==================== design 1
--- config.mk ---
export PLATFORM = sky130hd
export DESIGN_NAME = tdm_mult_sched
export DESIGN_NICKNAME = d
export VERILOG_FILES = /design/src/rtl/tdm_mult_sched_pkg.sv /design/src/rtl/tdm_mult_sched_rr_arbiter.sv /design/src/rtl/tdm_mult_sched.sv
export SDC_FILE = /design/constraint.sdc
export NUM_CORES = 1
export LEC_CHECK = 0
export CAP_MARGIN = 15
export CORE_ASPECT_RATIO = 1.25
export CORE_MARGIN = 8
export CORE_UTILIZATION = 43
export DETAILED_ROUTE_END_ITERATION = 16
export PLACE_DENSITY = 0.82
export SLEW_MARGIN = 0
export SYNTH_ARGS = -nofsm -noshare
export SYNTH_HDL_FRONTEND = slang
export SYNTH_SLANG_ARGS = --single-unit
--- constraint.sdc ---
create_clock -name clk -period 3.9 [get_ports clk]
set_input_delay 0.39 -clock clk [delete_from_list [all_inputs] [get_ports clk]]
set_output_delay 0.39 -clock clk [all_outputs]
set_load 0.03 [all_outputs]
--- src/rtl/tdm_mult_sched_pkg.sv ---
// Shared types and constants for the TDM / round-robin multiplier scheduler.
package tdm_sched_pkg;

  localparam int STATS_W  = 16;
  // Widest requester index needed for the supported range of 2..16 requesters.
  localparam int ID_MAX_W = 4;

  function automatic int id_width(input int n);
    return (n <= 2) ? 1 : $clog2(n);
  endfunction

  typedef enum logic {
    RR  = 1'b0,
    TDM = 1'b1
  } mode_e;

  typedef struct packed {
    logic                valid;
    logic [ID_MAX_W-1:0] id;
  } tag_t;

endpackage

--- src/rtl/tdm_mult_sched_rr_arbiter.sv ---
// Combinational grant selection: fixed TDM slot at ptr, or first valid request
// searching cyclically from ptr.
module rr_arbiter
  import tdm_sched_pkg::*;
#(
  parameter int NUM_REQ = 4,
  parameter int ID_W    = 2
) (
  input  logic [NUM_REQ-1:0] req,
  input  logic [ID_W-1:0]    ptr,
  input  mode_e              mode,
  input  logic               en,
  output logic [NUM_REQ-1:0] grant,
  output logic [ID_W-1:0]    grant_idx,
  output logic               grant_any
);

  int j;

  always_comb begin
    grant     = '0;
    grant_idx = ptr;
    grant_any = 1'b0;
    j         = 0;
    if (en) begin
      if (mode == TDM) begin
        if (req[ptr]) begin
          grant[ptr] = 1'b1;
          grant_any  = 1'b1;
        end
      end else begin
        for (int k = 0; k < NUM_REQ; k++) begin
          j = int'(ptr) + k;
          if (j >= NUM_REQ) j = j - NUM_REQ;
          if (!grant_any && req[j]) begin
            grant[j]  = 1'b1;
            grant_idx = ID_W'(j);
            grant_any = 1'b1;
          end
        end
      end
    end
  end

endmodule

--- src/rtl/tdm_mult_sched.sv ---
// Shares one pipelined multiplier among NUM_REQ requesters and returns id-tagged
// results. Define TDM_SCHED_STATS_EN to add per-requester saturating grant counters.
module tdm_mult_sched
  import tdm_sched_pkg::*;
#(
  parameter int NUM_REQ      = 4,
  parameter int WIDTH_A      = 8,
  parameter int WIDTH_B      = 8,
  parameter int MULT_LATENCY = 2,
  localparam int ID_W        = id_width(NUM_REQ),
  localparam int P_W         = WIDTH_A + WIDTH_B
) (
  input  logic                              clk,
  input  logic                              rst,
`ifdef TDM_SCHED_STATS_EN
  input  logic                              stats_clr,
  output logic [NUM_REQ-1:0][STATS_W-1:0]   grant_cnt,
`endif
  input  logic                              en,
  input  logic                              tdm_mode,
  input  logic [NUM_REQ-1:0]                req_valid,
  input  logic [NUM_REQ-1:0][WIDTH_A-1:0]   req_a,
  input  logic [NUM_REQ-1:0][WIDTH_B-1:0]   req_b,
  output logic [NUM_REQ-1:0]                req_ready,
  output logic                              mult_valid,
  output logic [WIDTH_A-1:0]                mult_a,
  output logic [WIDTH_B-1:0]                mult_b,
  input  logic [P_W-1:0]                    mult_p,
  output logic                              res_valid,
  output logic [ID_W-1:0]                   res_id,
  output logic [P_W-1:0]                    res_data
);

  logic [ID_W-1:0]    ptr;
  logic [NUM_REQ-1:0] grant;
  logic [ID_W-1:0]    grant_idx;
  logic               grant_any;
  logic [ID_W-1:0]    mult_id_p0;
  mode_e              mode;
  tag_t               tag_p1 [MULT_LATENCY];

  function automatic logic [ID_W-1:0] wrap_inc(input logic [ID_W-1:0] x);
    return (x == ID_W'(NUM_REQ - 1)) ? '0 : x + ID_W'(1);
  endfunction

  assign mode = mode_e'(tdm_mode);

  rr_arbiter #(
    .NUM_REQ (NUM_REQ),
    .ID_W    (ID_W)
  ) u_arb (
    .req       (req_valid),
    .ptr       (ptr),
    .mode      (mode),
    .en        (en),
    .grant     (grant),
    .grant_idx (grant_idx),
    .grant_any (grant_any)
  );

  // Grants are masked while reset is asserted so nothing is accepted then.
  assign req_ready = rst ? grant : '0;

  always_ff @(posedge clk or negedge rst) begin
    if (!rst) begin
      ptr <= '0;
    end else if (en) begin
      if (mode == TDM)    ptr <= wrap_inc(ptr);
      else if (grant_any) ptr <= wrap_inc(grant_idx);
    end
  end

  // Stage p0: issue registers feeding the multiplier.
  always_ff @(posedge clk or negedge rst) begin
    if (!rst) begin
      mult_valid <= 1'b0;
      mult_a     <= '0;
      mult_b     <= '0;
      mult_id_p0 <= '0;
    end else begin
      mult_valid <= grant_any;
      if (grant_any) begin
        mult_a     <= req_a[grant_idx];
        mult_b     <= req_b[grant_idx];
        mult_id_p0 <= grant_idx;
      end
    end
  end

  // Stage p1: tag shift register tracking the multiplier's internal pipeline.
  always_ff @(posedge clk or negedge rst) begin
    if (!rst) begin
      for (int i = 0; i < MULT_LATENCY; i++) tag_p1[i] <= '0;
    end else begin
      tag_p1[0] <= '{valid: mult_valid, id: ID_MAX_W'(mult_id_p0)};
      for (int i = 1; i < MULT_LATENCY; i++) tag_p1[i] <= tag_p1[i-1];
    end
  end

  // Stage p2: result registers, product captured only with a live tag.
  always_ff @(posedge clk or negedge rst) begin
    if (!rst) begin
      res_valid <= 1'b0;
      res_id    <= '0;
      res_data  <= '0;
    end else begin
      res_valid <= tag_p1[MULT_LATENCY-1].valid;
      if (tag_p1[MULT_LATENCY-1].valid) begin
        res_id   <= tag_p1[MULT_LATENCY-1].id[ID_W-1:0];
        res_data <= mult_p;
      end
    end
  end

`ifdef TDM_SCHED_STATS_EN
  function automatic logic [STATS_W-1:0] sat_inc(input logic [STATS_W-1:0] c);
    return (&c) ? c : c + STATS_W'(1);
  endfunction

  // Clear takes priority over a coincident grant.
  always_ff @(posedge clk or negedge rst) begin
    if (!rst) begin
      grant_cnt <= '0;
    end else if (stats_clr) begin
      grant_cnt <= '0;
    end else begin
      for (int i = 0; i < NUM_REQ; i++)
        if (grant[i]) grant_cnt[i] <= sat_inc(grant_cnt[i]);
    end
  end
`endif

endmodule

==================== design 2
$ cat config.mk
export PLATFORM = sky130hd
export DESIGN_NAME = rll_stuff_tx_flat
export DESIGN_NICKNAME = d
export VERILOG_FILES = /design/src/rtl/rll_stuff_tx_if.sv /design/src/rtl/rll_stuff_tx.sv /design/src/flat_wrapper.sv
export SDC_FILE = /design/constraint.sdc
export NUM_CORES = 1
export LEC_CHECK = 0
export CORE_ASPECT_RATIO = 1.4
export CORE_UTILIZATION = 31
export DETAILED_ROUTE_END_ITERATION = 6
export HOLD_SLACK_MARGIN = 0.06
export PLACE_DENSITY = 0.58
export SLEW_MARGIN = 20
export SYNTH_ARGS = -nofsm -noshare
export SYNTH_HDL_FRONTEND = slang
export SYNTH_SLANG_ARGS = --single-unit
$ cat constraint.sdc
create_clock -name clk -period 2 [get_ports clk]
set_input_delay 0.3 -clock clk [delete_from_list [all_inputs] [get_ports clk]]
set_output_delay 0.3 -clock clk [all_outputs]
set_load 0.1 [all_outputs]
$ cat src/rtl/rll_stuff_tx_if.sv
// rtl/rll_stuff_tx_if.sv - load handshake and serial line bundle for rll_stuff_tx
interface rll_stuff_tx_if #(
    parameter int WIDTH = 8
);
    logic             load_valid;
    logic [WIDTH-1:0] load_data;
    logic             load_ready;
    logic             out;
    logic             out_valid;
    logic             stuff;
    logic             busy;

    modport master (
        output load_valid, load_data,
        input  load_ready, out, out_valid, stuff, busy
    );

    modport slave (
        input  load_valid, load_data,
        output load_ready, out, out_valid, stuff, busy
    );
endinterface

$ cat src/rtl/rll_stuff_tx.sv
// rtl/rll_stuff_tx.sv - MSB-first serialiser inserting opposite-polarity stuff bits after MAX_RUN equal bits
module rll_stuff_tx #(
    parameter int WIDTH   = 8,
    parameter int MAX_RUN = 3
) (
    input logic            clk,
    input logic            nReset,
    rll_stuff_tx_if.slave  bus
);
    localparam int IW = $clog2(WIDTH);
    localparam int RW = $clog2(MAX_RUN + 1);

    typedef enum logic [1:0] {IDLE, DATA, STUFF} state_t;

    state_t           state, state_nxt;
    logic [WIDTH-1:0] shreg, shreg_nxt;
    logic [IW-1:0]    idx, idx_nxt;
    logic [RW-1:0]    run, run_nxt;
    logic             last, last_nxt;
    logic             out_q, out_nxt;
    logic             valid_q, valid_nxt;
    logic             stuff_q, stuff_nxt;
    logic             load_ready;
    logic             accept;
    logic             on_last_bit;
    logic             run_full;

    assign on_last_bit = (idx == IW'(WIDTH - 1));
    assign run_full    = (run == RW'(MAX_RUN));
    assign accept      = bus.load_valid && load_ready;

    always_ff @(posedge clk or negedge nReset) begin
        if (!nReset) state <= IDLE;
        else         state <= state_nxt;
    end

    always_comb begin
        state_nxt = state;
        shreg_nxt = shreg;
        idx_nxt   = idx;
        run_nxt   = run;
        last_nxt  = last;
        out_nxt   = out_q;
        valid_nxt = valid_q;
        stuff_nxt = stuff_q;
        case (state)
            IDLE: begin
                out_nxt   = 1'b0;
                valid_nxt = 1'b0;
                stuff_nxt = 1'b0;
                run_nxt   = '0;
                if (accept) begin
                    state_nxt = DATA;
                    shreg_nxt = bus.load_data;
                    idx_nxt   = '0;
                    out_nxt   = bus.load_data[WIDTH-1];
                    last_nxt  = bus.load_data[WIDTH-1];
                    run_nxt   = RW'(1);
                    valid_nxt = 1'b1;
                end
            end
            default: begin
                if (run_full) begin
                    // Stuff bit: bit index holds so the pending data bit is sent next
                    state_nxt = STUFF;
                    out_nxt   = ~last;
                    last_nxt  = ~last;
                    run_nxt   = RW'(1);
                    stuff_nxt = 1'b1;
                end else if (!on_last_bit) begin
                    state_nxt = DATA;
                    shreg_nxt = shreg << 1;
                    idx_nxt   = idx + IW'(1);
                    out_nxt   = shreg[WIDTH-2];
                    last_nxt  = shreg[WIDTH-2];
                    run_nxt   = (shreg[WIDTH-2] == last) ? run + RW'(1) : RW'(1);
                    stuff_nxt = 1'b0;
                end else if (accept) begin
                    // Back-to-back word: run carries over the word boundary
                    state_nxt = DATA;
                    shreg_nxt = bus.load_data;
                    idx_nxt   = '0;
                    out_nxt   = bus.load_data[WIDTH-1];
                    last_nxt  = bus.load_data[WIDTH-1];
                    run_nxt   = (bus.load_data[WIDTH-1] == last) ? run + RW'(1) : RW'(1);
                    stuff_nxt = 1'b0;
                end else begin
                    state_nxt = IDLE;
                    out_nxt   = 1'b0;
                    valid_nxt = 1'b0;
                    stuff_nxt = 1'b0;
                    run_nxt   = '0;
                end
            end
        endcase
    end

    always_ff @(posedge clk or negedge nReset) begin
        if (!nReset) begin
            shreg   <= '0;
            idx     <= '0;
            run     <= '0;
            last    <= 1'b0;
            out_q   <= 1'b0;
            valid_q <= 1'b0;
            stuff_q <= 1'b0;
        end else begin
            shreg   <= shreg_nxt;
            idx     <= idx_nxt;
            run     <= run_nxt;
            last    <= last_nxt;
            out_q   <= out_nxt;
            valid_q <= valid_nxt;
            stuff_q <= stuff_nxt;
        end
    end

    always_comb begin
        load_ready = 1'b0;
        case (state)
            IDLE:    load_ready = 1'b1;
            DATA:    load_ready = on_last_bit && !run_full;
            STUFF:   load_ready = on_last_bit;
            default: load_ready = 1'b0;
        endcase
    end

    assign bus.load_ready = load_ready;
    assign bus.busy       = (state != IDLE);
    assign bus.out        = out_q;
    assign bus.out_valid  = valid_q;
    assign bus.stuff      = stuff_q;
endmodule

$ cat src/flat_wrapper.sv
// flat-port wrapper written by rule: the top's interface ports become plain ports
module rll_stuff_tx_flat 
#(
    parameter int WIDTH   = 8,
    parameter int MAX_RUN = 3
)
  (clk, nReset, bus_load_valid, bus_load_data, bus_load_ready, bus_out, bus_out_valid, bus_stuff, bus_busy);
  rll_stuff_tx_if #(.WIDTH(WIDTH)) bus_i ();
  input logic clk;
  input logic nReset;
  input wire logic [$bits(bus_i.load_valid)-1:0] bus_load_valid;
  input wire logic [$bits(bus_i.load_data)-1:0] bus_load_data;
  output wire logic [$bits(bus_i.load_ready)-1:0] bus_load_ready;
  output wire logic [$bits(bus_i.out)-1:0] bus_out;
  output wire logic [$bits(bus_i.out_valid)-1:0] bus_out_valid;
  output wire logic [$bits(bus_i.stuff)-1:0] bus_stuff;
  output wire logic [$bits(bus_i.busy)-1:0] bus_busy;
  assign bus_i.load_valid = bus_load_valid;
  assign bus_i.load_data = bus_load_data;
  assign bus_load_ready = bus_i.load_ready;
  assign bus_out = bus_i.out;
  assign bus_out_valid = bus_i.out_valid;
  assign bus_stuff = bus_i.stuff;
  assign bus_busy = bus_i.busy;
  rll_stuff_tx #(.WIDTH(WIDTH), .MAX_RUN(MAX_RUN)) u_core (.clk(clk), .nReset(nReset), .bus(bus_i));
endmodule
Fig. 1: design 1, I/O pins on the die edge
Scale bar: 20 um. Pins as bars across the die edge, other pins in gray.
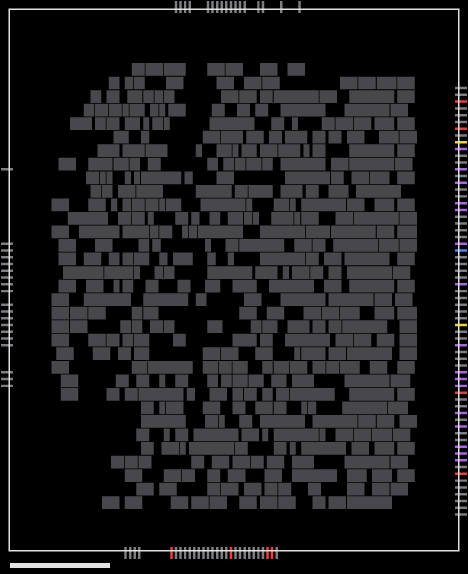
color	port	pins	direction	edge
purple	mult_p	16	input	right
red	mult_b	8	output	4 right, 4 bottom
yellow	res_id	2	output	right
blue	res_valid	1	output	right
all pins by edge	64 right, 28 bottom, 19 left, 17 top

==> results.cfg, design 1 <==
; physical design summary
[clock_network]
hold_buffers = 0
cts_buffers = 5

[critical_path]
crit-reg2reg-capture = mult_a[1]
r2r_cells = 9

[final_layout]
nFillCells = 524
flop-count = 46
nClkBuffers = 6
logic_gate_count = 208
fin_cells = 492
drive_above_1_share_pct = 14.8

[power_and_ir_drop]
power_density_nw_per_um2 = 758

[timing]
setup_viol_count_final = 0

[synthesis]
netlist_area_um2 = 2940
synth-adder-area-share_pct = 1.70
async_flop_share_pct = 100
top_logic_kind = AND-OR/OR-AND gates
synthCells = 284

[outcome]
status = finished, final reports clean

[global_routing]
grt_usage_pct = 19.1
grt_max_degree = 47

[placed_design]
placed_cells = 482
dp_hpwl_um = 7210
port_buffers = 127

[run]
warnings = 29
==> design 1: sequential cells by signal, summed over array words and instances, names as in the netlist <==
register    flops
res_id          2
tag_p1          6
mult_id_p0      2
ptr             2
mult_b          8
mult_a          8
res_data       16
mult_valid      1
res_valid       1
==> design 1: where the power goes <==
part / switching (mW) / internal, mW / leakage (nW)
logic: 1.26 / 0.975 / 1.15
registers: 0.122 / 0.683 / 0.537
clock network: 0.160 / 0.127 / 0.0452
total: 1.54 / 1.79 / 1.73
==> design 1: cells in the final DEF, fill, tap and decap left out, types with 9 or more instances in the layout <==
cell | synthesis | final
clkdlybuf4s50_1 | 0 | 125
or3_1 | 16 | 16
buf_4 | 0 | 11
nor2_1 | 21 | 21
o21ai_0 | 9 | 9
a221oi_1 | 16 | 16
a211oi_2 | 9 | 9
nand2_1 | 9 | 9
a21boi_0 | 15 | 15
dfrtp_1 | 46 | 46
mux2_2 | 18 | 18
a211oi_1 | 23 | 23
a21o_1 | 16 | 16
==> design 1: per-layer routing <==
metal  vias to the layer above  track usage [%]  part of all wire (%)
met3                         8             4.71                   5.8
met4                         0             5.72                   1.3
met2                       128             32.8                    49
met5                         -                0                     0
met1                      1342             23.3                    44
li1                       1329                -                     -
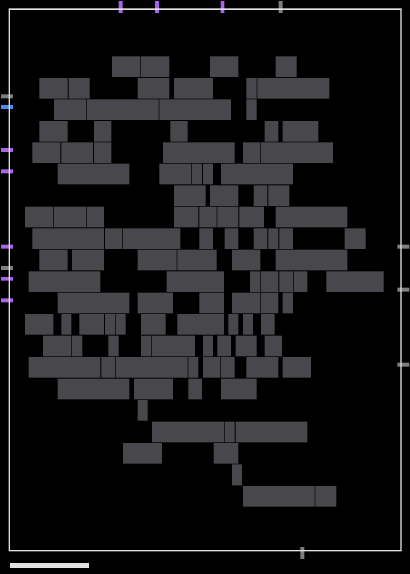
Fig. 2. I/O pins on the die edge (design 2).
Scale bar: 10 um. Pins as bars across the die edge, other pins in gray.
color	port	pins	direction	edge
blue	nReset	1	input	left
purple	bus_load_data	8	input	5 left, 3 top

==> results.cfg, design 2 <==
; physical design summary
[power_and_ir_drop]
p_sw_mw = 1.00
p_clk_share_pct = 13.4
switching_share_pct = 45.0

[placed_design]
place_congestion = 0.806
placed_cells = 143

[routing]
finalWirelength_um = 1900

[final_layout]
layout_top_cell = dfrtp_1
n_antenna_cell = 0

[outcome]
status = finished, final reports clean

[synthesis]
async_flop_share_pct = 100
ys_seq_share_pct = 46.2
ys_types = 33

[global_routing]
antenna_found_initial = 0

[critical_path]
path_class = reg -> out

[die]
fp.dieH_um = 68.4
core_um2 = 2940

[clock_network]
clk_pin_slew_worst_paths_ns = 0.07
==> design 2: cell families after synthesis <==
kind of cell	Yosys count
buf+inv	14
compound gates	25
fa+ha+maj	3
mux	2
xor+xnor	1
flops	18
simple gates	30
==> design 2: final cells by class <==
class / instances / share of cell area (%)
clock buffer: 4 / 4.44
inverter: 9 / 2.73
multi-input combinational: 61 / 37.8
sequential: 18 / 36.4
tap: 37 / 3.74
timing repair buffer: 18 / 14.9
==> design 2: flip-flops by register name, summed over array words and instances, names as in the netlist <==
signal / flops
u_core.shreg: 7
u_core.idx: 3
u_core.run: 2
u_core.state: 2
u_core.bus.out: 1
u_core.bus.out_valid: 1
u_core.bus.stuff: 1
u_core.last: 1
==> design 2: cell usage after synthesis (3+ instances only) <==
library cell	number	area share [%]
dfrtp_1	18	46
inv_1	9	3.5
a21oi_1	7	3.6
nand2b_1	7	4.5
nor2_1	6	2.3
nand2_1	5	1.9
ha_1	3	3.8
o221a_1	3	3.5
o221a_2	3	3.5
==> design 2: repair_timing <==
item	CTS	global route
setup endpoints to repair	1	0
gates resized	2	0
hold buffers	0	0
endpoints found under the hold margin	0	0

==================== design 3
Fig. 3: design 3, I/O pins on the die edge
Scale bar: 20 um. Pins as bars across the die edge, other pins in gray.
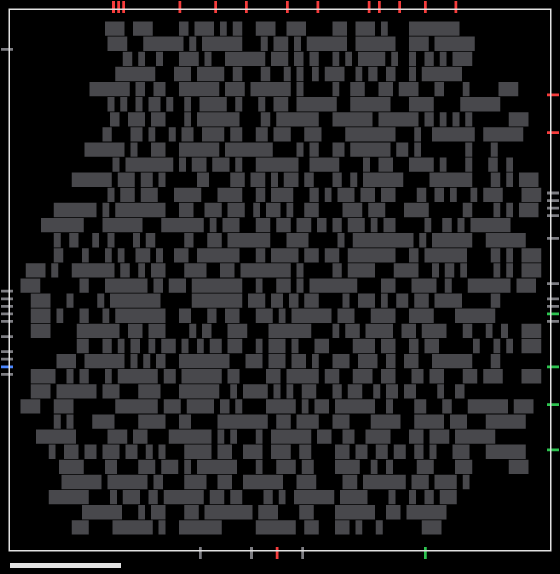

### src/rtl/vbcal_pkg.sv
// vbcal_pkg: shared state enum, tune width and default timing constants for VCO band calibration
package vbcal_pkg;
  localparam int TUNE_W = 5;
  localparam int SETTLE_DEF = 64;
  localparam int WINDOW_DEF = 1024;
  typedef enum logic [2:0] {S_IDLE, S_SETTLE, S_COUNT, S_DECIDE, S_DONE} vbcal_state_t;
endpackage

### src/rtl/vbcal_win_cnt.sv
// vbcal_win_cnt: saturating windowed tick counter (clear wins over enable)
module vbcal_win_cnt #(
  parameter int W = 16
) (
  input  logic         refclk,
  input  logic         rst_n,
  input  logic         clr_i,
  input  logic         en_i,
  input  logic         tick_i,
  output logic [W-1:0] cnt_o
);
  logic [W-1:0] cnt_q, cnt_d;
  always_comb cnt_d = clr_i ? '0 : (en_i && tick_i && cnt_q != '1) ? cnt_q + 1'b1 : cnt_q;
  always_ff @(posedge refclk)
    if (!rst_n) cnt_q <= '0;
    else cnt_q <= cnt_d;
  assign cnt_o = cnt_q;
endmodule

### src/rtl/vco_band_cal.sv
// vco_band_cal: MSB-first successive-approximation coarse band calibration of a VCO tune word.
// Optional macro VBCAL_RANGE_ERR_EN adds the cal_err out-of-range flag.
module vco_band_cal
  import vbcal_pkg::*;
#(
  parameter logic [TUNE_W-1:0] TUNE_RST   = 5'b01111,
  parameter int                CNT_W      = 16,
  parameter int                SETTLE_CYC = SETTLE_DEF,
  parameter int                WINDOW_CYC = WINDOW_DEF
) (
  input  logic              refclk,
  input  logic              rst_n,
  input  logic              start,
  input  logic              vco_tick,
  input  logic [CNT_W-1:0]  target_cnt,
  output logic [TUNE_W-1:0] tune,
  output logic              vctrl_hold,
  output logic              busy,
  output logic              done,
  output logic [CNT_W-1:0]  last_cnt
`ifdef VBCAL_RANGE_ERR_EN
  ,
  output logic              cal_err
`endif
);
  localparam int CYC_W = $clog2(WINDOW_CYC > SETTLE_CYC ? WINDOW_CYC : SETTLE_CYC) + 1;
  vbcal_state_t state_q, state_d;
  logic [CYC_W-1:0] cyc_q, cyc_d;
  logic [2:0] idx_q, idx_d;
  logic [TUNE_W-1:0] tune_q, tune_d;
  logic [CNT_W-1:0] tgt_q, tgt_d, last_q, last_d, cnt;
  logic busy_q, busy_d, done_q, done_d, blk_q;
  vbcal_win_cnt #(.W(CNT_W)) u_cnt (
    .refclk(refclk),
    .rst_n (rst_n),
    .clr_i (state_q == S_SETTLE),
    .en_i  (state_q == S_COUNT),
    .tick_i(vco_tick),
    .cnt_o (cnt)
  );
`ifdef VBCAL_RANGE_ERR_EN
  logic err_q, err_d;
  always_comb begin
    err_d = err_q;
    if (state_q == S_IDLE && start && !blk_q) err_d = 1'b0;
    if (state_q == S_DONE)
      err_d = (tune_q == '1 && last_q < tgt_q) || (tune_q == '0 && last_q > tgt_q);
  end
  always_ff @(posedge refclk)
    if (!rst_n) err_q <= 1'b0;
    else err_q <= err_d;
  assign cal_err = err_q;
`endif
  always_comb begin
    state_d = state_q;
    cyc_d   = cyc_q + 1'b1;
    idx_d   = idx_q;
    tune_d  = tune_q;
    tgt_d   = tgt_q;
    last_d  = last_q;
    busy_d  = busy_q;
    done_d  = done_q;
    case (state_q)
      S_IDLE: begin
        cyc_d = '0;
        if (start && !blk_q) begin
          tgt_d   = target_cnt;
          idx_d   = 3'd4;
          tune_d  = 5'b10000;
          done_d  = 1'b0;
          busy_d  = 1'b1;
          state_d = S_SETTLE;
        end
      end
      S_SETTLE: if (cyc_q == CYC_W'(SETTLE_CYC - 1)) begin
        cyc_d   = '0;
        state_d = S_COUNT;
      end
      S_COUNT: if (cyc_q == CYC_W'(WINDOW_CYC - 1)) begin
        cyc_d   = '0;
        state_d = S_DECIDE;
      end
      S_DECIDE: begin
        cyc_d  = '0;
        last_d = cnt;
        if (cnt > tgt_q) tune_d[idx_q] = 1'b0;
        if (idx_q != 3'd0) begin
          tune_d[idx_q - 3'd1] = 1'b1;
          idx_d   = idx_q - 3'd1;
          state_d = S_SETTLE;
        end else state_d = S_DONE;
      end
      S_DONE: begin
        cyc_d   = '0;
        done_d  = 1'b1;
        busy_d  = 1'b0;
        state_d = S_IDLE;
      end
      default: state_d = S_IDLE;
    endcase
  end
  // blk_q masks start during the first IDLE cycle after DONE, when done has just risen
  always_ff @(posedge refclk)
    if (!rst_n) begin
      state_q <= S_IDLE;
      cyc_q   <= '0;
      idx_q   <= '0;
      tune_q  <= TUNE_RST;
      tgt_q   <= '0;
      last_q  <= '0;
      busy_q  <= 1'b0;
      done_q  <= 1'b0;
      blk_q   <= 1'b0;
    end else begin
      state_q <= state_d;
      cyc_q   <= cyc_d;
      idx_q   <= idx_d;
      tune_q  <= tune_d;
      tgt_q   <= tgt_d;
      last_q  <= last_d;
      busy_q  <= busy_d;
      done_q  <= done_d;
      blk_q   <= state_q == S_DONE;
    end
  assign tune       = tune_q;
  assign busy       = busy_q;
  assign vctrl_hold = busy_q;
  assign done       = done_q;
  assign last_cnt   = last_q;
endmodule

### config.mk
export PLATFORM = sky130hd
export DESIGN_NAME = vco_band_cal
export DESIGN_NICKNAME = d
export VERILOG_FILES = /design/src/rtl/vbcal_pkg.sv /design/src/rtl/vbcal_win_cnt.sv /design/src/rtl/vco_band_cal.sv
export SDC_FILE = /design/constraint.sdc
export NUM_CORES = 1
export LEC_CHECK = 0
export ABC_CLOCK_PERIOD_IN_PS = 1850
export CAP_MARGIN = 10
export CELL_PAD_IN_SITES_DETAIL_PLACEMENT = 1
export CELL_PAD_IN_SITES_GLOBAL_PLACEMENT = 1
export CORE_UTILIZATION = 39
export CTS_BUF_LIST = sky130_fd_sc_hd__clkbuf_2 sky130_fd_sc_hd__clkbuf_4 sky130_fd_sc_hd__clkbuf_8
export DETAILED_ROUTE_END_ITERATION = 7
export PLACE_DENSITY_LB_ADDON = 0.3
export SETUP_SLACK_MARGIN = 0.1
export SKIP_CTS_REPAIR_TIMING = 1
export SYNTH_ARGS = -nofsm -noshare
export SYNTH_HDL_FRONTEND = slang
export SYNTH_SLANG_ARGS = --single-unit
### constraint.sdc
create_clock -name refclk -period 1.85 [get_ports refclk]
set_input_delay 0.185 -clock refclk [delete_from_list [all_inputs] [get_ports refclk]]
set_output_delay 0.185 -clock refclk [all_outputs]
set_load 0.05 [all_outputs]
==================== design 4
==> src/rtl/booth_radix8_mult_if.sv <==
// Request/complete handshake bundle for the radix-8 Booth multiplier.
// master drives the request side, slave is the multiply engine.
interface booth_radix8_mult_if #(
  parameter int unsigned WIDTH = 15
);
  logic                 start;
  logic                 tc;
  logic [WIDTH-1:0]     multiplicand;
  logic [WIDTH-1:0]     multiplier;
  logic                 busy;
  logic                 done;
  logic [2*WIDTH-1:0]   product;

  modport master (
    output start, tc, multiplicand, multiplier,
    input  busy, done, product
  );

  modport slave (
    input  start, tc, multiplicand, multiplier,
    output busy, done, product
  );
endinterface

==> src/rtl/booth_radix8_mult.sv <==
// Sequential radix-8 Booth multiplier: one 3-bit digit per cycle, signed or unsigned
// operands, zero-operand early exit, registered full-width product.
module booth_radix8_mult #(
  parameter int unsigned WIDTH = 15
) (
  input  logic               clk,
  input  logic               rst,
  booth_radix8_mult_if.slave mul
);

  localparam int unsigned NDIG = (WIDTH + 3) / 3;
  localparam int unsigned W1   = WIDTH + 1;
  localparam int unsigned AW   = WIDTH + 4;
  localparam int unsigned QW   = 3 * NDIG;
  localparam int unsigned PW   = 2 * WIDTH;
  localparam int unsigned CW   = $clog2(NDIG + 1);

  typedef enum logic [1:0] {StIdle, StCalc, StDone} state_e;

  state_e          state_q, state_d;
  logic [W1-1:0]   m_q, m_d;
  logic [AW-1:0]   m3_q, m3_d;
  logic [AW-1:0]   a_q, a_d;
  logic [QW-1:0]   q_q, q_d;
  logic            qm1_q, qm1_d;
  logic [CW-1:0]   cnt_q, cnt_d;
  logic [PW-1:0]   prod_q, prod_d;

  // Operands widened by one bit so a single signed datapath covers both modes.
  logic [W1-1:0]   m_in, q_in;
  logic [AW-1:0]   m_in_ext, m3_in;
  logic [AW-1:0]   m_ext, addend, sum;
  logic [AW-1:0]   a_sh;
  logic [QW-1:0]   q_sh;
  logic            accept, zero_op, last_iter;

  assign m_in      = {mul.tc & mul.multiplicand[WIDTH-1], mul.multiplicand};
  assign q_in      = {mul.tc & mul.multiplier[WIDTH-1], mul.multiplier};
  assign m_in_ext  = AW'($signed(m_in));
  assign m3_in     = m_in_ext + (m_in_ext << 1);
  assign m_ext     = AW'($signed(m_q));
  assign accept    = mul.start && (state_q == StIdle);
  assign zero_op   = (mul.multiplicand == '0) || (mul.multiplier == '0);
  assign last_iter = (cnt_q == CW'(NDIG - 1));

  // Booth recode of {Q[2:0],Q[-1]} into a digit in -4..+4.
  always_comb begin
    addend = '0;
    unique case ({q_q[2:0], qm1_q})
      4'b0000, 4'b1111: addend = '0;
      4'b0001, 4'b0010: addend = m_ext;
      4'b0011, 4'b0100: addend = m_ext << 1;
      4'b0101, 4'b0110: addend = m3_q;
      4'b0111:          addend = m_ext << 2;
      4'b1000:          addend = -(m_ext << 2);
      4'b1001, 4'b1010: addend = -m3_q;
      4'b1011, 4'b1100: addend = -(m_ext << 1);
      4'b1101, 4'b1110: addend = -m_ext;
      default:          addend = '0;
    endcase
  end

  assign sum  = a_q + addend;
  assign a_sh = {{3{sum[AW-1]}}, sum[AW-1:3]};
  assign q_sh = {sum[2:0], q_q[QW-1:3]};

  always_comb begin
    state_d = state_q;
    m_d     = m_q;
    m3_d    = m3_q;
    a_d     = a_q;
    q_d     = q_q;
    qm1_d   = qm1_q;
    cnt_d   = cnt_q;
    prod_d  = prod_q;
    unique case (state_q)
      StIdle: begin
        if (accept) begin
          if (zero_op) begin
            prod_d  = '0;
            state_d = StDone;
          end else begin
            m_d     = m_in;
            m3_d    = m3_in;
            a_d     = '0;
            q_d     = QW'($signed(q_in));
            qm1_d   = 1'b0;
            cnt_d   = '0;
            state_d = StCalc;
          end
        end
      end
      StCalc: begin
        a_d   = a_sh;
        q_d   = q_sh;
        qm1_d = q_q[2];
        cnt_d = cnt_q + 1'b1;
        if (last_iter) begin
          prod_d  = PW'({a_sh, q_sh});
          state_d = StDone;
        end
      end
      StDone: begin
        state_d = StIdle;
      end
      default: begin
        state_d = StIdle;
      end
    endcase
  end

  always_ff @(posedge clk or negedge rst) begin
    if (!rst) begin
      state_q <= StIdle;
      m_q     <= '0;
      m3_q    <= '0;
      a_q     <= '0;
      q_q     <= '0;
      qm1_q   <= 1'b0;
      cnt_q   <= '0;
      prod_q  <= '0;
    end else begin
      state_q <= state_d;
      m_q     <= m_d;
      m3_q    <= m3_d;
      a_q     <= a_d;
      q_q     <= q_d;
      qm1_q   <= qm1_d;
      cnt_q   <= cnt_d;
      prod_q  <= prod_d;
    end
  end

  assign mul.busy    = (state_q != StIdle);
  assign mul.done    = (state_q == StDone);
  assign mul.product = prod_q;

endmodule

==> src/flat_wrapper.sv <==
// flat-port wrapper written by rule: the top's interface ports become plain ports
module booth_radix8_mult_flat 
#(
  parameter int unsigned WIDTH = 15
)
  (clk, rst, mul_start, mul_tc, mul_multiplicand, mul_multiplier, mul_busy, mul_done, mul_product);
  booth_radix8_mult_if #(.WIDTH(WIDTH)) mul_i ();
  input  logic clk;
  input  logic rst;
  input wire logic [$bits(mul_i.start)-1:0] mul_start;
  input wire logic [$bits(mul_i.tc)-1:0] mul_tc;
  input wire logic [$bits(mul_i.multiplicand)-1:0] mul_multiplicand;
  input wire logic [$bits(mul_i.multiplier)-1:0] mul_multiplier;
  output wire logic [$bits(mul_i.busy)-1:0] mul_busy;
  output wire logic [$bits(mul_i.done)-1:0] mul_done;
  output wire logic [$bits(mul_i.product)-1:0] mul_product;
  assign mul_i.start = mul_start;
  assign mul_i.tc = mul_tc;
  assign mul_i.multiplicand = mul_multiplicand;
  assign mul_i.multiplier = mul_multiplier;
  assign mul_busy = mul_i.busy;
  assign mul_done = mul_i.done;
  assign mul_product = mul_i.product;
  booth_radix8_mult #(.WIDTH(WIDTH)) u_core (.clk(clk), .rst(rst), .mul(mul_i));
endmodule
==> config.mk <==
export PLATFORM = sky130hd
export DESIGN_NAME = booth_radix8_mult_flat
export DESIGN_NICKNAME = d
export VERILOG_FILES = /design/src/rtl/booth_radix8_mult_if.sv /design/src/rtl/booth_radix8_mult.sv /design/src/flat_wrapper.sv
export SDC_FILE = /design/constraint.sdc
export NUM_CORES = 1
export LEC_CHECK = 0
export ABC_AREA = 1
export CAP_MARGIN = 5
export CORE_UTILIZATION = 59
export DETAILED_ROUTE_END_ITERATION = 10
export PLACE_DENSITY = 0.83
export RECOVER_POWER = 25
export SLEW_MARGIN = 30
export SYNTH_ARGS = -nofsm -noshare
export SYNTH_HDL_FRONTEND = slang
export SYNTH_SLANG_ARGS = --single-unit
==> constraint.sdc <==
create_clock -name clk -period 3.7 [get_ports clk]
set_input_delay 0.74 -clock clk [delete_from_list [all_inputs] [get_ports clk]]
set_output_delay 0.74 -clock clk [all_outputs]
set_load 0.02 [all_outputs]
==================== design 5
$ cat config.mk
export PLATFORM = sky130hd
export DESIGN_NAME = uart_tx_engine
export DESIGN_NICKNAME = d
export VERILOG_FILES = /design/src/rtl/uart_tx_engine.sv
export SDC_FILE = /design/constraint.sdc
export NUM_CORES = 1
export LEC_CHECK = 0
export CAP_MARGIN = 5
export CELL_PAD_IN_SITES_DETAIL_PLACEMENT = 0
export CELL_PAD_IN_SITES_GLOBAL_PLACEMENT = 1
export CORE_AREA = 5 5 87 129
export CTS_CLUSTER_SIZE = 40
export DETAILED_ROUTE_END_ITERATION = 7
export DIE_AREA = 0 0 92 134
export PLACE_DENSITY = 0.85
export SETUP_SLACK_MARGIN = 0.05
export SLEW_MARGIN = 20
export SYNTH_ARGS = -nofsm -noshare
export SYNTH_HDL_FRONTEND = slang
export SYNTH_SLANG_ARGS = --single-unit
$ cat constraint.sdc
create_clock -name CLK -period 5.4 [get_ports CLK]
set_input_delay 1.08 -clock CLK [delete_from_list [all_inputs] [get_ports CLK]]
set_output_delay 1.08 -clock CLK [all_outputs]
set_load 0.02 [all_outputs]
$ cat src/rtl/uart_tx_engine.sv
// UART transmitter: FIFO-buffered serializer with optional parity, 1/2 stop bits and break.
// Ports: CLK, RST (sync, active-high); iDATA_BITS/iPARITY_EN/iODD_PARITY/iSTOP_BIT frame
//   format; iBREAK break request; iVALID/iDATA write port; oREADY, oFIFO_COUNT FIFO status;
//   oUART_TX_BUSY activity flag; oUART_TX registered serial line (idle high).
module uart_tx_engine #(
    parameter int OVER_SAMPLING = 4,
    parameter int FIFO_DEPTH    = 8
) (
    input  logic                        CLK,
    input  logic                        RST,
    input  logic [3:0]                  iDATA_BITS,
    input  logic                        iPARITY_EN,
    input  logic                        iODD_PARITY,
    input  logic                        iSTOP_BIT,
    input  logic                        iBREAK,
    input  logic                        iVALID,
    input  logic [8:0]                  iDATA,
    output logic                        oREADY,
    output logic [$clog2(FIFO_DEPTH):0] oFIFO_COUNT,
    output logic                        oUART_TX_BUSY,
    output logic                        oUART_TX
);

    localparam int PTR_W = $clog2(FIFO_DEPTH);
    localparam int CNT_W = PTR_W + 1;
    localparam int CYC_W = $clog2(OVER_SAMPLING);
    localparam logic [CNT_W-1:0] CNT_FULL = CNT_W'(FIFO_DEPTH);
    localparam logic [CYC_W-1:0] CYC_LAST = CYC_W'(OVER_SAMPLING - 1);

    typedef enum logic [2:0] {
        ST_IDLE,
        ST_START,
        ST_DATA,
        ST_PARITY,
        ST_STOP,
        ST_BREAK
    } state_t;

    // FIFO storage
    logic [8:0]       mem_q [FIFO_DEPTH];
    logic [PTR_W-1:0] wr_ptr_q;
    logic [PTR_W-1:0] rd_ptr_q;
    logic [CNT_W-1:0] count_q;
    logic             push;
    logic             pop;

    // Frame engine
    state_t           state_q;
    logic [CYC_W-1:0] cyc_q;
    logic [3:0]       bit_q;
    logic [3:0]       nbits_q;
    logic             par_en_q;
    logic             par_q;
    logic             stop2_q;
    logic [8:0]       shift_q;
    logic             tx_q;
    logic             busy_q;

    logic [3:0]       nbits_c;
    logic [8:0]       head_c;
    logic             par_c;
    logic             bit_end;
    logic             frame_end;
    logic             line_c;

    assign oREADY        = (count_q < CNT_FULL);
    assign oFIFO_COUNT   = count_q;
    assign oUART_TX      = tx_q;
    assign oUART_TX_BUSY = busy_q;

    assign push = iVALID && oREADY;

    always_comb begin
        nbits_c = iDATA_BITS;
        if (iDATA_BITS < 4'd5) begin
            nbits_c = 4'd5;
        end else if (iDATA_BITS > 4'd9) begin
            nbits_c = 4'd9;
        end
    end

    // Head word with the unused upper bits cleared, so the parity and
    // shift register only ever see the active data bits.
    assign head_c = mem_q[rd_ptr_q] & (9'h1FF >> (4'd9 - nbits_c));
    assign par_c  = (^head_c) ^ iODD_PARITY;

    assign bit_end   = (cyc_q == CYC_LAST);
    assign frame_end = (state_q == ST_STOP) && bit_end &&
                       (bit_q == {3'b000, stop2_q});

    // Pop either from idle (break wins) or back-to-back at the last stop clock.
    assign pop = (count_q != '0) &&
                 (((state_q == ST_IDLE) && !iBREAK) || frame_end);

    // Line level for the current state; registered into tx_q next edge.
    always_comb begin
        line_c = 1'b1;
        unique case (state_q)
            ST_START:  line_c = 1'b0;
            ST_BREAK:  line_c = 1'b0;
            ST_DATA:   line_c = shift_q[0];
            ST_PARITY: line_c = par_q;
            default:   line_c = 1'b1;
        endcase
    end

    always_ff @(posedge CLK) begin
        if (push && !RST) begin
            mem_q[wr_ptr_q] <= iDATA;
        end
    end

    always_ff @(posedge CLK) begin
        if (RST) begin
            wr_ptr_q <= '0;
            rd_ptr_q <= '0;
            count_q  <= '0;
        end else begin
            if (push) begin
                wr_ptr_q <= wr_ptr_q + PTR_W'(1);
            end
            if (pop) begin
                rd_ptr_q <= rd_ptr_q + PTR_W'(1);
            end
            unique case ({push, pop})
                2'b10:   count_q <= count_q + CNT_W'(1);
                2'b01:   count_q <= count_q - CNT_W'(1);
                default: count_q <= count_q;
            endcase
        end
    end

    always_ff @(posedge CLK) begin
        if (RST) begin
            state_q  <= ST_IDLE;
            cyc_q    <= '0;
            bit_q    <= '0;
            nbits_q  <= 4'd8;
            par_en_q <= 1'b0;
            par_q    <= 1'b0;
            stop2_q  <= 1'b0;
            shift_q  <= '0;
            tx_q     <= 1'b1;
            busy_q   <= 1'b0;
        end else begin
            tx_q   <= line_c;
            busy_q <= (state_q != ST_IDLE) || (count_q != '0);
            cyc_q  <= bit_end ? '0 : cyc_q + CYC_W'(1);
            if (pop) begin
                // Frame format is frozen here for the whole frame.
                state_q  <= ST_START;
                cyc_q    <= '0;
                bit_q    <= '0;
                nbits_q  <= nbits_c;
                par_en_q <= iPARITY_EN;
                par_q    <= par_c;
                stop2_q  <= iSTOP_BIT;
                shift_q  <= head_c;
            end else begin
                unique case (state_q)
                    ST_IDLE: begin
                        cyc_q <= '0;
                        if (iBREAK) begin
                            state_q <= ST_BREAK;
                        end
                    end
                    ST_START: begin
                        if (bit_end) begin
                            state_q <= ST_DATA;
                        end
                    end
                    ST_DATA: begin
                        if (bit_end) begin
                            shift_q <= shift_q >> 1;
                            if (bit_q == nbits_q - 4'd1) begin
                                bit_q   <= '0;
                                state_q <= par_en_q ? ST_PARITY : ST_STOP;
                            end else begin
                                bit_q <= bit_q + 4'd1;
                            end
                        end
                    end
                    ST_PARITY: begin
                        if (bit_end) begin
                            state_q <= ST_STOP;
                        end
                    end
                    ST_STOP: begin
                        if (frame_end) begin
                            state_q <= ST_IDLE;
                        end else if (bit_end) begin
                            bit_q <= bit_q + 4'd1;
                        end
                    end
                    ST_BREAK: begin
                        cyc_q <= '0;
                        // Release: one stop bit time of mark before anything else.
                        if (!iBREAK) begin
                            state_q <= ST_STOP;
                            bit_q   <= '0;
                            stop2_q <= 1'b0;
                        end
                    end
                    default: state_q <= ST_IDLE;
                endcase
            end
        end
    end

endmodule
==================== design 6
===== config.mk =====
export PLATFORM = sky130hd
export DESIGN_NAME = fp_unit_arbiter
export DESIGN_NICKNAME = d
export VERILOG_FILES = /design/src/rtl/fp_unit_arbiter.sv
export SDC_FILE = /design/constraint.sdc
export NUM_CORES = 1
export LEC_CHECK = 0
export CAP_MARGIN = 0
export CORE_AREA = 2 2 160 162
export CTS_CLUSTER_SIZE = 10
export DETAILED_ROUTE_END_ITERATION = 10
export DIE_AREA = 0 0 162 164
export DONT_BUFFER_PORTS = 1
export GPL_ROUTABILITY_DRIVEN = 0
export GPL_TIMING_DRIVEN = 0
export HOLD_SLACK_MARGIN = 0.12
export MAX_ROUTING_LAYER = met4
export PLACE_DENSITY = 0.67
export SLEW_MARGIN = 40
export SYNTH_ARGS = -nofsm -noshare
export SYNTH_HDL_FRONTEND = slang
export SYNTH_SLANG_ARGS = --single-unit

===== constraint.sdc =====
create_clock -name clk -period 9.75 [get_ports clk]
set_input_delay 1.4625 -clock clk [delete_from_list [all_inputs] [get_ports clk]]
set_output_delay 1.4625 -clock clk [all_outputs]
set_load 0.01 [all_outputs]

===== src/rtl/fp_unit_arbiter.sv =====
// fp_unit_arbiter: round-robin sharing of one FP unit among NUM_REQ requesters,
// with per-requester operand buffering and a watchdog that force-releases a hung unit.
module fp_unit_arbiter #(
    parameter int NUM_REQ        = 4,
    parameter int ID_WIDTH       = 2,
    parameter int TIMEOUT_CYCLES = 64,
    parameter int TMO_WIDTH      = 7
) (
    input  logic                    clk,
    input  logic                    rst,
    input  logic [NUM_REQ-1:0]      req_start,
    input  logic [32*NUM_REQ-1:0]   req_dataa,
    input  logic [32*NUM_REQ-1:0]   req_datab,
    input  logic [3*NUM_REQ-1:0]    req_op,
    output logic [NUM_REQ-1:0]      req_done,
    output logic [31:0]             req_result,
    output logic [31:0]             fp_dataa,
    output logic [31:0]             fp_datab,
    output logic [2:0]              fp_operation,
    output logic                    fp_clk_en,
    input  logic                    fp_done,
    input  logic [31:0]             fp_result,
    output logic                    busy,
    output logic [ID_WIDTH-1:0]     grant_id,
    output logic                    timeout_err
);
    typedef enum logic [1:0] {IDLE, ISSUE, WAIT} state_t;
    state_t state, state_nxt;
    logic [31:0] slot_a [NUM_REQ];
    logic [31:0] slot_b [NUM_REQ];
    logic [2:0] slot_op [NUM_REQ];
    logic [NUM_REQ-1:0] pending, accept;
    logic [ID_WIDTH-1:0] rr_ptr, winner, cand;
    logic [TMO_WIDTH-1:0] wd;
    logic found, tmo, done_any, grant;
    assign busy = state != IDLE;
    assign fp_clk_en = state == ISSUE;
    assign tmo = state == WAIT && !fp_done && wd == TMO_WIDTH'(TIMEOUT_CYCLES - 1);
    assign done_any = busy && (fp_done || tmo);
    assign req_result = tmo ? 32'h7FC0_0000 : fp_result;
    assign grant = state == IDLE && found;
    always_comb begin
        winner = '0;
        found = 1'b0;
        cand = '0;
        for (int k = 1; k <= NUM_REQ; k++) begin
            cand = ID_WIDTH'((int'(rr_ptr) + k) % NUM_REQ);
            if (!found && pending[cand]) begin
                winner = cand;
                found = 1'b1;
            end
        end
    end
    // the in-flight request still counts as outstanding until its done cycle
    always_comb begin
        accept = '0;
        for (int i = 0; i < NUM_REQ; i++)
            accept[i] = req_start[i] && !pending[i] && !(busy && !done_any && grant_id == ID_WIDTH'(i));
    end
    always_comb begin
        req_done = '0;
        if (done_any) req_done[grant_id] = 1'b1;
    end
    always_comb begin
        state_nxt = state;
        case (state)
            IDLE:    state_nxt = found ? ISSUE : IDLE;
            ISSUE:   state_nxt = fp_done ? IDLE : WAIT;
            WAIT:    state_nxt = done_any ? IDLE : WAIT;
            default: state_nxt = IDLE;
        endcase
    end
    always_ff @(posedge clk) begin
        if (rst) state <= IDLE;
        else state <= state_nxt;
    end
    always_ff @(posedge clk) begin
        for (int i = 0; i < NUM_REQ; i++) begin
            if (accept[i]) begin
                slot_a[i] <= req_dataa[32*i +: 32];
                slot_b[i] <= req_datab[32*i +: 32];
                slot_op[i] <= req_op[3*i +: 3];
            end
        end
    end
    always_ff @(posedge clk) begin
        if (rst) begin
            pending <= '0;
            rr_ptr <= ID_WIDTH'(NUM_REQ - 1);
            grant_id <= '0;
            fp_dataa <= '0;
            fp_datab <= '0;
            fp_operation <= '0;
            timeout_err <= 1'b0;
            wd <= '0;
        end else begin
            pending <= (pending | accept) & ~(grant ? NUM_REQ'(1) << winner : '0);
            if (tmo || (req_start & ~accept) != '0) timeout_err <= 1'b1;
            if (grant) begin
                fp_dataa <= slot_a[winner];
                fp_datab <= slot_b[winner];
                fp_operation <= slot_op[winner];
                grant_id <= winner;
                rr_ptr <= winner;
                wd <= '0;
            end else if (busy) begin
                wd <= wd + 1'b1;
            end
        end
    end
endmodule



==> gallery <==
I/O pins on the die edge.
shot_01.png
Scale bar: 50 um. Pins as bars across the die edge, other pins in gray.
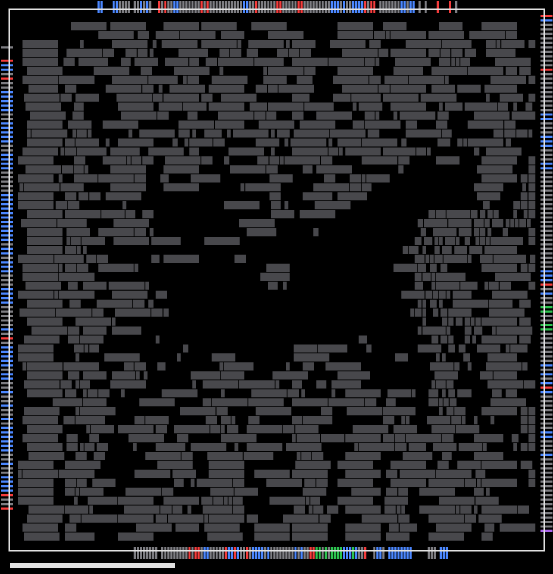
shot_02.png
Scale bar: 20 um. Pins as bars across the die edge, other pins in gray.
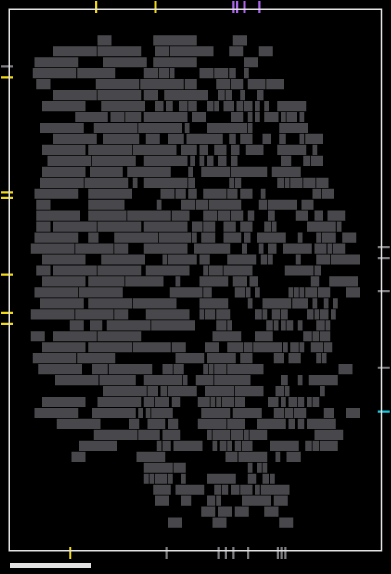
shot_03.png
Scale bar: 20 um. Pins as bars across the die edge, other pins in gray.
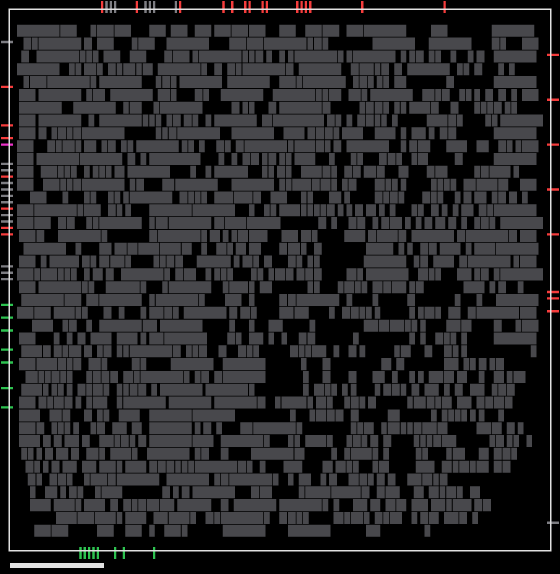
The one with the most pins is shot_01.png.
The one with the largest die is shot_01.png.
- design 4 = shot_03.png
- design 6 = shot_01.png
- design 5 = shot_02.png

Fig. 4: design 6, where the registers sit
Scale bar: 50 um.
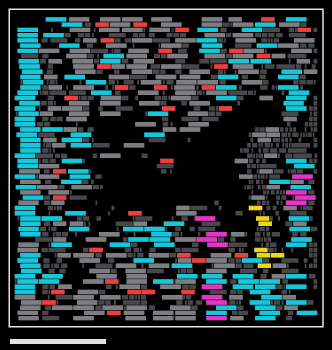
color	netlist name	placed flops
cyan	slot_b	128
red	fp_dataa	32
magenta	slot_op	12
yellow	wd	7

==> results.cfg, design 6 <==
; physical design summary
[timing]
hold_viol = 0
slew_violations = 0
whs_ns = 0.509
setup_tns_ns = 0

[power_and_ir_drop]
p_leak_nw = 5.49
powerSeq_mw = 2.13

[min_path]
min_to = wd[6]

[synthesis]
top_cell_area_share_pct = 62.2
yosys_area_um2 = 12900
edf_count = 268
async_flop_share_pct = 0

[clock_network]
hold_buffers = 0
cts.sinks = 353
htree_levels = 2
clk_pin_slew_worst_paths_ns = 0.05

[final_layout]
finalInstanceArea_um2 = 14900

[global_routing]
grt_pass1_vias = 7524
grt_overflow = 0

[outcome]
status = finished, final reports clean
==> design 6: worst max-delay path, stage by stage, from the launching register on <==
cell	delay [ns]
dfxtp_1	0.37
ha_1	0.22
nand4_1	0.21
or2_2	0.37
nand3b_1	0.36
clkbuf_1	0.26
and2_1	0.31
==> design 6: cell type report <==
class                   instances  area [um2]  share of cell area, %
flip-flops and latches        353        9750                   65.3
repair buffers                 16         340                   2.28
diodes                         10        25.0                  0.168
plain buffers                  43         230                   1.54
multi-input cells             397        2970                   19.9
clock inverters                 3        21.3                  0.143
inverters                       5        18.8                  0.126
well taps                     330         413                   2.77
clock buffers                  72        1150                   7.72
==> design 6: layer usage <==
metal	wire length [um]	share of wire, %	vias to the layer above
met2	17200	52	406
li1	-	-	3214
met3	3150	9.5	80
met4	1430	4.3	0
met5	0	0	-
met1	11500	35	3521
==> design 6: layout by cell type (no fill, tap or decap), drive strengths merged, types with 2 or more instances in the layout <==
master and count:
nor2b 4, dfxtp 85, edfxtp 268, nand2b 15, and2 24, nand2 75
o21ai 10, nor2 24, xor2 3, mux2i 135, nor3 4, or2 3
nand4 3, inv 7, clkbuf 90, o221ai 67, a21oi 6, buf 41
diode 10, a211oi 2, or3 4, a221oi 3, a21o 2
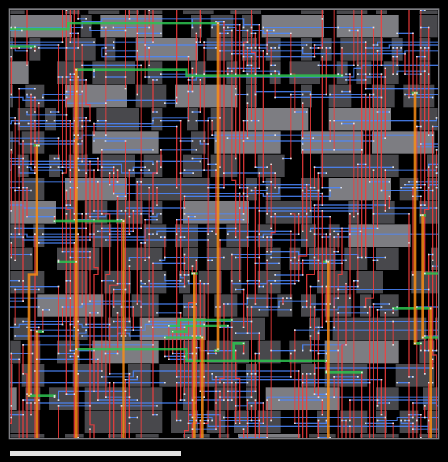
Fig. 5. Close-up of the layout (design 3).
Scale bar: 20 um. Region (24, 43) to (74, 93) um. Cells in gray, sequential cells in the stronger gray; small squares are vias.
color	layer
blue	met1
green	met3
red	met2
orange	met4
cells with their middle in the window	169
netlist names of flops here include	u_cnt.cnt_o (13), last_cnt (9)
sequential cells in the window	23
most frequent	nand2_1 (27), buf_4 (22)

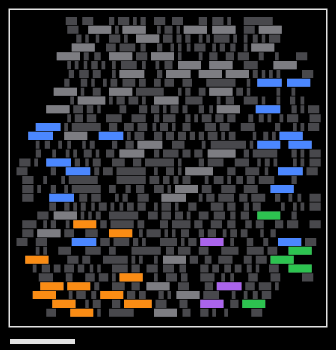
Fig. 6. Where the registers sit (design 3).
Scale bar: 20 um.
color	netlist name	placed flops
orange	cyc_q	11
purple	idx_q	3
blue	tgt_q	16
green	tune	5

About Fig. 3:
color	port	pins	direction	edge
blue	busy	1	output	left
red	last_cnt	16	output	13 top, 2 right, 1 bottom
green	tune	5	output	4 right, 1 bottom
all pins by edge	15 right, 13 top, 11 left, 5 bottom

==> results.cfg, design 3 <==
; physical design summary
[synthesis]
ys.flop_type = dfxtp_1
synthCells = 428
synthTopCellsByCount = 81 x nand2_1, 73 x dfxtp_1, 51 x a21oi_1
synth_warnings = 0
top_cells_by_area = dfxtp_1 41%, nand2_1 8.6%, a21oi_1 7.2%
synth-xor-area-share_pct = 4.96

[outcome]
status = finished with violations
violations = setup timing

[power_and_ir_drop]
seqPwrFrac_pct = 37.0
ir_drop_mv = 0.455

[timing]
setup_viol_count_final = 4
finalWorstSetupSlack_ns = -0.0300

[placed_design]
post_dp_cell_area_um2 = 4350

[clock_network]
cts.path.max_buffers = 2

[routing]
drt_iter0_markers = 154
-- design 3: registers in the layout (all words and copies together), names as in the netlist --
signal / count
done: 1
tune: 5
state_q: 3
last_cnt: 16
idx_q: 3
busy: 1
tgt_q: 16
blk_q: 1
cyc_q: 11
u_cnt.cnt_o: 16
-- design 3: critical path: cells and delay by family (launching register included) --
family                   cells  cell delay [ns]
AND-OR/OR-AND                3             0.70
adder cells (fa/ha/maj)      1             0.27
buffers and inverters        2             0.22
flip-flops                   1             0.35
AND/OR/NAND/NOR              1             0.23
-- design 3: worst paths after layout --
kind / start / end / slack (ns) / cells after the start
setup reg to reg: tgt_q[14] / tune[1] / -0.03 / 7
setup / recovery: tgt_q[14] / tune[1] / -0.03 / 7
hold / removal: target_cnt[2] / tgt_q[2] / 0.36 / 3
hold reg to reg: last_cnt[1] / last_cnt[1] / 0.46 / 2
-- design 3: per-layer routing --
metal / wire [um] / track usage [%] / up-vias / share of wire [%]
li1: - / - / 1639 / -
met1: 4860 / 25.1 / 1695 / 42
met2: 6100 / 36.9 / 71 / 52
met3: 308 / 3.09 / 28 / 2.6
met4: 373 / 9.18 / 0 / 3.2
met5: 0 / 0 / - / 0
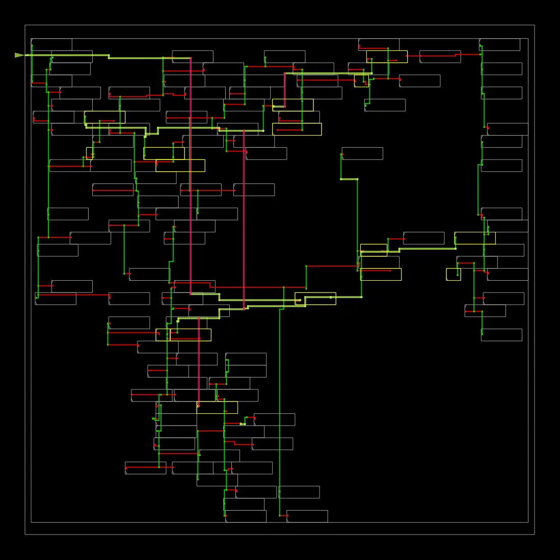
Fig. 7. Clock nets (design 4).
Clk. pwr: 1.05 mW
clock buf count: 10

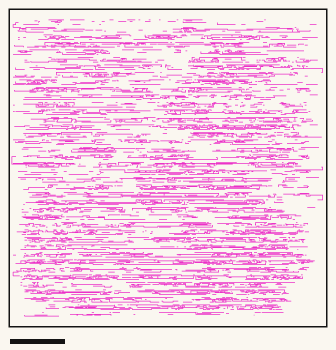
Fig. 8. M1 wires (design 4).
Scale bar: 20 um.
share of all routed wire	44%
longest straight run	35.0 um
main direction	horizontal

==> results.cfg, design 4 <==
; physical design summary
[routing]
finalWirelength_um = 21200

[synthesis]
ys_cells = 1039
synthesis.nets = 1118
synth-adder-area-share_pct = 7.73
netlist_area_um2 = 7480
synth.most_common_cell = nand2_1
ys_ff = 102
ys_types = 52

[global_routing]
gr-usage-met3_pct = 6.67
grt_usage_pct = 34.4

[timing]
setup_viol_count_final = 0
max-slew-margin-rel_pct = 14.8

[critical_path]
r2r_slack_ns = 0.31
crit_start = u_core.m3_q[0]
r2r_cells = 15

[outcome]
status = finished, final reports clean

[clock_network]
post_cts_buffers = 0

[die]
num_rows = 40
design 4: stage by stage:
step                instance area, um2  cells  hold WS (ns)  util [%]
floorplan                         7480   1039         0.444         -
global placement                  8300   1253         0.460      68.2
detailed placement                8300   1253         0.470      68.2
CTS                               8630   1269         0.487      70.9
global route                      8630   1270         0.505      70.9
finish                            8630   1270         0.483      70.9
design 4: worst register-to-register path, stage by stage, from the launching register on:
cell     delay [ns]
dfrtp_1        0.46
inv_4          0.14
ha_1           0.33
nand4_1        0.16
nor2_1         0.26
xor2_1         0.17
o22ai_1        0.08
nor2_1         0.10
nand3_1        0.16
ha_1           0.38
a21o_1         0.21
nor2_1         0.20
nand3_1        0.16
or2_2          0.29
nand3_1        0.09
o21ai_0        0.08
design 4: layout make-up:
type                            instances  share of cell area [%]
Sequential cell                       102                    29.6
Multi-Input combinational cell        802                    50.7
Clock buffer                           10                    2.65
Tap cell                              168                    2.44
Clock inverter                          6                    1.19
Inverter                              103                    4.51
Timing Repair Buffer                   79                    8.95
design 4: cells by family after synthesis:
group | count (synthesis)
flops | 102
fa+ha+maj | 45
compound gates | 228
simple gates | 511
buf+inv | 135
xor+xnor | 18
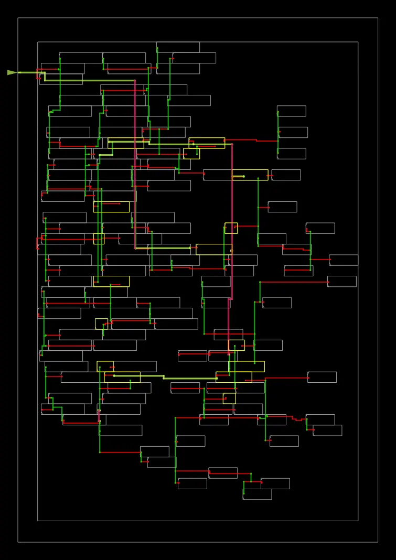
Fig. 9. Clock nets (design 5).
CTS sink cnt: 112
clock buf count: 9
Late-Pin Clk Latency: 0.35 ns

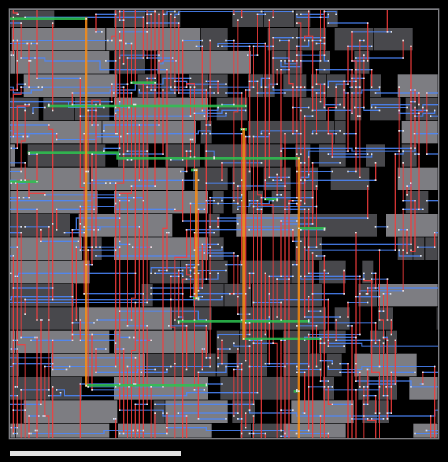
Fig. 10. Close-up of the layout (design 5).
Scale bar: 20 um. Region (21, 69) to (71, 119) um. Cells in gray, sequential cells in the stronger gray; small squares are vias.
color	layer
green	met3
blue	met1
red	met2
orange	met4
sequential cells in the window	34
netlist names of flops here include	mem_q (24), shift_q (5), nbits_q (4)
most frequent	edfxtp_1 (24), mux2i_1 (14)
cells with their middle in the window	145

==> results.cfg, design 5 <==
; physical design summary
[timing]
period_minus_slack_ns = 3.68
whs_ns = 0.452

[placed_design]
post_dp_cell_area_um2 = 5480
dp_hpwl_um = 6370
place_congestion = 0.795

[final_layout]
n_all_inverters = 14
finalInstanceArea_um2 = 5770
comb_area_um2 = 1990
bufAreaShareNonClock_pct = 5.55

[die]
fp.dieH_um = 134
core_um2 = 10000

[synthesis]
ys_seq_share_pct = 57.5
avgSynthCellArea_um2 = 12.8
synthesis.nets = 435
async_flop_share_pct = 0
largest_area_cell = edfxtp_1
synth-xor-area-share_pct = 5.00
synthCells = 403

[global_routing]
grt_usage_pct = 16.1
grt_pass1_vias = 3075

[routing]
dr_total_vias = 3058
via_per_inst = 5.59
route.detailed.wl_per_inst_um = 17.2

[critical_path]
max_stage_delay_ns = 0.59

[outcome]
status = finished, final reports clean
[design 5: stage by stage]
step / instances / worst slack [ns]
after detailed placement: 531 / 1.36
final: 547 / 1.72
after CTS: 547 / 1.72
after global routing: 547 / 1.42
after global placement: 531 / 1.45
after floorplan: 403 / 2.16
[design 5: critical path, delay by kind of cell]
family                   cells  cell delay [ns]
AND-OR/OR-AND                2             0.32
buffers and inverters        2             0.70
adder cells (fa/ha/maj)      1             0.28
XOR/XNOR                     3             0.75
AND/OR/NAND/NOR              3             0.82
[design 5: worst paths after layout]
kind	endpoint	slack [ns]	start
worst max-delay path	par_q	1.72	iDATA_BITS[3]
worst min-delay path	cyc_q[0]	0.45	cyc_q[0]
worst max register to register	oFIFO_COUNT[3]	2.16	cyc_q[0]
worst min register to register	cyc_q[0]	0.45	cyc_q[0]
[design 5: power by group]
group | switching [mW] | internal (mW) | total, mW
registers | 0.0787 | 0.995 | 1.07
clock network | 0.324 | 0.327 | 0.651
logic | 0.356 | 0.324 | 0.680
[design 5: layer usage]
metal	wire, um	GRT usage (%)	vias to the layer above
li1	-	-	1516
met1	3790	18.0	1485
met2	5200	30.2	45
met3	259	2.86	12
met4	139	5.62	0
met5	0	0	-

==================== design 7
Fig. 11: design 7, where the registers sit
Scale bar: 20 um.
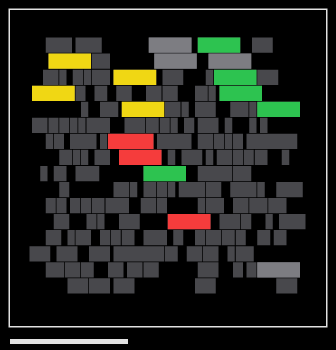

$ cat src/rtl/siganfu_machine_gun.sv
// Fire-control FSM for the Siganfu turret gun: gates fire on lock + IFF, counts rounds
// and spare magazines, sequences reload/cooldown and latches DOWNFALL when ammo is spent.
module siganfu_machine_gun #(
  parameter int unsigned MAG_SIZE        = 25,
  parameter int unsigned SPARE_MAGS      = 1,
  parameter int unsigned RELOAD_CYCLES   = 5,
  parameter int unsigned COOLDOWN_CYCLES = 10,
  parameter int unsigned CRIT_ROUNDS     = 5
) (
  input  logic       sysclk,
  input  logic       reboot,
  input  logic       target_locked,
  input  logic       is_enemy,
  input  logic       fire_command,
  input  logic       firing_mode,
  input  logic       overheat_sensor,
  output logic [2:0] current_state,
  output logic       criticality_alert,
  output logic       fire_trigger
);

  localparam int unsigned RW   = $clog2(MAG_SIZE + 1);
  localparam int unsigned SW   = (SPARE_MAGS > 0) ? $clog2(SPARE_MAGS + 1) : 1;
  localparam int unsigned CMAX = (RELOAD_CYCLES > COOLDOWN_CYCLES) ? RELOAD_CYCLES
                                                                    : COOLDOWN_CYCLES;
  localparam int unsigned CW   = $clog2(CMAX + 1);

  typedef enum logic [2:0] {
    ST_IDLE     = 3'd0,
    ST_LOCKED   = 3'd1,
    ST_FIRING   = 3'd2,
    ST_RELOAD   = 3'd3,
    ST_COOLDOWN = 3'd4,
    ST_DOWNFALL = 3'd5
  } state_e;

  state_e          state_q, state_d;
  logic [RW-1:0]   rounds_q, rounds_d;
  logic [SW-1:0]   spares_q, spares_d;
  logic [CW-1:0]   cnt_q, cnt_d;
  logic            press_q, press_d;
  logic            trig_q, trig_d;
  logic            alert_q, alert_d;
  logic            ok;

  assign ok = is_enemy & target_locked;

  // State and counter registers
  always_ff @(posedge sysclk) begin
    if (reboot) begin
      state_q  <= ST_IDLE;
      rounds_q <= RW'(MAG_SIZE);
      spares_q <= SW'(SPARE_MAGS);
      cnt_q    <= '0;
      press_q  <= 1'b0;
      trig_q   <= 1'b0;
      alert_q  <= 1'b0;
    end else begin
      state_q  <= state_d;
      rounds_q <= rounds_d;
      spares_q <= spares_d;
      cnt_q    <= cnt_d;
      press_q  <= press_d;
      trig_q   <= trig_d;
      alert_q  <= alert_d;
    end
  end

  // Next-state, counter updates and registered-output inputs
  always_comb begin
    state_d  = state_q;
    rounds_d = rounds_q;
    spares_d = spares_q;
    cnt_d    = cnt_q;
    press_d  = press_q;
    trig_d   = 1'b0;

    case (state_q)
      ST_IDLE: begin
        if (ok) state_d = ST_LOCKED;
      end
      ST_LOCKED: begin
        if (overheat_sensor) begin
          state_d = ST_COOLDOWN;
          cnt_d   = '0;
        end else if (!ok) begin
          state_d = ST_IDLE;
        end else if (fire_command) begin
          state_d = ST_FIRING;
        end
      end
      ST_FIRING: begin
        if (overheat_sensor) begin
          state_d = ST_COOLDOWN;
          cnt_d   = '0;
          press_d = 1'b0;
        end else if (!ok) begin
          state_d = ST_IDLE;
          press_d = 1'b0;
        end else if (!fire_command) begin
          state_d = ST_LOCKED;
          press_d = 1'b0;
        end else if ((firing_mode || !press_q) && (rounds_q != '0)) begin
          trig_d   = 1'b1;
          rounds_d = rounds_q - RW'(1);
          press_d  = 1'b1;
          // Last round of the magazine leaves FIRING on the same edge
          if (rounds_q == RW'(1)) begin
            press_d = 1'b0;
            cnt_d   = '0;
            state_d = (spares_q != '0) ? ST_RELOAD : ST_DOWNFALL;
          end
        end
      end
      ST_RELOAD: begin
        if (cnt_q == CW'(RELOAD_CYCLES - 1)) begin
          rounds_d = RW'(MAG_SIZE);
          if (spares_q != '0) spares_d = spares_q - SW'(1);
          cnt_d    = '0;
          state_d  = ST_IDLE;
        end else begin
          cnt_d = cnt_q + CW'(1);
        end
      end
      ST_COOLDOWN: begin
        // Counter saturates at the minimum dwell; exit waits for the sensor to clear
        if (cnt_q >= CW'(COOLDOWN_CYCLES - 1)) begin
          if (!overheat_sensor) begin
            state_d = ST_IDLE;
            cnt_d   = '0;
          end
        end else begin
          cnt_d = cnt_q + CW'(1);
        end
      end
      ST_DOWNFALL: begin
        state_d = ST_DOWNFALL;
      end
      default: begin
        state_d = ST_IDLE;
        cnt_d   = '0;
        press_d = 1'b0;
      end
    endcase

    alert_d = (state_d == ST_DOWNFALL) ||
              ((spares_d == '0) && (rounds_d <= RW'(CRIT_ROUNDS)));
  end

  assign current_state     = state_q;
  assign criticality_alert = alert_q;
  assign fire_trigger      = trig_q;

endmodule

$ cat config.mk
export PLATFORM = sky130hd
export DESIGN_NAME = siganfu_machine_gun
export DESIGN_NICKNAME = d
export VERILOG_FILES = /design/src/rtl/siganfu_machine_gun.sv
export SDC_FILE = /design/constraint.sdc
export NUM_CORES = 1
export LEC_CHECK = 0
export CAP_MARGIN = 0
export CORE_MARGIN = 3
export CORE_UTILIZATION = 50
export DETAILED_ROUTE_END_ITERATION = 10
export GPL_TIMING_DRIVEN = 1
export PLACE_DENSITY = 0.7
export SKIP_LAST_GASP = 1
export SYNTH_ARGS = -nofsm -noshare
export SYNTH_HDL_FRONTEND = slang
export SYNTH_SLANG_ARGS = --single-unit
export TNS_END_PERCENT = 50
$ cat constraint.sdc
create_clock -name sysclk -period 2.1 [get_ports sysclk]
set_input_delay 0.42 -clock sysclk [delete_from_list [all_inputs] [get_ports sysclk]]
set_output_delay 0.42 -clock sysclk [all_outputs]
set_load 0.02 [all_outputs]
==================== design 8
$ cat src/rtl/game_pkg.sv
// Shared definitions for the game flow sequencer and the player overlay stages:
// state encoding, screen one-hot bit positions, default goal/frame constants.
package game_pkg;

    typedef enum logic [2:0] {
        MENU      = 3'd0,
        HELP      = 3'd1,
        SELECT    = 3'd2,
        COUNTDOWN = 3'd3,
        PLAY      = 3'd4,
        WIN       = 3'd5
    } game_state_t;

    // Bit positions of the screen one-hot vector {menu, help, select_map, castle, forest, win}
    localparam int SCR_W      = 6;
    localparam int SCR_MENU   = 5;
    localparam int SCR_HELP   = 4;
    localparam int SCR_SELECT = 3;
    localparam int SCR_CASTLE = 2;
    localparam int SCR_FOREST = 1;
    localparam int SCR_WIN    = 0;

    // Defaults shared with playerL/playerR
    localparam logic [11:0] DEF_LEFT_GOAL        = 12'd64;
    localparam logic [11:0] DEF_RIGHT_GOAL       = 12'd960;
    localparam int          DEF_COUNTDOWN_FRAMES = 120;
    localparam int          DEF_WIN_FRAMES       = 180;
    localparam int          DEF_ROUND_FRAMES     = 3600;

    function automatic int max3(input int a, input int b, input int c);
        int m;
        m = (a > b) ? a : b;
        return (m > c) ? m : c;
    endfunction

    // Score counter that sticks at 15 instead of wrapping
    function automatic logic [3:0] sat_inc(input logic [3:0] v);
        return (v == 4'hF) ? v : v + 4'd1;
    endfunction

    // Screen select for a given state; the game screen depends on the chosen map
    function automatic logic [SCR_W-1:0] screen_decode(input game_state_t st, input logic map_sel);
        logic [SCR_W-1:0] s;
        s = '0;
        case (st)
            MENU:            s[SCR_MENU]   = 1'b1;
            HELP:            s[SCR_HELP]   = 1'b1;
            SELECT:          s[SCR_SELECT] = 1'b1;
            COUNTDOWN, PLAY: begin
                if (map_sel) s[SCR_FOREST] = 1'b1;
                else         s[SCR_CASTLE] = 1'b1;
            end
            WIN:             s[SCR_WIN]    = 1'b1;
            default:         s[SCR_MENU]   = 1'b1;
        endcase
        return s;
    endfunction

endpackage

$ cat src/rtl/game_flow_ctrl_edge_det.sv
// Registered rising-edge detector: the input is registered once, then compared
// with its one-cycle-older copy, so the pulse depends on flops only.
module edge_det (
    input  logic clk,
    input  logic rst,
    input  logic level,
    output logic rise
);

    logic level_r;
    logic level_q;

    // Input register plus delayed copy for edge comparison
    always_ff @(posedge clk or negedge rst) begin
        if (!rst) begin
            level_r <= 1'b0;
            level_q <= 1'b0;
        end else begin
            level_r <= level;
            level_q <= level_r;
        end
    end

    assign rise = level_r & ~level_q;

endmodule

$ cat src/rtl/game_flow_ctrl.sv
// Frame-synchronous game sequencer: keyboard edges drive the menu/help/select
// screens, vsync paces countdown, play and win timing, goals update scores.
// Optional build macro: GAME_FLOW_ROUND_TIMER_EN adds a per-round time limit
// (ROUND_FRAMES) that ends an undecided round as a draw.
module game_flow_ctrl
    import game_pkg::*;
#(
    parameter logic [11:0] LEFT_GOAL        = DEF_LEFT_GOAL,
    parameter logic [11:0] RIGHT_GOAL       = DEF_RIGHT_GOAL,
    parameter int          COUNTDOWN_FRAMES = DEF_COUNTDOWN_FRAMES,
    parameter int          WIN_FRAMES       = DEF_WIN_FRAMES,
    parameter int          ROUND_FRAMES     = DEF_ROUND_FRAMES
) (
    input  logic        clk,
    input  logic        rst,
    input  logic        vsync,
    input  logic        key_start,
    input  logic        key_help,
    input  logic        key_map,
    input  logic [11:0] lp_x,
    input  logic [11:0] rp_x,
    output logic        menu,
    output logic        help,
    output logic        select_map,
    output logic        game_castle,
    output logic        game_forest,
    output logic        win,
    output logic        winner,
    output logic        frame_tick,
    output logic        move_en,
    output logic        respawn,
    output logic [3:0]  score_l,
    output logic [3:0]  score_r,
    output logic [2:0]  state_dbg
);

    localparam int CNT_MAX = max3(COUNTDOWN_FRAMES, WIN_FRAMES, ROUND_FRAMES);
    localparam int CNT_W   = (CNT_MAX < 2) ? 1 : $clog2(CNT_MAX);

    localparam logic [CNT_W-1:0] CD_LAST  = CNT_W'(COUNTDOWN_FRAMES - 1);
    localparam logic [CNT_W-1:0] WIN_LAST = CNT_W'(WIN_FRAMES - 1);
`ifdef GAME_FLOW_ROUND_TIMER_EN
    localparam logic [CNT_W-1:0] RND_LAST = CNT_W'(ROUND_FRAMES - 1);
`endif

    logic start_e, help_e, map_e, tick_e;

    edge_det u_start (.clk(clk), .rst(rst), .level(key_start), .rise(start_e));
    edge_det u_help  (.clk(clk), .rst(rst), .level(key_help),  .rise(help_e));
    edge_det u_map   (.clk(clk), .rst(rst), .level(key_map),   .rise(map_e));
    edge_det u_vsync (.clk(clk), .rst(rst), .level(vsync),     .rise(tick_e));

    game_state_t      state, state_n;
    logic             map_q, map_n;
    logic [CNT_W-1:0] cnt, cnt_n;
    logic [3:0]       score_l_q, score_l_n;
    logic [3:0]       score_r_q, score_r_n;
    logic             winner_q, winner_n;
    logic             resp_n;
    logic [SCR_W-1:0] screen_q;
    logic             goal_l, goal_r;

    assign goal_l = (lp_x >= RIGHT_GOAL);
    assign goal_r = (rp_x <= LEFT_GOAL);

    // Next-state, map, counter and score decisions for the current cycle
    always_comb begin
        state_n   = state;
        map_n     = map_q;
        cnt_n     = cnt;
        score_l_n = score_l_q;
        score_r_n = score_r_q;
        winner_n  = winner_q;
        resp_n    = 1'b0;
        case (state)
            MENU: begin
                if (start_e) begin
                    state_n   = SELECT;
                    score_l_n = 4'd0;
                    score_r_n = 4'd0;
                end else if (help_e) begin
                    state_n = HELP;
                end
            end
            HELP: begin
                if (start_e || help_e) state_n = MENU;
            end
            SELECT: begin
                // Toggle first so a same-cycle start uses the new map
                if (map_e) map_n = ~map_q;
                if (start_e) begin
                    state_n = COUNTDOWN;
                    resp_n  = 1'b1;
                end
            end
            COUNTDOWN: begin
                if (tick_e) begin
                    if (cnt == CD_LAST) state_n = PLAY;
                    else                cnt_n   = cnt + 1'b1;
                end
            end
            PLAY: begin
                if (tick_e) begin
                    if (goal_l && goal_r) begin
                        state_n = COUNTDOWN;
                        resp_n  = 1'b1;
                    end else if (goal_l) begin
                        state_n   = WIN;
                        winner_n  = 1'b0;
                        score_l_n = sat_inc(score_l_q);
                    end else if (goal_r) begin
                        state_n   = WIN;
                        winner_n  = 1'b1;
                        score_r_n = sat_inc(score_r_q);
                    end
`ifdef GAME_FLOW_ROUND_TIMER_EN
                    else if (cnt == RND_LAST) begin
                        state_n = COUNTDOWN;
                        resp_n  = 1'b1;
                    end else begin
                        cnt_n = cnt + 1'b1;
                    end
`endif
                end
            end
            WIN: begin
                if (start_e || (tick_e && cnt == WIN_LAST)) begin
                    state_n = SELECT;
                    resp_n  = 1'b1;
                end else if (tick_e) begin
                    cnt_n = cnt + 1'b1;
                end
            end
            default: state_n = MENU;
        endcase
        // Every state entry starts the frame counter from zero
        if (state_n != state) cnt_n = '0;
    end

    // State register and registered outputs
    always_ff @(posedge clk or negedge rst) begin
        if (!rst) begin
            state      <= MENU;
            map_q      <= 1'b0;
            cnt        <= '0;
            score_l_q  <= 4'd0;
            score_r_q  <= 4'd0;
            winner_q   <= 1'b0;
            respawn    <= 1'b0;
            frame_tick <= 1'b0;
            move_en    <= 1'b0;
            screen_q   <= screen_decode(MENU, 1'b0);
        end else begin
            state      <= state_n;
            map_q      <= map_n;
            cnt        <= cnt_n;
            score_l_q  <= score_l_n;
            score_r_q  <= score_r_n;
            winner_q   <= winner_n;
            respawn    <= resp_n;
            frame_tick <= tick_e;
            move_en    <= (state == PLAY) && tick_e;
            screen_q   <= screen_decode(state_n, map_n);
        end
    end

    assign menu        = screen_q[SCR_MENU];
    assign help        = screen_q[SCR_HELP];
    assign select_map  = screen_q[SCR_SELECT];
    assign game_castle = screen_q[SCR_CASTLE];
    assign game_forest = screen_q[SCR_FOREST];
    assign win         = screen_q[SCR_WIN];
    assign winner      = winner_q;
    assign score_l     = score_l_q;
    assign score_r     = score_r_q;
    assign state_dbg   = state;

endmodule

$ cat config.mk
export PLATFORM = sky130hd
export DESIGN_NAME = game_flow_ctrl
export DESIGN_NICKNAME = d
export VERILOG_FILES = /design/src/rtl/game_pkg.sv /design/src/rtl/game_flow_ctrl_edge_det.sv /design/src/rtl/game_flow_ctrl.sv
export SDC_FILE = /design/constraint.sdc
export NUM_CORES = 1
export LEC_CHECK = 0
export ABC_AREA = 1
export CORE_ASPECT_RATIO = 1.5
export CORE_MARGIN = 2
export CORE_UTILIZATION = 53
export DETAILED_ROUTE_END_ITERATION = 6
export PLACE_DENSITY = 0.89
export SLEW_MARGIN = 40
export SYNTH_ARGS = -nofsm -noshare
export SYNTH_HDL_FRONTEND = slang
export SYNTH_HIERARCHICAL = 1
export SYNTH_SLANG_ARGS = --single-unit
$ cat constraint.sdc
create_clock -name clk -period 3.6 [get_ports clk]
set_input_delay 0.36 -clock clk [delete_from_list [all_inputs] [get_ports clk]]
set_output_delay 0.36 -clock clk [all_outputs]
set_load 0.1 [all_outputs]
==================== design 9
File: src/rtl/wb_initiator_pkg.sv
// Shared types and constants for the Wishbone classic single-transaction initiator.
// Bus widths, default ack timeout and the controller state encoding.
package wb_initiator_pkg;

  localparam int unsigned WB_ADR_W        = 32;
  localparam int unsigned WB_DAT_W        = 32;
  localparam int unsigned WB_SEL_W        = 4;
  localparam int unsigned DEFAULT_TIMEOUT = 255;

  typedef enum logic [1:0] {
    IDLE = 2'd0,
    BUS  = 2'd1,
    RESP = 2'd2
  } wb_state_e;

endpackage

File: src/rtl/wb_initiator_if.sv
// Wishbone classic bus signals between the initiator (master) and the addressed slave.
// Signal names keep the master-side _o/_i suffixes used on the bus.
interface wb_initiator_if;

  logic [wb_initiator_pkg::WB_ADR_W-1:0] wb_adr_o;
  logic [wb_initiator_pkg::WB_DAT_W-1:0] wb_dat_o;
  logic [wb_initiator_pkg::WB_SEL_W-1:0] wb_sel_o;
  logic                                  wb_we_o;
  logic                                  wb_cyc_o;
  logic                                  wb_stb_o;
  logic                                  wb_ack_i;
  logic [wb_initiator_pkg::WB_DAT_W-1:0] wb_dat_i;

  modport master (
    output wb_adr_o,
    output wb_dat_o,
    output wb_sel_o,
    output wb_we_o,
    output wb_cyc_o,
    output wb_stb_o,
    input  wb_ack_i,
    input  wb_dat_i
  );

  modport slave (
    input  wb_adr_o,
    input  wb_dat_o,
    input  wb_sel_o,
    input  wb_we_o,
    input  wb_cyc_o,
    input  wb_stb_o,
    output wb_ack_i,
    output wb_dat_i
  );

endinterface

File: src/rtl/wb_timeout_counter.sv
// Ack-wait down-to-abort timer: counts strobe cycles without ack and flags the last one.
// expired is true while the count sits at TIMEOUT-1.
module wb_timeout_counter #(
  parameter int unsigned TIMEOUT = wb_initiator_pkg::DEFAULT_TIMEOUT
) (
  input  logic wb_clk_i,
  input  logic wb_rst_i,
  input  logic clr,
  input  logic en,
  output logic expired
);

  localparam logic [15:0] LAST = 16'(TIMEOUT - 1);

  logic [15:0] count;

  always_ff @(posedge wb_clk_i) begin
    if (wb_rst_i) begin
      count <= 16'd0;
    end else if (clr) begin
      count <= 16'd0;
    end else if (en) begin
      count <= count + 16'd1;
    end
  end

  assign expired = (count == LAST);

endmodule

File: src/rtl/wb_initiator.sv
// Wishbone classic master: one request in, one bus cycle, one response out.
// A bounded ack wait aborts cycles to unmapped addresses with rsp_err.
//
// state | meaning
// IDLE  | ready for a request, bus idle-clean
// BUS   | cyc/stb asserted, waiting for ack or timeout
// RESP  | response held on rsp_* until rsp_ready
module wb_initiator
  import wb_initiator_pkg::*;
#(
  parameter int unsigned TIMEOUT = DEFAULT_TIMEOUT
) (
  input  logic                wb_clk_i,
  input  logic                wb_rst_i,

  input  logic                req_valid,
  output logic                req_ready,
  input  logic [WB_ADR_W-1:0] req_adr,
  input  logic [WB_DAT_W-1:0] req_dat,
  input  logic [WB_SEL_W-1:0] req_sel,
  input  logic                req_we,

  output logic                rsp_valid,
  input  logic                rsp_ready,
  output logic [WB_DAT_W-1:0] rsp_dat,
  output logic                rsp_err,

  wb_initiator_if.master      wb,

  output logic [7:0]          timeout_count
);

  wb_state_e state;
  logic      cnt_clr;
  logic      cnt_en;
  logic      expired;

  assign req_ready = (state == IDLE);
  assign cnt_clr   = (state == IDLE) && req_valid;
  assign cnt_en    = (state == BUS) && !wb.wb_ack_i;

  wb_timeout_counter #(
    .TIMEOUT (TIMEOUT)
  ) u_timeout (
    .wb_clk_i (wb_clk_i),
    .wb_rst_i (wb_rst_i),
    .clr      (cnt_clr),
    .en       (cnt_en),
    .expired  (expired)
  );

  always_ff @(posedge wb_clk_i) begin
    if (wb_rst_i) begin
      state         <= IDLE;
      wb.wb_adr_o   <= '0;
      wb.wb_dat_o   <= '0;
      wb.wb_sel_o   <= '0;
      wb.wb_we_o    <= 1'b0;
      wb.wb_cyc_o   <= 1'b0;
      wb.wb_stb_o   <= 1'b0;
      rsp_valid     <= 1'b0;
      rsp_dat       <= '0;
      rsp_err       <= 1'b0;
      timeout_count <= 8'd0;
    end else begin
      case (state)
        IDLE: begin
          if (req_valid) begin
            wb.wb_adr_o <= req_adr;
            wb.wb_dat_o <= req_dat;
            wb.wb_sel_o <= req_sel;
            wb.wb_we_o  <= req_we;
            wb.wb_cyc_o <= 1'b1;
            wb.wb_stb_o <= 1'b1;
            state       <= BUS;
          end
        end

        BUS: begin
          // Ack is checked first so a same-cycle ack beats the timeout.
          if (wb.wb_ack_i || expired) begin
            if (wb.wb_ack_i) begin
              rsp_dat <= wb.wb_we_o ? '0 : wb.wb_dat_i;
              rsp_err <= 1'b0;
            end else begin
              rsp_dat <= '0;
              rsp_err <= 1'b1;
              if (timeout_count != 8'hFF) begin
                timeout_count <= timeout_count + 8'd1;
              end
            end
            wb.wb_adr_o <= '0;
            wb.wb_dat_o <= '0;
            wb.wb_sel_o <= '0;
            wb.wb_we_o  <= 1'b0;
            wb.wb_cyc_o <= 1'b0;
            wb.wb_stb_o <= 1'b0;
            rsp_valid   <= 1'b1;
            state       <= RESP;
          end
        end

        RESP: begin
          // Late acks land here and are dropped.
          if (rsp_ready) begin
            rsp_valid <= 1'b0;
            rsp_dat   <= '0;
            rsp_err   <= 1'b0;
            state     <= IDLE;
          end
        end

        default: state <= IDLE;
      endcase
    end
  end

endmodule

File: src/flat_wrapper.sv
// flat-port wrapper written by rule: the top's interface ports become plain ports
module wb_initiator_flat import wb_initiator_pkg::*;
#(
  parameter int unsigned TIMEOUT = DEFAULT_TIMEOUT
)
  (wb_clk_i, wb_rst_i, req_valid, req_ready, req_adr, req_dat, req_sel, req_we, rsp_valid, rsp_ready, rsp_dat, rsp_err, timeout_count, wb_wb_adr_o, wb_wb_dat_o, wb_wb_sel_o, wb_wb_we_o, wb_wb_cyc_o, wb_wb_stb_o, wb_wb_ack_i, wb_wb_dat_i);
  wb_initiator_if wb_i ();
  input  logic wb_clk_i;
  input  logic wb_rst_i;
  input  logic req_valid;
  output logic req_ready;
  input  logic [WB_ADR_W-1:0] req_adr;
  input  logic [WB_DAT_W-1:0] req_dat;
  input  logic [WB_SEL_W-1:0] req_sel;
  input  logic req_we;
  output logic rsp_valid;
  input  logic rsp_ready;
  output logic [WB_DAT_W-1:0] rsp_dat;
  output logic rsp_err;
  output logic [7:0] timeout_count;
  output wire logic [$bits(wb_i.wb_adr_o)-1:0] wb_wb_adr_o;
  output wire logic [$bits(wb_i.wb_dat_o)-1:0] wb_wb_dat_o;
  output wire logic [$bits(wb_i.wb_sel_o)-1:0] wb_wb_sel_o;
  output wire logic [$bits(wb_i.wb_we_o)-1:0] wb_wb_we_o;
  output wire logic [$bits(wb_i.wb_cyc_o)-1:0] wb_wb_cyc_o;
  output wire logic [$bits(wb_i.wb_stb_o)-1:0] wb_wb_stb_o;
  input wire logic [$bits(wb_i.wb_ack_i)-1:0] wb_wb_ack_i;
  input wire logic [$bits(wb_i.wb_dat_i)-1:0] wb_wb_dat_i;
  assign wb_wb_adr_o = wb_i.wb_adr_o;
  assign wb_wb_dat_o = wb_i.wb_dat_o;
  assign wb_wb_sel_o = wb_i.wb_sel_o;
  assign wb_wb_we_o = wb_i.wb_we_o;
  assign wb_wb_cyc_o = wb_i.wb_cyc_o;
  assign wb_wb_stb_o = wb_i.wb_stb_o;
  assign wb_i.wb_ack_i = wb_wb_ack_i;
  assign wb_i.wb_dat_i = wb_wb_dat_i;
  wb_initiator #(.TIMEOUT(TIMEOUT)) u_core (.wb_clk_i(wb_clk_i), .wb_rst_i(wb_rst_i), .req_valid(req_valid), .req_ready(req_ready), .req_adr(req_adr), .req_dat(req_dat), .req_sel(req_sel), .req_we(req_we), .rsp_valid(rsp_valid), .rsp_ready(rsp_ready), .rsp_dat(rsp_dat), .rsp_err(rsp_err), .wb(wb_i), .timeout_count(timeout_count));
endmodule
File: config.mk
export PLATFORM = sky130hd
export DESIGN_NAME = wb_initiator_flat
export DESIGN_NICKNAME = d
export VERILOG_FILES = /design/src/rtl/wb_initiator_pkg.sv /design/src/rtl/wb_initiator_if.sv /design/src/rtl/wb_timeout_counter.sv /design/src/rtl/wb_initiator.sv /design/src/flat_wrapper.sv
export SDC_FILE = /design/constraint.sdc
export NUM_CORES = 1
export LEC_CHECK = 0
export CAP_MARGIN = 30
export CORE_AREA = 2 2 115 117
export CTS_CLUSTER_DIAMETER = 200
export CTS_CLUSTER_SIZE = 10
export DETAILED_ROUTE_END_ITERATION = 10
export DIE_AREA = 0 0 117 119
export GPL_TIMING_DRIVEN = 0
export MAX_ROUTING_LAYER = met4
export PLACE_DENSITY = 0.77
export SLEW_MARGIN = 10
export SYNTH_ARGS = -nofsm -noshare
export SYNTH_HDL_FRONTEND = slang
export SYNTH_HIERARCHICAL = 1
export SYNTH_SLANG_ARGS = --single-unit
File: constraint.sdc
create_clock -name wb_clk_i -period 3 [get_ports wb_clk_i]
set_input_delay 0.6 -clock wb_clk_i [delete_from_list [all_inputs] [get_ports wb_clk_i]]
set_output_delay 0.6 -clock wb_clk_i [all_outputs]
set_load 0.01 [all_outputs]
==================== design 10
--- src/rtl/kypd_emulator.sv ---
// kypd_emulator: synthesizable stand-in for the passive 4x4 PmodKYPD matrix.
// A host command (key_code, hold_cycles) closes one switch of the matrix for a
// programmed time, with contact bounce on press and release. The scanner's
// column strobes are reflected onto the row lines combinationally.
//
// Ports:
//   clk, rst_n           clock, asynchronous active-low reset
//   col[3:0]    in       column strobes from the scanner (active-low)
//   row[3:0]    out      row lines back to the scanner (active-low, idle high)
//   key_valid   in       host command valid
//   key_ready   out      emulator idle, command can be accepted
//   key_code    in       hex key to press
//   hold_cycles in       solid-contact time in cycles (0 behaves as 1)
//   busy        out      command in flight (accept .. end of gap)
//   done        out      one-cycle pulse on the last gap cycle
module kypd_emulator #(
  parameter int BOUNCE_PERIOD  = 16,
  parameter int BOUNCE_TOGGLES = 6,
  parameter int GAP_CYCLES     = 1000
) (
  input  logic        clk,
  input  logic        rst_n,
  input  logic [3:0]  col,
  output logic [3:0]  row,
  input  logic        key_valid,
  output logic        key_ready,
  input  logic [3:0]  key_code,
  input  logic [15:0] hold_cycles,
  output logic        busy,
  output logic        done
);

  localparam int MAXC = (BOUNCE_PERIOD > GAP_CYCLES) ? BOUNCE_PERIOD : GAP_CYCLES;
  localparam int CW   = ($clog2(MAXC + 1) > 16) ? $clog2(MAXC + 1) : 16;
  localparam int TW   = (BOUNCE_TOGGLES > 1) ? $clog2(BOUNCE_TOGGLES) : 1;
  localparam logic [TW-1:0] TLAST = (BOUNCE_TOGGLES > 0) ? TW'(BOUNCE_TOGGLES - 1) : '0;
  localparam logic [CW-1:0] P_LD  = CW'(BOUNCE_PERIOD - 1);
  localparam logic [CW-1:0] G_LD  = CW'(GAP_CYCLES - 1);
  localparam logic BOUNCE_EN = (BOUNCE_TOGGLES != 0);

  typedef enum logic [2:0] {S_IDLE, S_BIN, S_HOLD, S_BOUT, S_GAP} state_t;

  state_t        r_state, w_state_nxt;
  logic [CW-1:0] r_cnt, w_cnt_nxt;
  logic [TW-1:0] r_tog, w_tog_nxt;
  logic [15:0]   r_hold_ld;
  logic [1:0]    r_row, r_col;
  logic          r_closed, w_closed_nxt;
  logic          w_accept, w_cnt_end, w_tog_end;
  logic [15:0]   w_hold_ld;
  logic [1:0]    w_kr, w_kc;

  assign key_ready = (r_state == S_IDLE);
  assign busy      = (r_state != S_IDLE);
  assign w_accept  = key_valid && key_ready;
  assign w_cnt_end = (r_cnt == '0);
  assign w_tog_end = (r_tog == TLAST);
  assign done      = (r_state == S_GAP) && w_cnt_end;

  // Counters run down to zero, so the load value is length-1; hold of 0 loads
  // the same value as hold of 1, and 0xFFFF gives 65535 cycles without wrap.
  assign w_hold_ld = (hold_cycles == 16'd0) ? 16'd0 : hold_cycles - 16'd1;

  // Key map, row-major: 1 2 3 A / 4 5 6 B / 7 8 9 C / 0 F E D
  always_comb begin
    w_kr = 2'd0;
    w_kc = 2'd0;
    case (key_code)
      4'h1: begin w_kr = 2'd0; w_kc = 2'd0; end
      4'h2: begin w_kr = 2'd0; w_kc = 2'd1; end
      4'h3: begin w_kr = 2'd0; w_kc = 2'd2; end
      4'hA: begin w_kr = 2'd0; w_kc = 2'd3; end
      4'h4: begin w_kr = 2'd1; w_kc = 2'd0; end
      4'h5: begin w_kr = 2'd1; w_kc = 2'd1; end
      4'h6: begin w_kr = 2'd1; w_kc = 2'd2; end
      4'hB: begin w_kr = 2'd1; w_kc = 2'd3; end
      4'h7: begin w_kr = 2'd2; w_kc = 2'd0; end
      4'h8: begin w_kr = 2'd2; w_kc = 2'd1; end
      4'h9: begin w_kr = 2'd2; w_kc = 2'd2; end
      4'hC: begin w_kr = 2'd2; w_kc = 2'd3; end
      4'h0: begin w_kr = 2'd3; w_kc = 2'd0; end
      4'hF: begin w_kr = 2'd3; w_kc = 2'd1; end
      4'hE: begin w_kr = 2'd3; w_kc = 2'd2; end
      default: begin w_kr = 2'd3; w_kc = 2'd3; end  // 4'hD
    endcase
  end

  // Each bounce burst is BOUNCE_TOGGLES phases of BOUNCE_PERIOD cycles; the
  // toggle out of the last phase is the entry into the next state.
  always_comb begin
    w_state_nxt = r_state;
    w_cnt_nxt   = r_cnt;
    w_tog_nxt   = r_tog;
    case (r_state)
      S_IDLE: if (w_accept) begin
        w_tog_nxt = '0;
        if (BOUNCE_EN) begin
          w_state_nxt = S_BIN;
          w_cnt_nxt   = P_LD;
        end else begin
          w_state_nxt = S_HOLD;
          w_cnt_nxt   = CW'(w_hold_ld);
        end
      end
      S_BIN: begin
        if (!w_cnt_end) w_cnt_nxt = r_cnt - CW'(1);
        else if (w_tog_end) begin
          w_state_nxt = S_HOLD;
          w_cnt_nxt   = CW'(r_hold_ld);
        end else begin
          w_tog_nxt = r_tog + TW'(1);
          w_cnt_nxt = P_LD;
        end
      end
      S_HOLD: begin
        if (!w_cnt_end) w_cnt_nxt = r_cnt - CW'(1);
        else if (BOUNCE_EN) begin
          w_state_nxt = S_BOUT;
          w_cnt_nxt   = P_LD;
          w_tog_nxt   = '0;
        end else begin
          w_state_nxt = S_GAP;
          w_cnt_nxt   = G_LD;
        end
      end
      S_BOUT: begin
        if (!w_cnt_end) w_cnt_nxt = r_cnt - CW'(1);
        else if (w_tog_end) begin
          w_state_nxt = S_GAP;
          w_cnt_nxt   = G_LD;
        end else begin
          w_tog_nxt = r_tog + TW'(1);
          w_cnt_nxt = P_LD;
        end
      end
      S_GAP: begin
        if (w_cnt_end) w_state_nxt = S_IDLE;
        else           w_cnt_nxt   = r_cnt - CW'(1);
      end
      default: w_state_nxt = S_IDLE;
    endcase
  end

  // Press bursts start closed, release bursts start open; even phases keep
  // the starting level.
  always_comb begin
    w_closed_nxt = 1'b0;
    case (w_state_nxt)
      S_BIN:   w_closed_nxt = ~w_tog_nxt[0];
      S_HOLD:  w_closed_nxt = 1'b1;
      S_BOUT:  w_closed_nxt = w_tog_nxt[0];
      default: w_closed_nxt = 1'b0;
    endcase
  end

  always_ff @(posedge clk or negedge rst_n) begin
    if (!rst_n) begin
      r_state   <= S_IDLE;
      r_cnt     <= '0;
      r_tog     <= '0;
      r_closed  <= 1'b0;
      r_hold_ld <= 16'd0;
      r_row     <= 2'd0;
      r_col     <= 2'd0;
    end else begin
      r_state  <= w_state_nxt;
      r_cnt    <= w_cnt_nxt;
      r_tog    <= w_tog_nxt;
      r_closed <= w_closed_nxt;
      if (w_accept) begin
        r_hold_ld <= w_hold_ld;
        r_row     <= w_kr;
        r_col     <= w_kc;
      end
    end
  end

  // Passive switch: the row follows the column strobe with no clock latency.
  always_comb begin
    row = 4'hF;
    if (r_closed && !col[r_col]) row[r_row] = 1'b0;
  end

endmodule
--- config.mk ---
export PLATFORM = sky130hd
export DESIGN_NAME = kypd_emulator
export DESIGN_NICKNAME = d
export VERILOG_FILES = /design/src/rtl/kypd_emulator.sv
export SDC_FILE = /design/constraint.sdc
export NUM_CORES = 1
export LEC_CHECK = 0
export CORE_UTILIZATION = 52
export CTS_CLUSTER_SIZE = 30
export DETAILED_ROUTE_END_ITERATION = 16
export GPL_TIMING_DRIVEN = 1
export PLACE_DENSITY = 0.73
export SYNTH_ARGS = -nofsm -noshare
export SYNTH_HDL_FRONTEND = slang
export SYNTH_SLANG_ARGS = --single-unit
--- constraint.sdc ---
create_clock -name clk -period 4.4 [get_ports clk]
set_input_delay 0.88 -clock clk [delete_from_list [all_inputs] [get_ports clk]]
set_output_delay 0.88 -clock clk [all_outputs]
set_load 0.1 [all_outputs]
Fig. 12: design 10, close-up of the layout
Scale bar: 20 um. Region (13, 25) to (63, 75) um. Cells in gray, sequential cells in the stronger gray; small squares are vias.
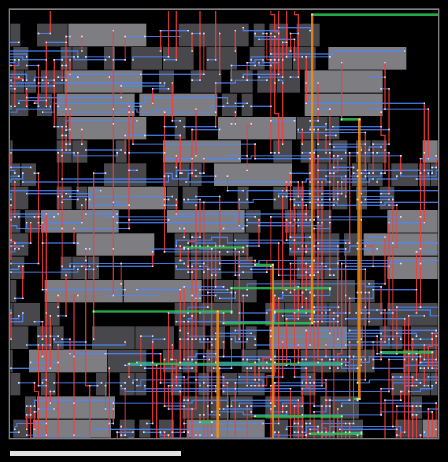
color	layer
green	met3
orange	met4
red	met2
blue	met1
most frequent	o21ai_0 (26), dfrtp_1 (25), nand2_1 (24)
sequential cells in the window	25
cells with their middle in the window	183
netlist names of flops here include	r_cnt (10), r_hold_ld (10), r_col (2)

==> results.cfg, design 10 <==
; physical design summary
[outcome]
status = finished, final reports clean

[final_layout]
fin_cells = 430
logic_gate_count = 264
reg_top3 = r_cnt (16), r_hold_ld (16)
largestClassByArea = combinational gates

[critical_path]
cp-start-kind = input port
crit_path_max_fanout = 3

[die]
die_w_um = 75.1

[clock_network]
htree_levels = 2
cts.sinks = 43
cts_buffers = 5
cts_tree = yes

[power_and_ir_drop]
p_leak_nw = 1.29
switching_share_pct = 39.7
ir_drop_mv = 0.211

[synthesis]
synthSimpleGateAreaFrac_pct = 28.1

[routing]
top_layer_used = met4
wl_met2_um = 2880

[global_routing]
grt_pass1_vias = 2276
grt_usage_pct = 25.8

[timing]
period_minus_slack_ns = 3.33
rsz0062_at_grt = false

[placed_design]
post_dp_cell_area_um2 = 3140

[min_path]
hp-class = reg -> reg
## design 10: cell usage in the layout, fill, tap and decap left out, drive strengths merged, types with 2 or more instances in the layout
master	count
o31ai	6
a21boi	2
nor2	23
and2	2
inv	10
or4	5
or2	2
xnor2	9
nor3b	3
nand3	7
xor2	5
o221ai	3
or3	2
nor3	19
nor2b	5
a21oi	21
a31oi	6
and3	2
a211o	2
clkdlybuf4s50	27
nand3b	3
ha	3
a31o	2
o311ai	3
clkbuf	5
clkinvlp	2
o21bai	2
o21ai	45
buf	8
nand2b	6
nand4	2
dfrtp	43
a21o	3
nand2	44
nor4	12
## design 10: worst max-delay path: stages
cell             delay (ns)
clkdlybuf4s50_1        0.39
mux4_2                 0.46
nor2b_1                0.19
nor2b_1                0.22
nand2b_1               0.08
buf_4                  0.23
## design 10: synth_stat cells (all sizes together), types with 5 or more instances
cell,count,share of area (%)
nor2b,5,1.1
nand3,7,1.3
inv,10,1.4
clkbuf,10,1.4
xnor2,9,2.8
nor3,19,3.8
a21oi,21,3.9
nor2,23,3.7
dfrtp,43,39
nand2,44,6.1
o21ai,45,8.3
nand2b,6,1.4
a31oi,6,1.4
xor2,5,1.6
or4,5,1.6
o31ai,6,1.8
nor4,12,3.5
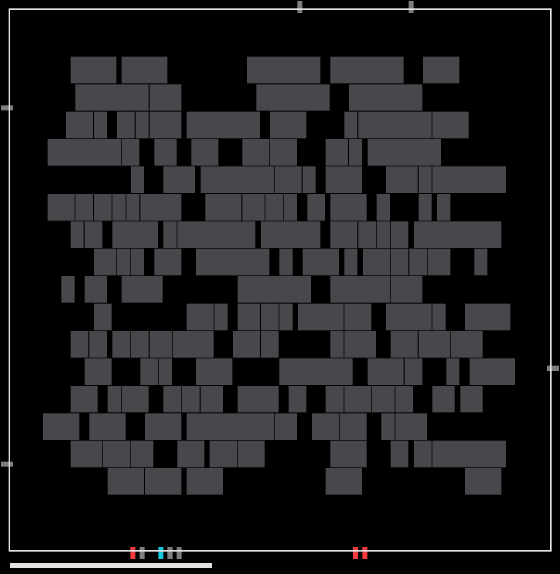
Fig. 13. I/O pins on the die edge (design 7).
Scale bar: 20 um. Pins as bars across the die edge, other pins in gray.
color	port	pins	direction	edge
red	current_state	3	output	bottom
cyan	is_enemy	1	input	bottom

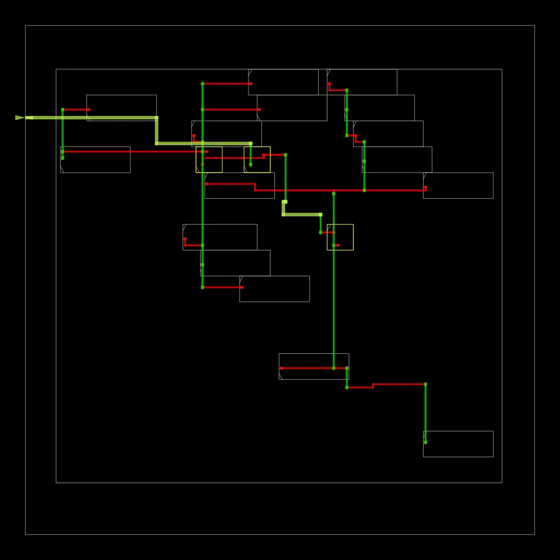
Fig. 14. Clock nets (design 7).
CTS buffer count: 3
clock buf count: 3
CTS sink cnt: 16
Clk. pwr: 0.160 mW

## Picture notes: Fig. 11
color	netlist name	placed flops
green	rounds_q	5
yellow	cnt_q	4
red	current_state	3
not colored	4

==> results.cfg, design 7 <==
; physical design summary
[final_layout]
nFillCells = 195
final_cell_mix = 15 x dfxtp_1, 13 x nor2_1, 11 x clkdlybuf4s50_1
drive_above_1_share_pct = 16.3
regArea_um2 = 322
largest_reg_flops = 5
layout_top_cell = dfxtp_1

[run]
maxCapViolations = 0

[synthesis]
ys_ff = 16
async_flop_share_pct = 0
netlist_area_um2 = 1130
yosys_area_um2 = 1130
ys_types = 54
avgSynthCellArea_um2 = 8.38

[power_and_ir_drop]
power-top-group = sequential cells
p_comb_share_pct = 14.1

[routing]
finalWirelength_um = 2800
route.detailed.wl_per_inst_um = 15.6
drt_iter0_markers = 35

[critical_path]
r2r_cells = 7
cp-start-kind = flip-flop

[outcome]
status = finished, final reports clean

[clock_network]
htree_levels = 1
==> design 7: metal layers <==
metal	GRT usage (%)	vias up	part of all wire (%)
li1	-	544	-
met1	29.3	529	43
met4	4.68	0	0.54
met2	37.1	40	51
met5	0	-	0
met3	4.71	2	5.9
==> design 7: final cells by class <==
type / count / share of cell area (%)
clock buffers: 3 / 1.68
well taps: 27 / 2.51
flip-flops and latches: 16 / 23.9
repair buffers: 21 / 13.8
inverters: 9 / 2.51
multi-input cells: 104 / 55.6
==> design 7: per-stage QoR <==
step / setup slack (ns) / hold WS (ns)
after detailed placement: -0.0137 / 0.483
after global routing: 0.0259 / 0.532
final: 0.109 / 0.507
after floorplan: 0.331 / 0.458
after global placement: 0.0743 / 0.471
after CTS: 0.0302 / 0.500
==> design 7: how the worst min path moves through the flow <==
stage	startpoint	endpoint	slack [ns]	cells after the start
final	press_q	press_q	0.51	2
after global routing	press_q	press_q	0.53	2
after CTS	press_q	press_q	0.50	2
after detailed placement	press_q	press_q	0.48	2
after global placement	press_q	press_q	0.47	2
after floorplan	press_q	press_q	0.46	2
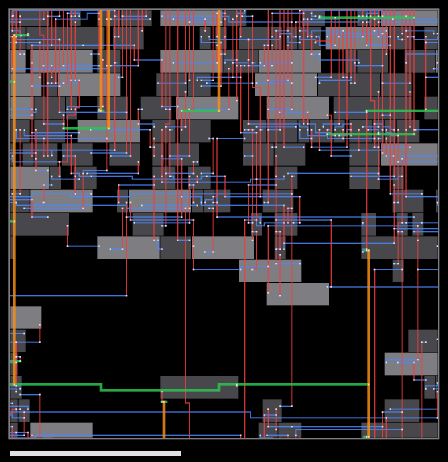
Fig. 15. Close-up of the layout (design 9).
Scale bar: 20 um. Region (34, 58) to (84, 108) um. Cells in gray, sequential cells in the stronger gray; small squares are vias.
color	layer
red	met2
orange	met4
blue	met1
green	met3
sequential cells in the window	23
most frequent	clkdlybuf4s50_1 (27), dfxtp_1 (23), a22oi_1 (22)
cells with their middle in the window	116
netlist names of flops here include	u_core/rsp_dat (6), u_core/wb.wb_dat_o (6), u_core/wb.wb_sel_o (4)

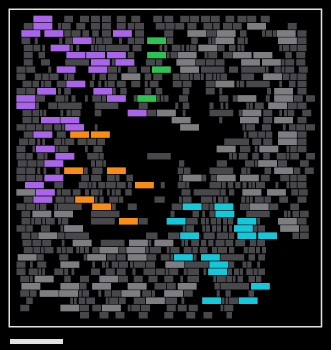
Fig. 16. Where the registers sit (design 9).
Scale bar: 20 um.
color	netlist name	placed flops
cyan	u_core/u_timeout/count	16
green	u_core/wb.wb_sel_o	4
orange	u_core/timeout_count	8
purple	u_core/wb.wb_dat_o	32
not colored	70

==> results.cfg, design 9 <==
; physical design summary
[placed_design]
dp_hpwl_um = 10800
place_ws_ns = 0.186
port_buffers = 219

[critical_path]
endpoint = u_core/wb.wb_adr_o[21]
crit_start = u_core/u_timeout/count[11]

[final_layout]
finalInstanceArea_um2 = 7930
synthToLayoutAreaGrowth_pct = 59.5
nFillCells = 1092

[power_and_ir_drop]
seqPwrFrac_pct = 41.8
powerSeq_mw = 1.85
switching_share_pct = 23.1
power_density_nw_per_um2 = 558

[clock_network]
clk_pin_slew_worst_paths_ns = 0.05
cts_tree = yes
hold_buffers = 0

[timing]
max-slew-margin-rel_pct = 56.2
setup_tns_ns = 0
rsz0062_at_grt = false
finalWorstSetupSlack_ns = 0.322
hold_viol = 0

[synthesis]
top_logic_kind = AND-OR/OR-AND gates
ys_seq_share_pct = 52.4
synthSimpleGateAreaFrac_pct = 19.1
ys_types = 43
synth-xor-area-share_pct = 1.23

[run]
warnings = 27
maxCapViolations = 0

[outcome]
status = finished, final reports clean
## design 9: cells in the final DEF, fill, tap and decap left out, types with 2 or more instances in the layout
cell type and n:
inv_1 3, nand3_1 8, nor3b_1 6, bufinv_16 2
buf_4 2, dfxtp_1 130, clkdlybuf4s50_1 219, ha_1 3
a22oi_2 10, or4_1 5, nor2_1 117, nand2_1 14
o21ai_0 3, xor2_1 4, buf_6 5, nand2b_1 4
mux2i_1 11, a22oi_1 85, or2_2 2, o31ai_1 6
clkbuf_16 17, buf_2 19, nor4_1 5, nand4_2 2
nor4b_1 2, or3_1 7, nor3_1 3, a211oi_1 3
clkinv_2 3, a21oi_1 15, xnor2_1 3, clkbuf_1 21
nand4_1 5, nor2_2 4
## design 9: final cells by class
type | count | share of cell area, %
Inverter | 3 | 0.142
Tap cell | 176 | 2.78
Sequential cell | 130 | 32.8
Multi-Input combinational cell | 340 | 26.9
Timing Repair Buffer | 219 | 27.7
Buffer | 41 | 2.81
Clock buffer | 24 | 5.82
Clock inverter | 6 | 1.04
## design 9: worst reg2reg max path: cells and delay by family, from the launching register on
kind                   cells  cell delay, ns
buffers and inverters      3            0.49
DFF                        1            0.36
and+or+nand+nor            5            1.24
AOI/OAI and AO/OA          2            0.45
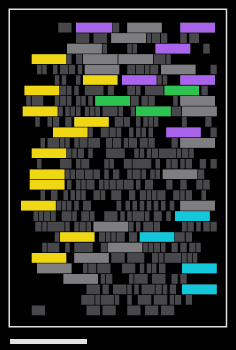
Fig. 17. Where the registers sit (design 8).
Scale bar: 20 um.
color	netlist name	placed flops
purple	screen_q	6
yellow	cnt	12
cyan	score_r	4
green	state_dbg	3
not colored	17

==> results.cfg, design 8 <==
; physical design summary
[global_routing]
grt_max_degree = 43
grt_overflow = 0
grt_pass1_vias = 1939

[final_layout]
drive_above_1_share_pct = 15.5
fin_util_pct = 67.0
nFillCells = 354
fin_cells = 374

[synthesis]
synthSimpleGateAreaFrac_pct = 30.7
avgSynthCellArea_um2 = 7.75
synth_warnings = 6
synth.most_common_cell = nand2_1

[timing]
period_used_pct = 59.7

[critical_path]
crit_start = lp_x[8]
max_stage_delay_ns = 0.46
crit_path_max_fanout = 5
slowest_stage = clkdlybuf4s50_1
cp-end-kind = flip-flop

[outcome]
status = finished, final reports clean

[die]
io_pins = 51

[placed_design]
placed_cells = 366
place_congestion = 0.899

[clock_network]
post_cts_buffers = 0
clk_pin_slew_worst_paths_ns = 0.08
post_cts_resized = 0
cts_buffers = 5
cts_tree = yes

[power_and_ir_drop]
powerComb_mw = 0.759
p_clk_share_pct = 18.6

[routing]
finalWirelength_um = 4350
## design 8: final cells by class
type                       instances  area [um2]  area share, %
clock buffer                       5        68.8           2.62
clock inverter                     3        21.3          0.809
inverter                          52         195           7.42
multi-input combinational        183         903           34.3
sequential                        42        1050           40.0
tap                               45        56.3           2.14
timing repair buffer              44         333           12.7
## design 8: state kept, by name, summed over array words and instances (netlist names)
register / count
state_dbg: 3
respawn: 1
u_help/level_q: 1
u_help/level_r: 1
winner: 1
frame_tick: 1
move_en: 1
u_start/level_q: 1
u_map/level_q: 1
score_l: 4
screen_q: 6
u_start/level_r: 1
cnt: 12
u_vsync/level_r: 1
map_q: 1
score_r: 4
u_map/level_r: 1
u_vsync/level_q: 1
## design 8: metal layers
layer  track usage (%)  routed length (um)
met5                 0                   0
met4              10.5                 103
met3              4.21                 141
met2              42.1                2410
met1              20.5                1700
## design 8: worst paths after layout
kind,slack (ns),end
setup reg to reg,1.55,screen_q[2]
hold reg to reg,0.37,u_map/level_q
setup / recovery,1.45,screen_q[2]
max in group asynchronous,3.21,screen_q[5]
min in group clk,0.37,u_map/level_q
hold / removal,0.02,screen_q[2]

==> notes/layouts.md <==
Pictures saved along the way, in no particular order.

M1 wires.
Scale bar: 20 um.
Plate I
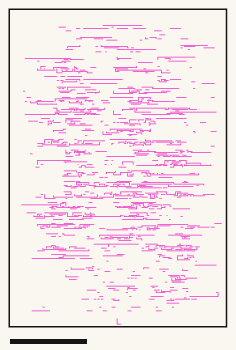
Plate II
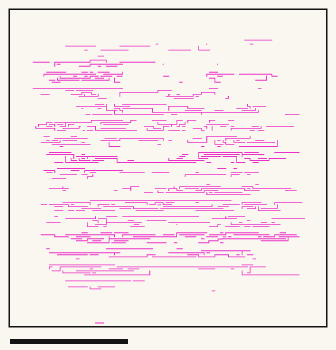
Plate III
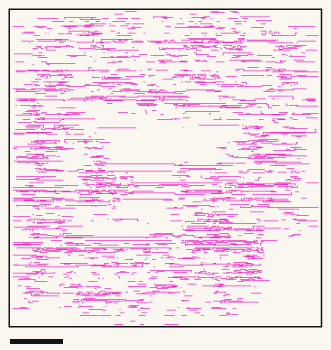
Plate IV
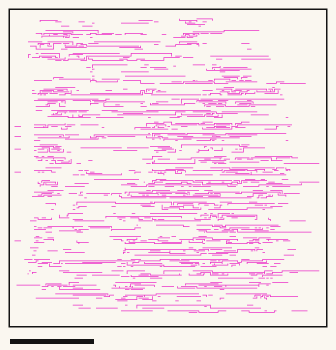
- smallest die: Plate II
- largest die: Plate III
For design 9, see Plate III.
For design 7, see Plate II.
For design 10, see Plate IV.
For design 8, see Plate I.


==================== design 11
Fig. 18: design 11, I/O pins on the die edge
Scale bar: 50 um. Pins as bars across the die edge, other pins in gray.
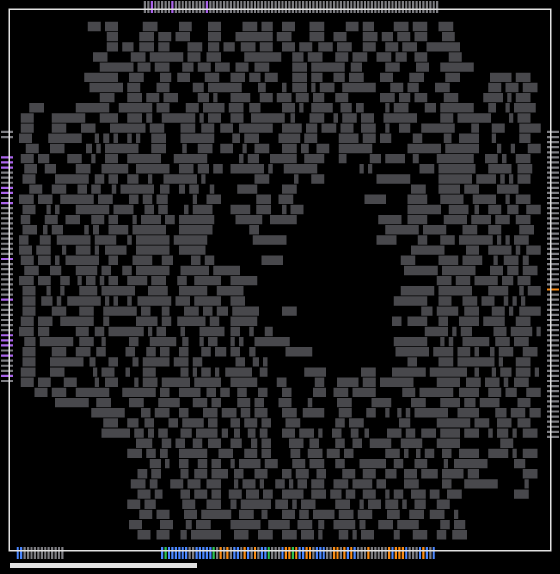
Fig. 19: design 11, close-up of the layout
Scale bar: 20 um. Region (47, 76) to (97, 126) um. Cells in gray, sequential cells in the stronger gray; small squares are vias.
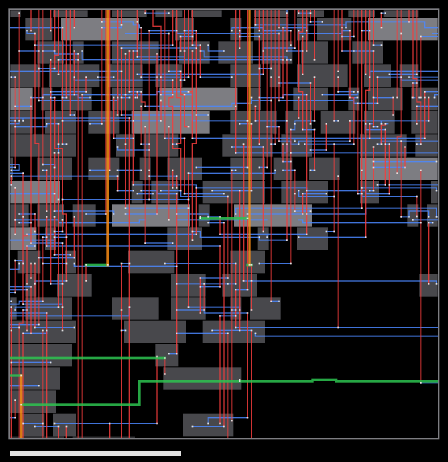
Fig. 20: design 11, clock nets
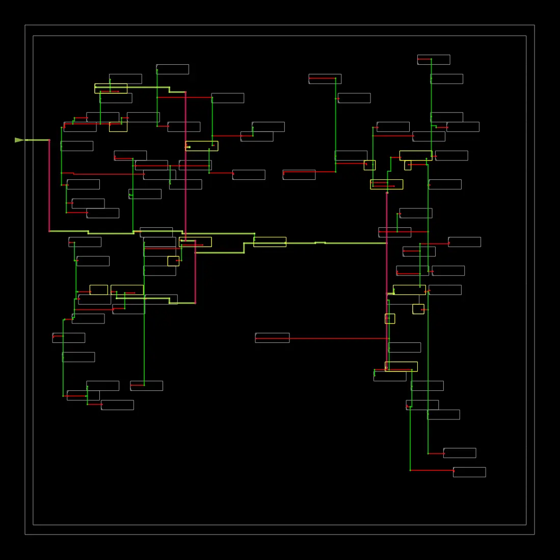
===== src/rtl/mmio_ram_arbiter_pkg.sv =====
// ============================================================================
// Module  : mmio_ram_arbiter_pkg
// Brief   : Shared memory-op encodings, MMIO offsets and arbiter state codes.
// Revision: 1.0 - initial release
// ============================================================================
`default_nettype none

package mmio_ram_arbiter_pkg;

    localparam logic [3:0] MEM_NOP = 4'h0;
    localparam logic [3:0] MEM_LB  = 4'h1;
    localparam logic [3:0] MEM_LBU = 4'h2;
    localparam logic [3:0] MEM_LH  = 4'h3;
    localparam logic [3:0] MEM_LHU = 4'h4;
    localparam logic [3:0] MEM_LW  = 4'h5;
    localparam logic [3:0] MEM_SB  = 4'h6;
    localparam logic [3:0] MEM_SH  = 4'h7;
    localparam logic [3:0] MEM_SW  = 4'h8;

    localparam int unsigned LED_OFS    = 0;
    localparam int unsigned DPY_OFS    = 8;
    localparam int unsigned DPY_STRIDE = 4;

    typedef enum logic [0:0] {
        ST_IDLE = 1'b0,
        ST_INST = 1'b1
    } arb_state_e;

    function automatic logic is_store(input logic [3:0] op);
        return (op == MEM_SB) || (op == MEM_SH) || (op == MEM_SW);
    endfunction

endpackage

`default_nettype wire


===== src/rtl/mmio_ram_arbiter_hex_to_seg7.sv =====
// ============================================================================
// Module  : hex_to_seg7
// Brief   : Hex digit to active-high seven-segment code {dp=0, g..a}.
// Revision: 1.0 - initial release
// ============================================================================
`default_nettype none

module hex_to_seg7 (
    input  logic [3:0] digit_i,
    output logic [7:0] seg_o
);

    always_comb begin
        seg_o = 8'h00;
        case (digit_i)
            4'h0: seg_o = 8'h3F;
            4'h1: seg_o = 8'h06;
            4'h2: seg_o = 8'h5B;
            4'h3: seg_o = 8'h4F;
            4'h4: seg_o = 8'h66;
            4'h5: seg_o = 8'h6D;
            4'h6: seg_o = 8'h7D;
            4'h7: seg_o = 8'h07;
            4'h8: seg_o = 8'h7F;
            4'h9: seg_o = 8'h6F;
            4'hA: seg_o = 8'h77;
            4'hB: seg_o = 8'h7C;
            4'hC: seg_o = 8'h39;
            4'hD: seg_o = 8'h5E;
            4'hE: seg_o = 8'h79;
            4'hF: seg_o = 8'h71;
            default: seg_o = 8'h00;
        endcase
    end

endmodule

`default_nettype wire


===== src/rtl/mmio_ram_arbiter.sv =====
// ============================================================================
// Module  : mmio_ram_arbiter
// Brief   : kseg->SRAM translation, LED/display MMIO window and IF/MEM
//           SRAM arbiter. Define MMIO_DPY_SEG_EN for seven-segment display out.
// Revision: 1.0 - initial release
// ============================================================================
`default_nettype none

module mmio_ram_arbiter
    import mmio_ram_arbiter_pkg::*;
#(
    parameter int unsigned DATA_W    = 32,
    parameter int unsigned RAM_AW    = 20,
    parameter int unsigned LED_W     = 16,
    parameter int unsigned NUM_DPY   = 2,
    parameter logic [31:0] MMIO_BASE = 32'hBFD00400
) (
    input  logic                 clk,
    input  logic                 rst_n,
    input  logic                 inst_req_i,
    input  logic [31:0]          inst_addr_i,
    input  logic [31:0]          data_addr_i,
    input  logic [3:0]           ram_op_i,
    input  logic [DATA_W-1:0]    store_data_i,
    input  logic [DATA_W-1:0]    sram_rdata_i,
    output logic [RAM_AW-1:0]    sram_addr_o,
    output logic [3:0]           sram_op_o,
    output logic [DATA_W-1:0]    sram_wdata_o,
    output logic [DATA_W-1:0]    load_data_o,
    output logic [DATA_W-1:0]    load_inst_o,
    output logic                 stall_o,
    output logic [LED_W-1:0]     led_o,
    output logic [8*NUM_DPY-1:0] dpy_o
);

    localparam logic [31:0] WIN_SIZE = 32'(DPY_OFS + DPY_STRIDE * NUM_DPY);

    arb_state_e                   state_q, state_d;
    logic [LED_W-1:0]             led_q, led_d;
    logic [NUM_DPY-1:0][7:0]      dpy_q, dpy_d;
    logic [DATA_W-1:0]            hold_q, hold_d;

    logic [31:0]                  w_ofs;
    logic [3:0]                   w_word;
    logic                         w_mmio_hit;
    logic                         w_data_ram;
    logic [7:0]                   w_dpy_wval;
    logic [DATA_W-1:0]            w_mmio_rd;
    logic                         w_unused;

    // Below-base addresses wrap to huge offsets, so one compare bounds both ends.
    assign w_ofs      = data_addr_i - MMIO_BASE;
    assign w_word     = w_ofs[5:2];
    assign w_mmio_hit = (ram_op_i != MEM_NOP) && (w_ofs < WIN_SIZE);
    assign w_data_ram = (ram_op_i != MEM_NOP) && !w_mmio_hit;
    assign w_unused   = &{1'b0, inst_addr_i, w_ofs[1:0]};

`ifdef MMIO_DPY_SEG_EN
    assign w_dpy_wval = {4'h0, store_data_i[3:0]};
`else
    assign w_dpy_wval = store_data_i[7:0];
`endif

    always_comb begin
        led_d     = led_q;
        dpy_d     = dpy_q;
        w_mmio_rd = '0;
        if (w_word == 4'(LED_OFS / 4)) begin
            w_mmio_rd = DATA_W'(led_q);
            if (w_mmio_hit && is_store(ram_op_i)) led_d = store_data_i[LED_W-1:0];
        end
        for (int k = 0; k < int'(NUM_DPY); k++) begin
            if (w_word == 4'((DPY_OFS + DPY_STRIDE * k) / 4)) begin
                w_mmio_rd = DATA_W'(dpy_q[k]);
                if (w_mmio_hit && is_store(ram_op_i)) dpy_d[k] = w_dpy_wval;
            end
        end
    end

    always_comb begin
        state_d      = state_q;
        hold_d       = hold_q;
        stall_o      = 1'b0;
        sram_addr_o  = '0;
        sram_op_o    = MEM_NOP;
        sram_wdata_o = '0;
        load_inst_o  = '0;
        load_data_o  = w_mmio_hit ? w_mmio_rd : '0;
        case (state_q)
            ST_IDLE: begin
                if (w_data_ram) begin
                    sram_addr_o  = data_addr_i[RAM_AW+1:2];
                    sram_op_o    = ram_op_i;
                    sram_wdata_o = store_data_i;
                    load_data_o  = sram_rdata_i;
                    if (inst_req_i) begin
                        stall_o = 1'b1;
                        hold_d  = sram_rdata_i;
                        state_d = ST_INST;
                    end
                end else if (inst_req_i) begin
                    sram_addr_o = inst_addr_i[RAM_AW+1:2];
                    sram_op_o   = MEM_LW;
                    load_inst_o = sram_rdata_i;
                end
            end
            ST_INST: begin
                sram_addr_o = inst_addr_i[RAM_AW+1:2];
                sram_op_o   = MEM_LW;
                load_inst_o = sram_rdata_i;
                load_data_o = hold_q;
                state_d     = ST_IDLE;
            end
            default: state_d = ST_IDLE;
        endcase
        // Keep SRAM and pipeline quiet while reset is asserted, even with a store pending.
        if (!rst_n) begin
            sram_op_o = MEM_NOP;
            stall_o   = 1'b0;
        end
    end

    always_ff @(posedge clk or negedge rst_n) begin
        if (!rst_n) begin
            state_q <= ST_IDLE;
            led_q   <= '0;
            dpy_q   <= '0;
            hold_q  <= '0;
        end else begin
            state_q <= state_d;
            led_q   <= led_d;
            dpy_q   <= dpy_d;
            hold_q  <= hold_d;
        end
    end

    assign led_o = led_q;

`ifdef MMIO_DPY_SEG_EN
    for (genvar k = 0; k < int'(NUM_DPY); k++) begin : g_seg
        hex_to_seg7 u_seg (
            .digit_i (dpy_q[k][3:0]),
            .seg_o   (dpy_o[8*k +: 8])
        );
    end
`else
    assign dpy_o = dpy_q;
`endif

endmodule

`default_nettype wire


===== config.mk =====
export PLATFORM = sky130hd
export DESIGN_NAME = mmio_ram_arbiter
export DESIGN_NICKNAME = d
export VERILOG_FILES = /design/src/rtl/mmio_ram_arbiter_pkg.sv /design/src/rtl/mmio_ram_arbiter_hex_to_seg7.sv /design/src/rtl/mmio_ram_arbiter.sv
export SDC_FILE = /design/constraint.sdc
export NUM_CORES = 1
export LEC_CHECK = 0
export CAP_MARGIN = 5
export CELL_PAD_IN_SITES_DETAIL_PLACEMENT = 1
export CELL_PAD_IN_SITES_GLOBAL_PLACEMENT = 1
export CORE_MARGIN = 2
export CORE_UTILIZATION = 24
export DETAILED_ROUTE_END_ITERATION = 16
export PLACE_DENSITY = 0.83
export SYNTH_ARGS = -nofsm -noshare
export SYNTH_HDL_FRONTEND = slang
export SYNTH_SLANG_ARGS = --single-unit

===== constraint.sdc =====
create_clock -name clk -period 3.75 [get_ports clk]
set_clock_uncertainty 0.05 [all_clocks]
set_input_delay 0.75 -clock clk [delete_from_list [all_inputs] [get_ports clk]]
set_output_delay 0.75 -clock clk [all_outputs]
set_load 0.02 [all_outputs]

==> results.cfg <==
; physical design summary
[outcome]
status = finished with violations
violations = setup timing

[global_routing]
grt_pass1_wl_um = 35800
antenna_found_initial = 0
grt_usage_pct = 22.8

[critical_path]
r2r_slack_ns = 1.73
r2r_cells = 5
path_class = in -> out
cp-start-kind = input port
path_delay_family = simple AND/OR/NAND/NOR gates

[die]
die_w_um = 144

[synthesis]
synthCells = 516
edf_count = 0
synth_warnings = 0

[timing]
setup_viol_count_final = 121
max_slew.worst_pin.slew_ns = 0.639
finalWorstSetupSlack_ns = -0.610

[run]
warnings = 43

[clock_network]
cts_tree = yes
cts_buffers = 9

[routing]
ant_nets = 0

[min_path]
hp-class = in -> async

[final_layout]
n_all_inverters = 5
About Fig. 18:
color	port	pins	direction	edge
blue	data_addr_i	32	input	bottom
orange	sram_addr_o	20	output	19 bottom, 1 right
green	sram_op_o	4	output	bottom
purple	dpy_o	16	output	13 left, 3 top

About Fig. 19:
color	layer
orange	met4
green	met3
red	met2
blue	met1
netlist names of flops here include	hold_q (4), led_o (4)
sequential cells in the window	8
most frequent	nand2_1 (18), buf_6 (16), clkdlybuf4s50_1 (12)
cells with their middle in the window	101

About Fig. 20:
CTS sink cnt: 65
clock buf count: 11
Late-Pin Clk Latency: 0.34 ns

## metal layers
| metal | part of all wire (%) | track usage (%) |
|---|---|---|
| met1 | 39 | 26.7 |
| met5 | 0 | 0 |
| met2 | 54 | 41.6 |
| met3 | 4.6 | 5.03 |
| met4 | 3.0 | 6.59 |
## cells in the final DEF, fill, tap and decap left out, drive strengths merged, types with 2 or more instances in the layout
cell type      synthesis  routed
mux2                  64      64
o21ai                 63      63
clkdlybuf4s50          0     141
clkdlybuf4s15          0       2
o211ai                20      20
nor3                   2       2
o21a                   3       3
clkinv                 0       3
clkbuf                36      14
inv                    5       6
and4                   3       3
nand3                  3       3
or4                    6       6
a22oi                 16      16
and2                  40      40
buf                    7     246
dfrtp                 65      65
nand4                  3       3
and3                   4       4
nand2                102     102
nand2b                 3       3
nor2                  11      11
o311a                  2       2
a221o                  8       8
nor4                   6       6
a22o                  16      16
mux2i                  4       4
o311ai                11      11
nor3b                  2       2
## power groups by stage
stage               Clock (mW)  Combinational [mW]  Sequential (mW)
CTS                      0.858                1.18            0.798
finish                   0.833                1.31            0.801
detailed placement           0                1.07            0.808
global placement             0                1.05            0.805
floorplan                    0               0.552            0.799
global route             0.881                1.37            0.808


==> layout pictures side by side <==
Where the registers sit.
(a)
Scale bar: 20 um.
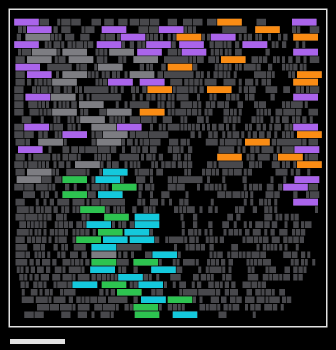
(b)
Scale bar: 10 um.
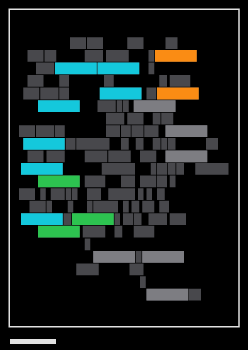
(c)
Scale bar: 20 um.
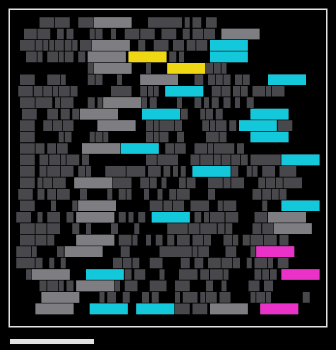
(d)
Scale bar: 20 um.
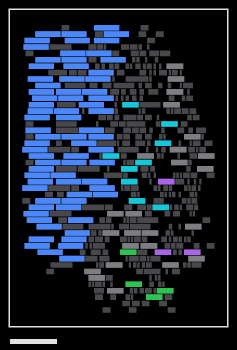
(e)
Scale bar: 20 um.
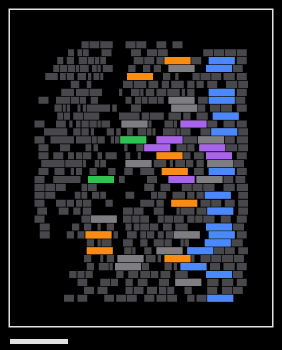
(f)
Scale bar: 50 um.
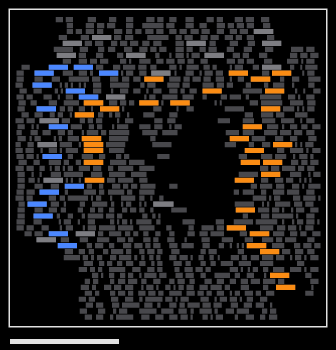
- largest die: (f)
- fewest sequential cells: (b)
(b): design 2
(e): design 1
(f): design 11
(c): design 10
(a): design 4
(d): design 5

Key to (a):
color	netlist name	placed flops
cyan	u_core.m3_q	18
green	u_core.m_q	14
purple	u_core.mul.product	30
orange	u_core.a_q	16
not colored	24


## Gallery

Close-up of the layout.
image #1
Scale bar: 20 um. Region (32, 55) to (82, 105) um. Cells in gray, sequential cells in the stronger gray; small squares are vias.
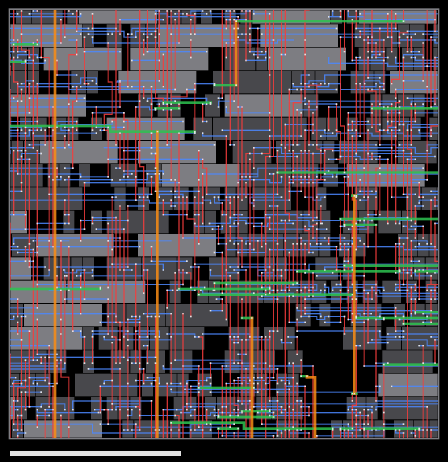
image #2
Scale bar: 20 um. Region (56, 90) to (106, 140) um. Cells in gray, sequential cells in the stronger gray; small squares are vias.
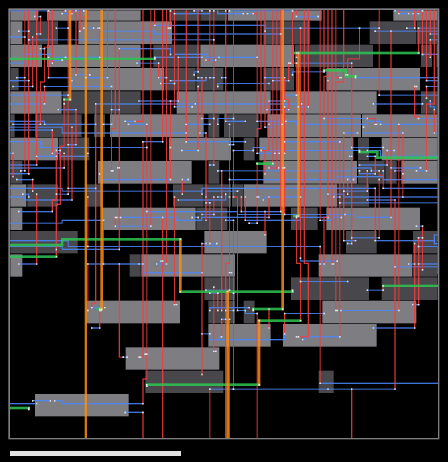
image #3
Scale bar: 20 um. Region (20, 51) to (70, 101) um. Cells in gray, sequential cells in the stronger gray; small squares are vias.
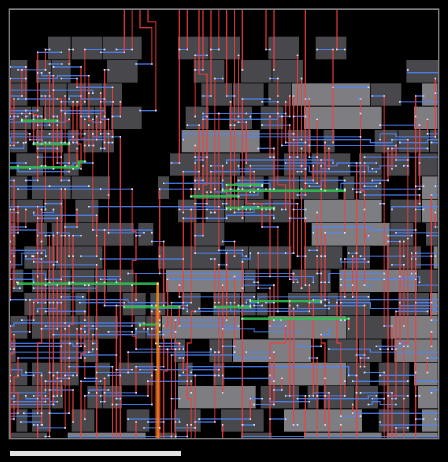
Of these, smallest die: image #3
Of these, largest die: image #2
design 4 -> image #1
design 1 -> image #3
design 6 -> image #2

Key to image #2:
color	layer
green	met3
blue	met1
orange	met4
red	met2
netlist names of flops here include	slot_a (22), fp_dataa (4), fp_datab (2)
cells with their middle in the window	71
most frequent	edfxtp_1 (24), mux2i_1 (13)
sequential cells in the window	30

Power is estimated from default activity; no workload was simulated.
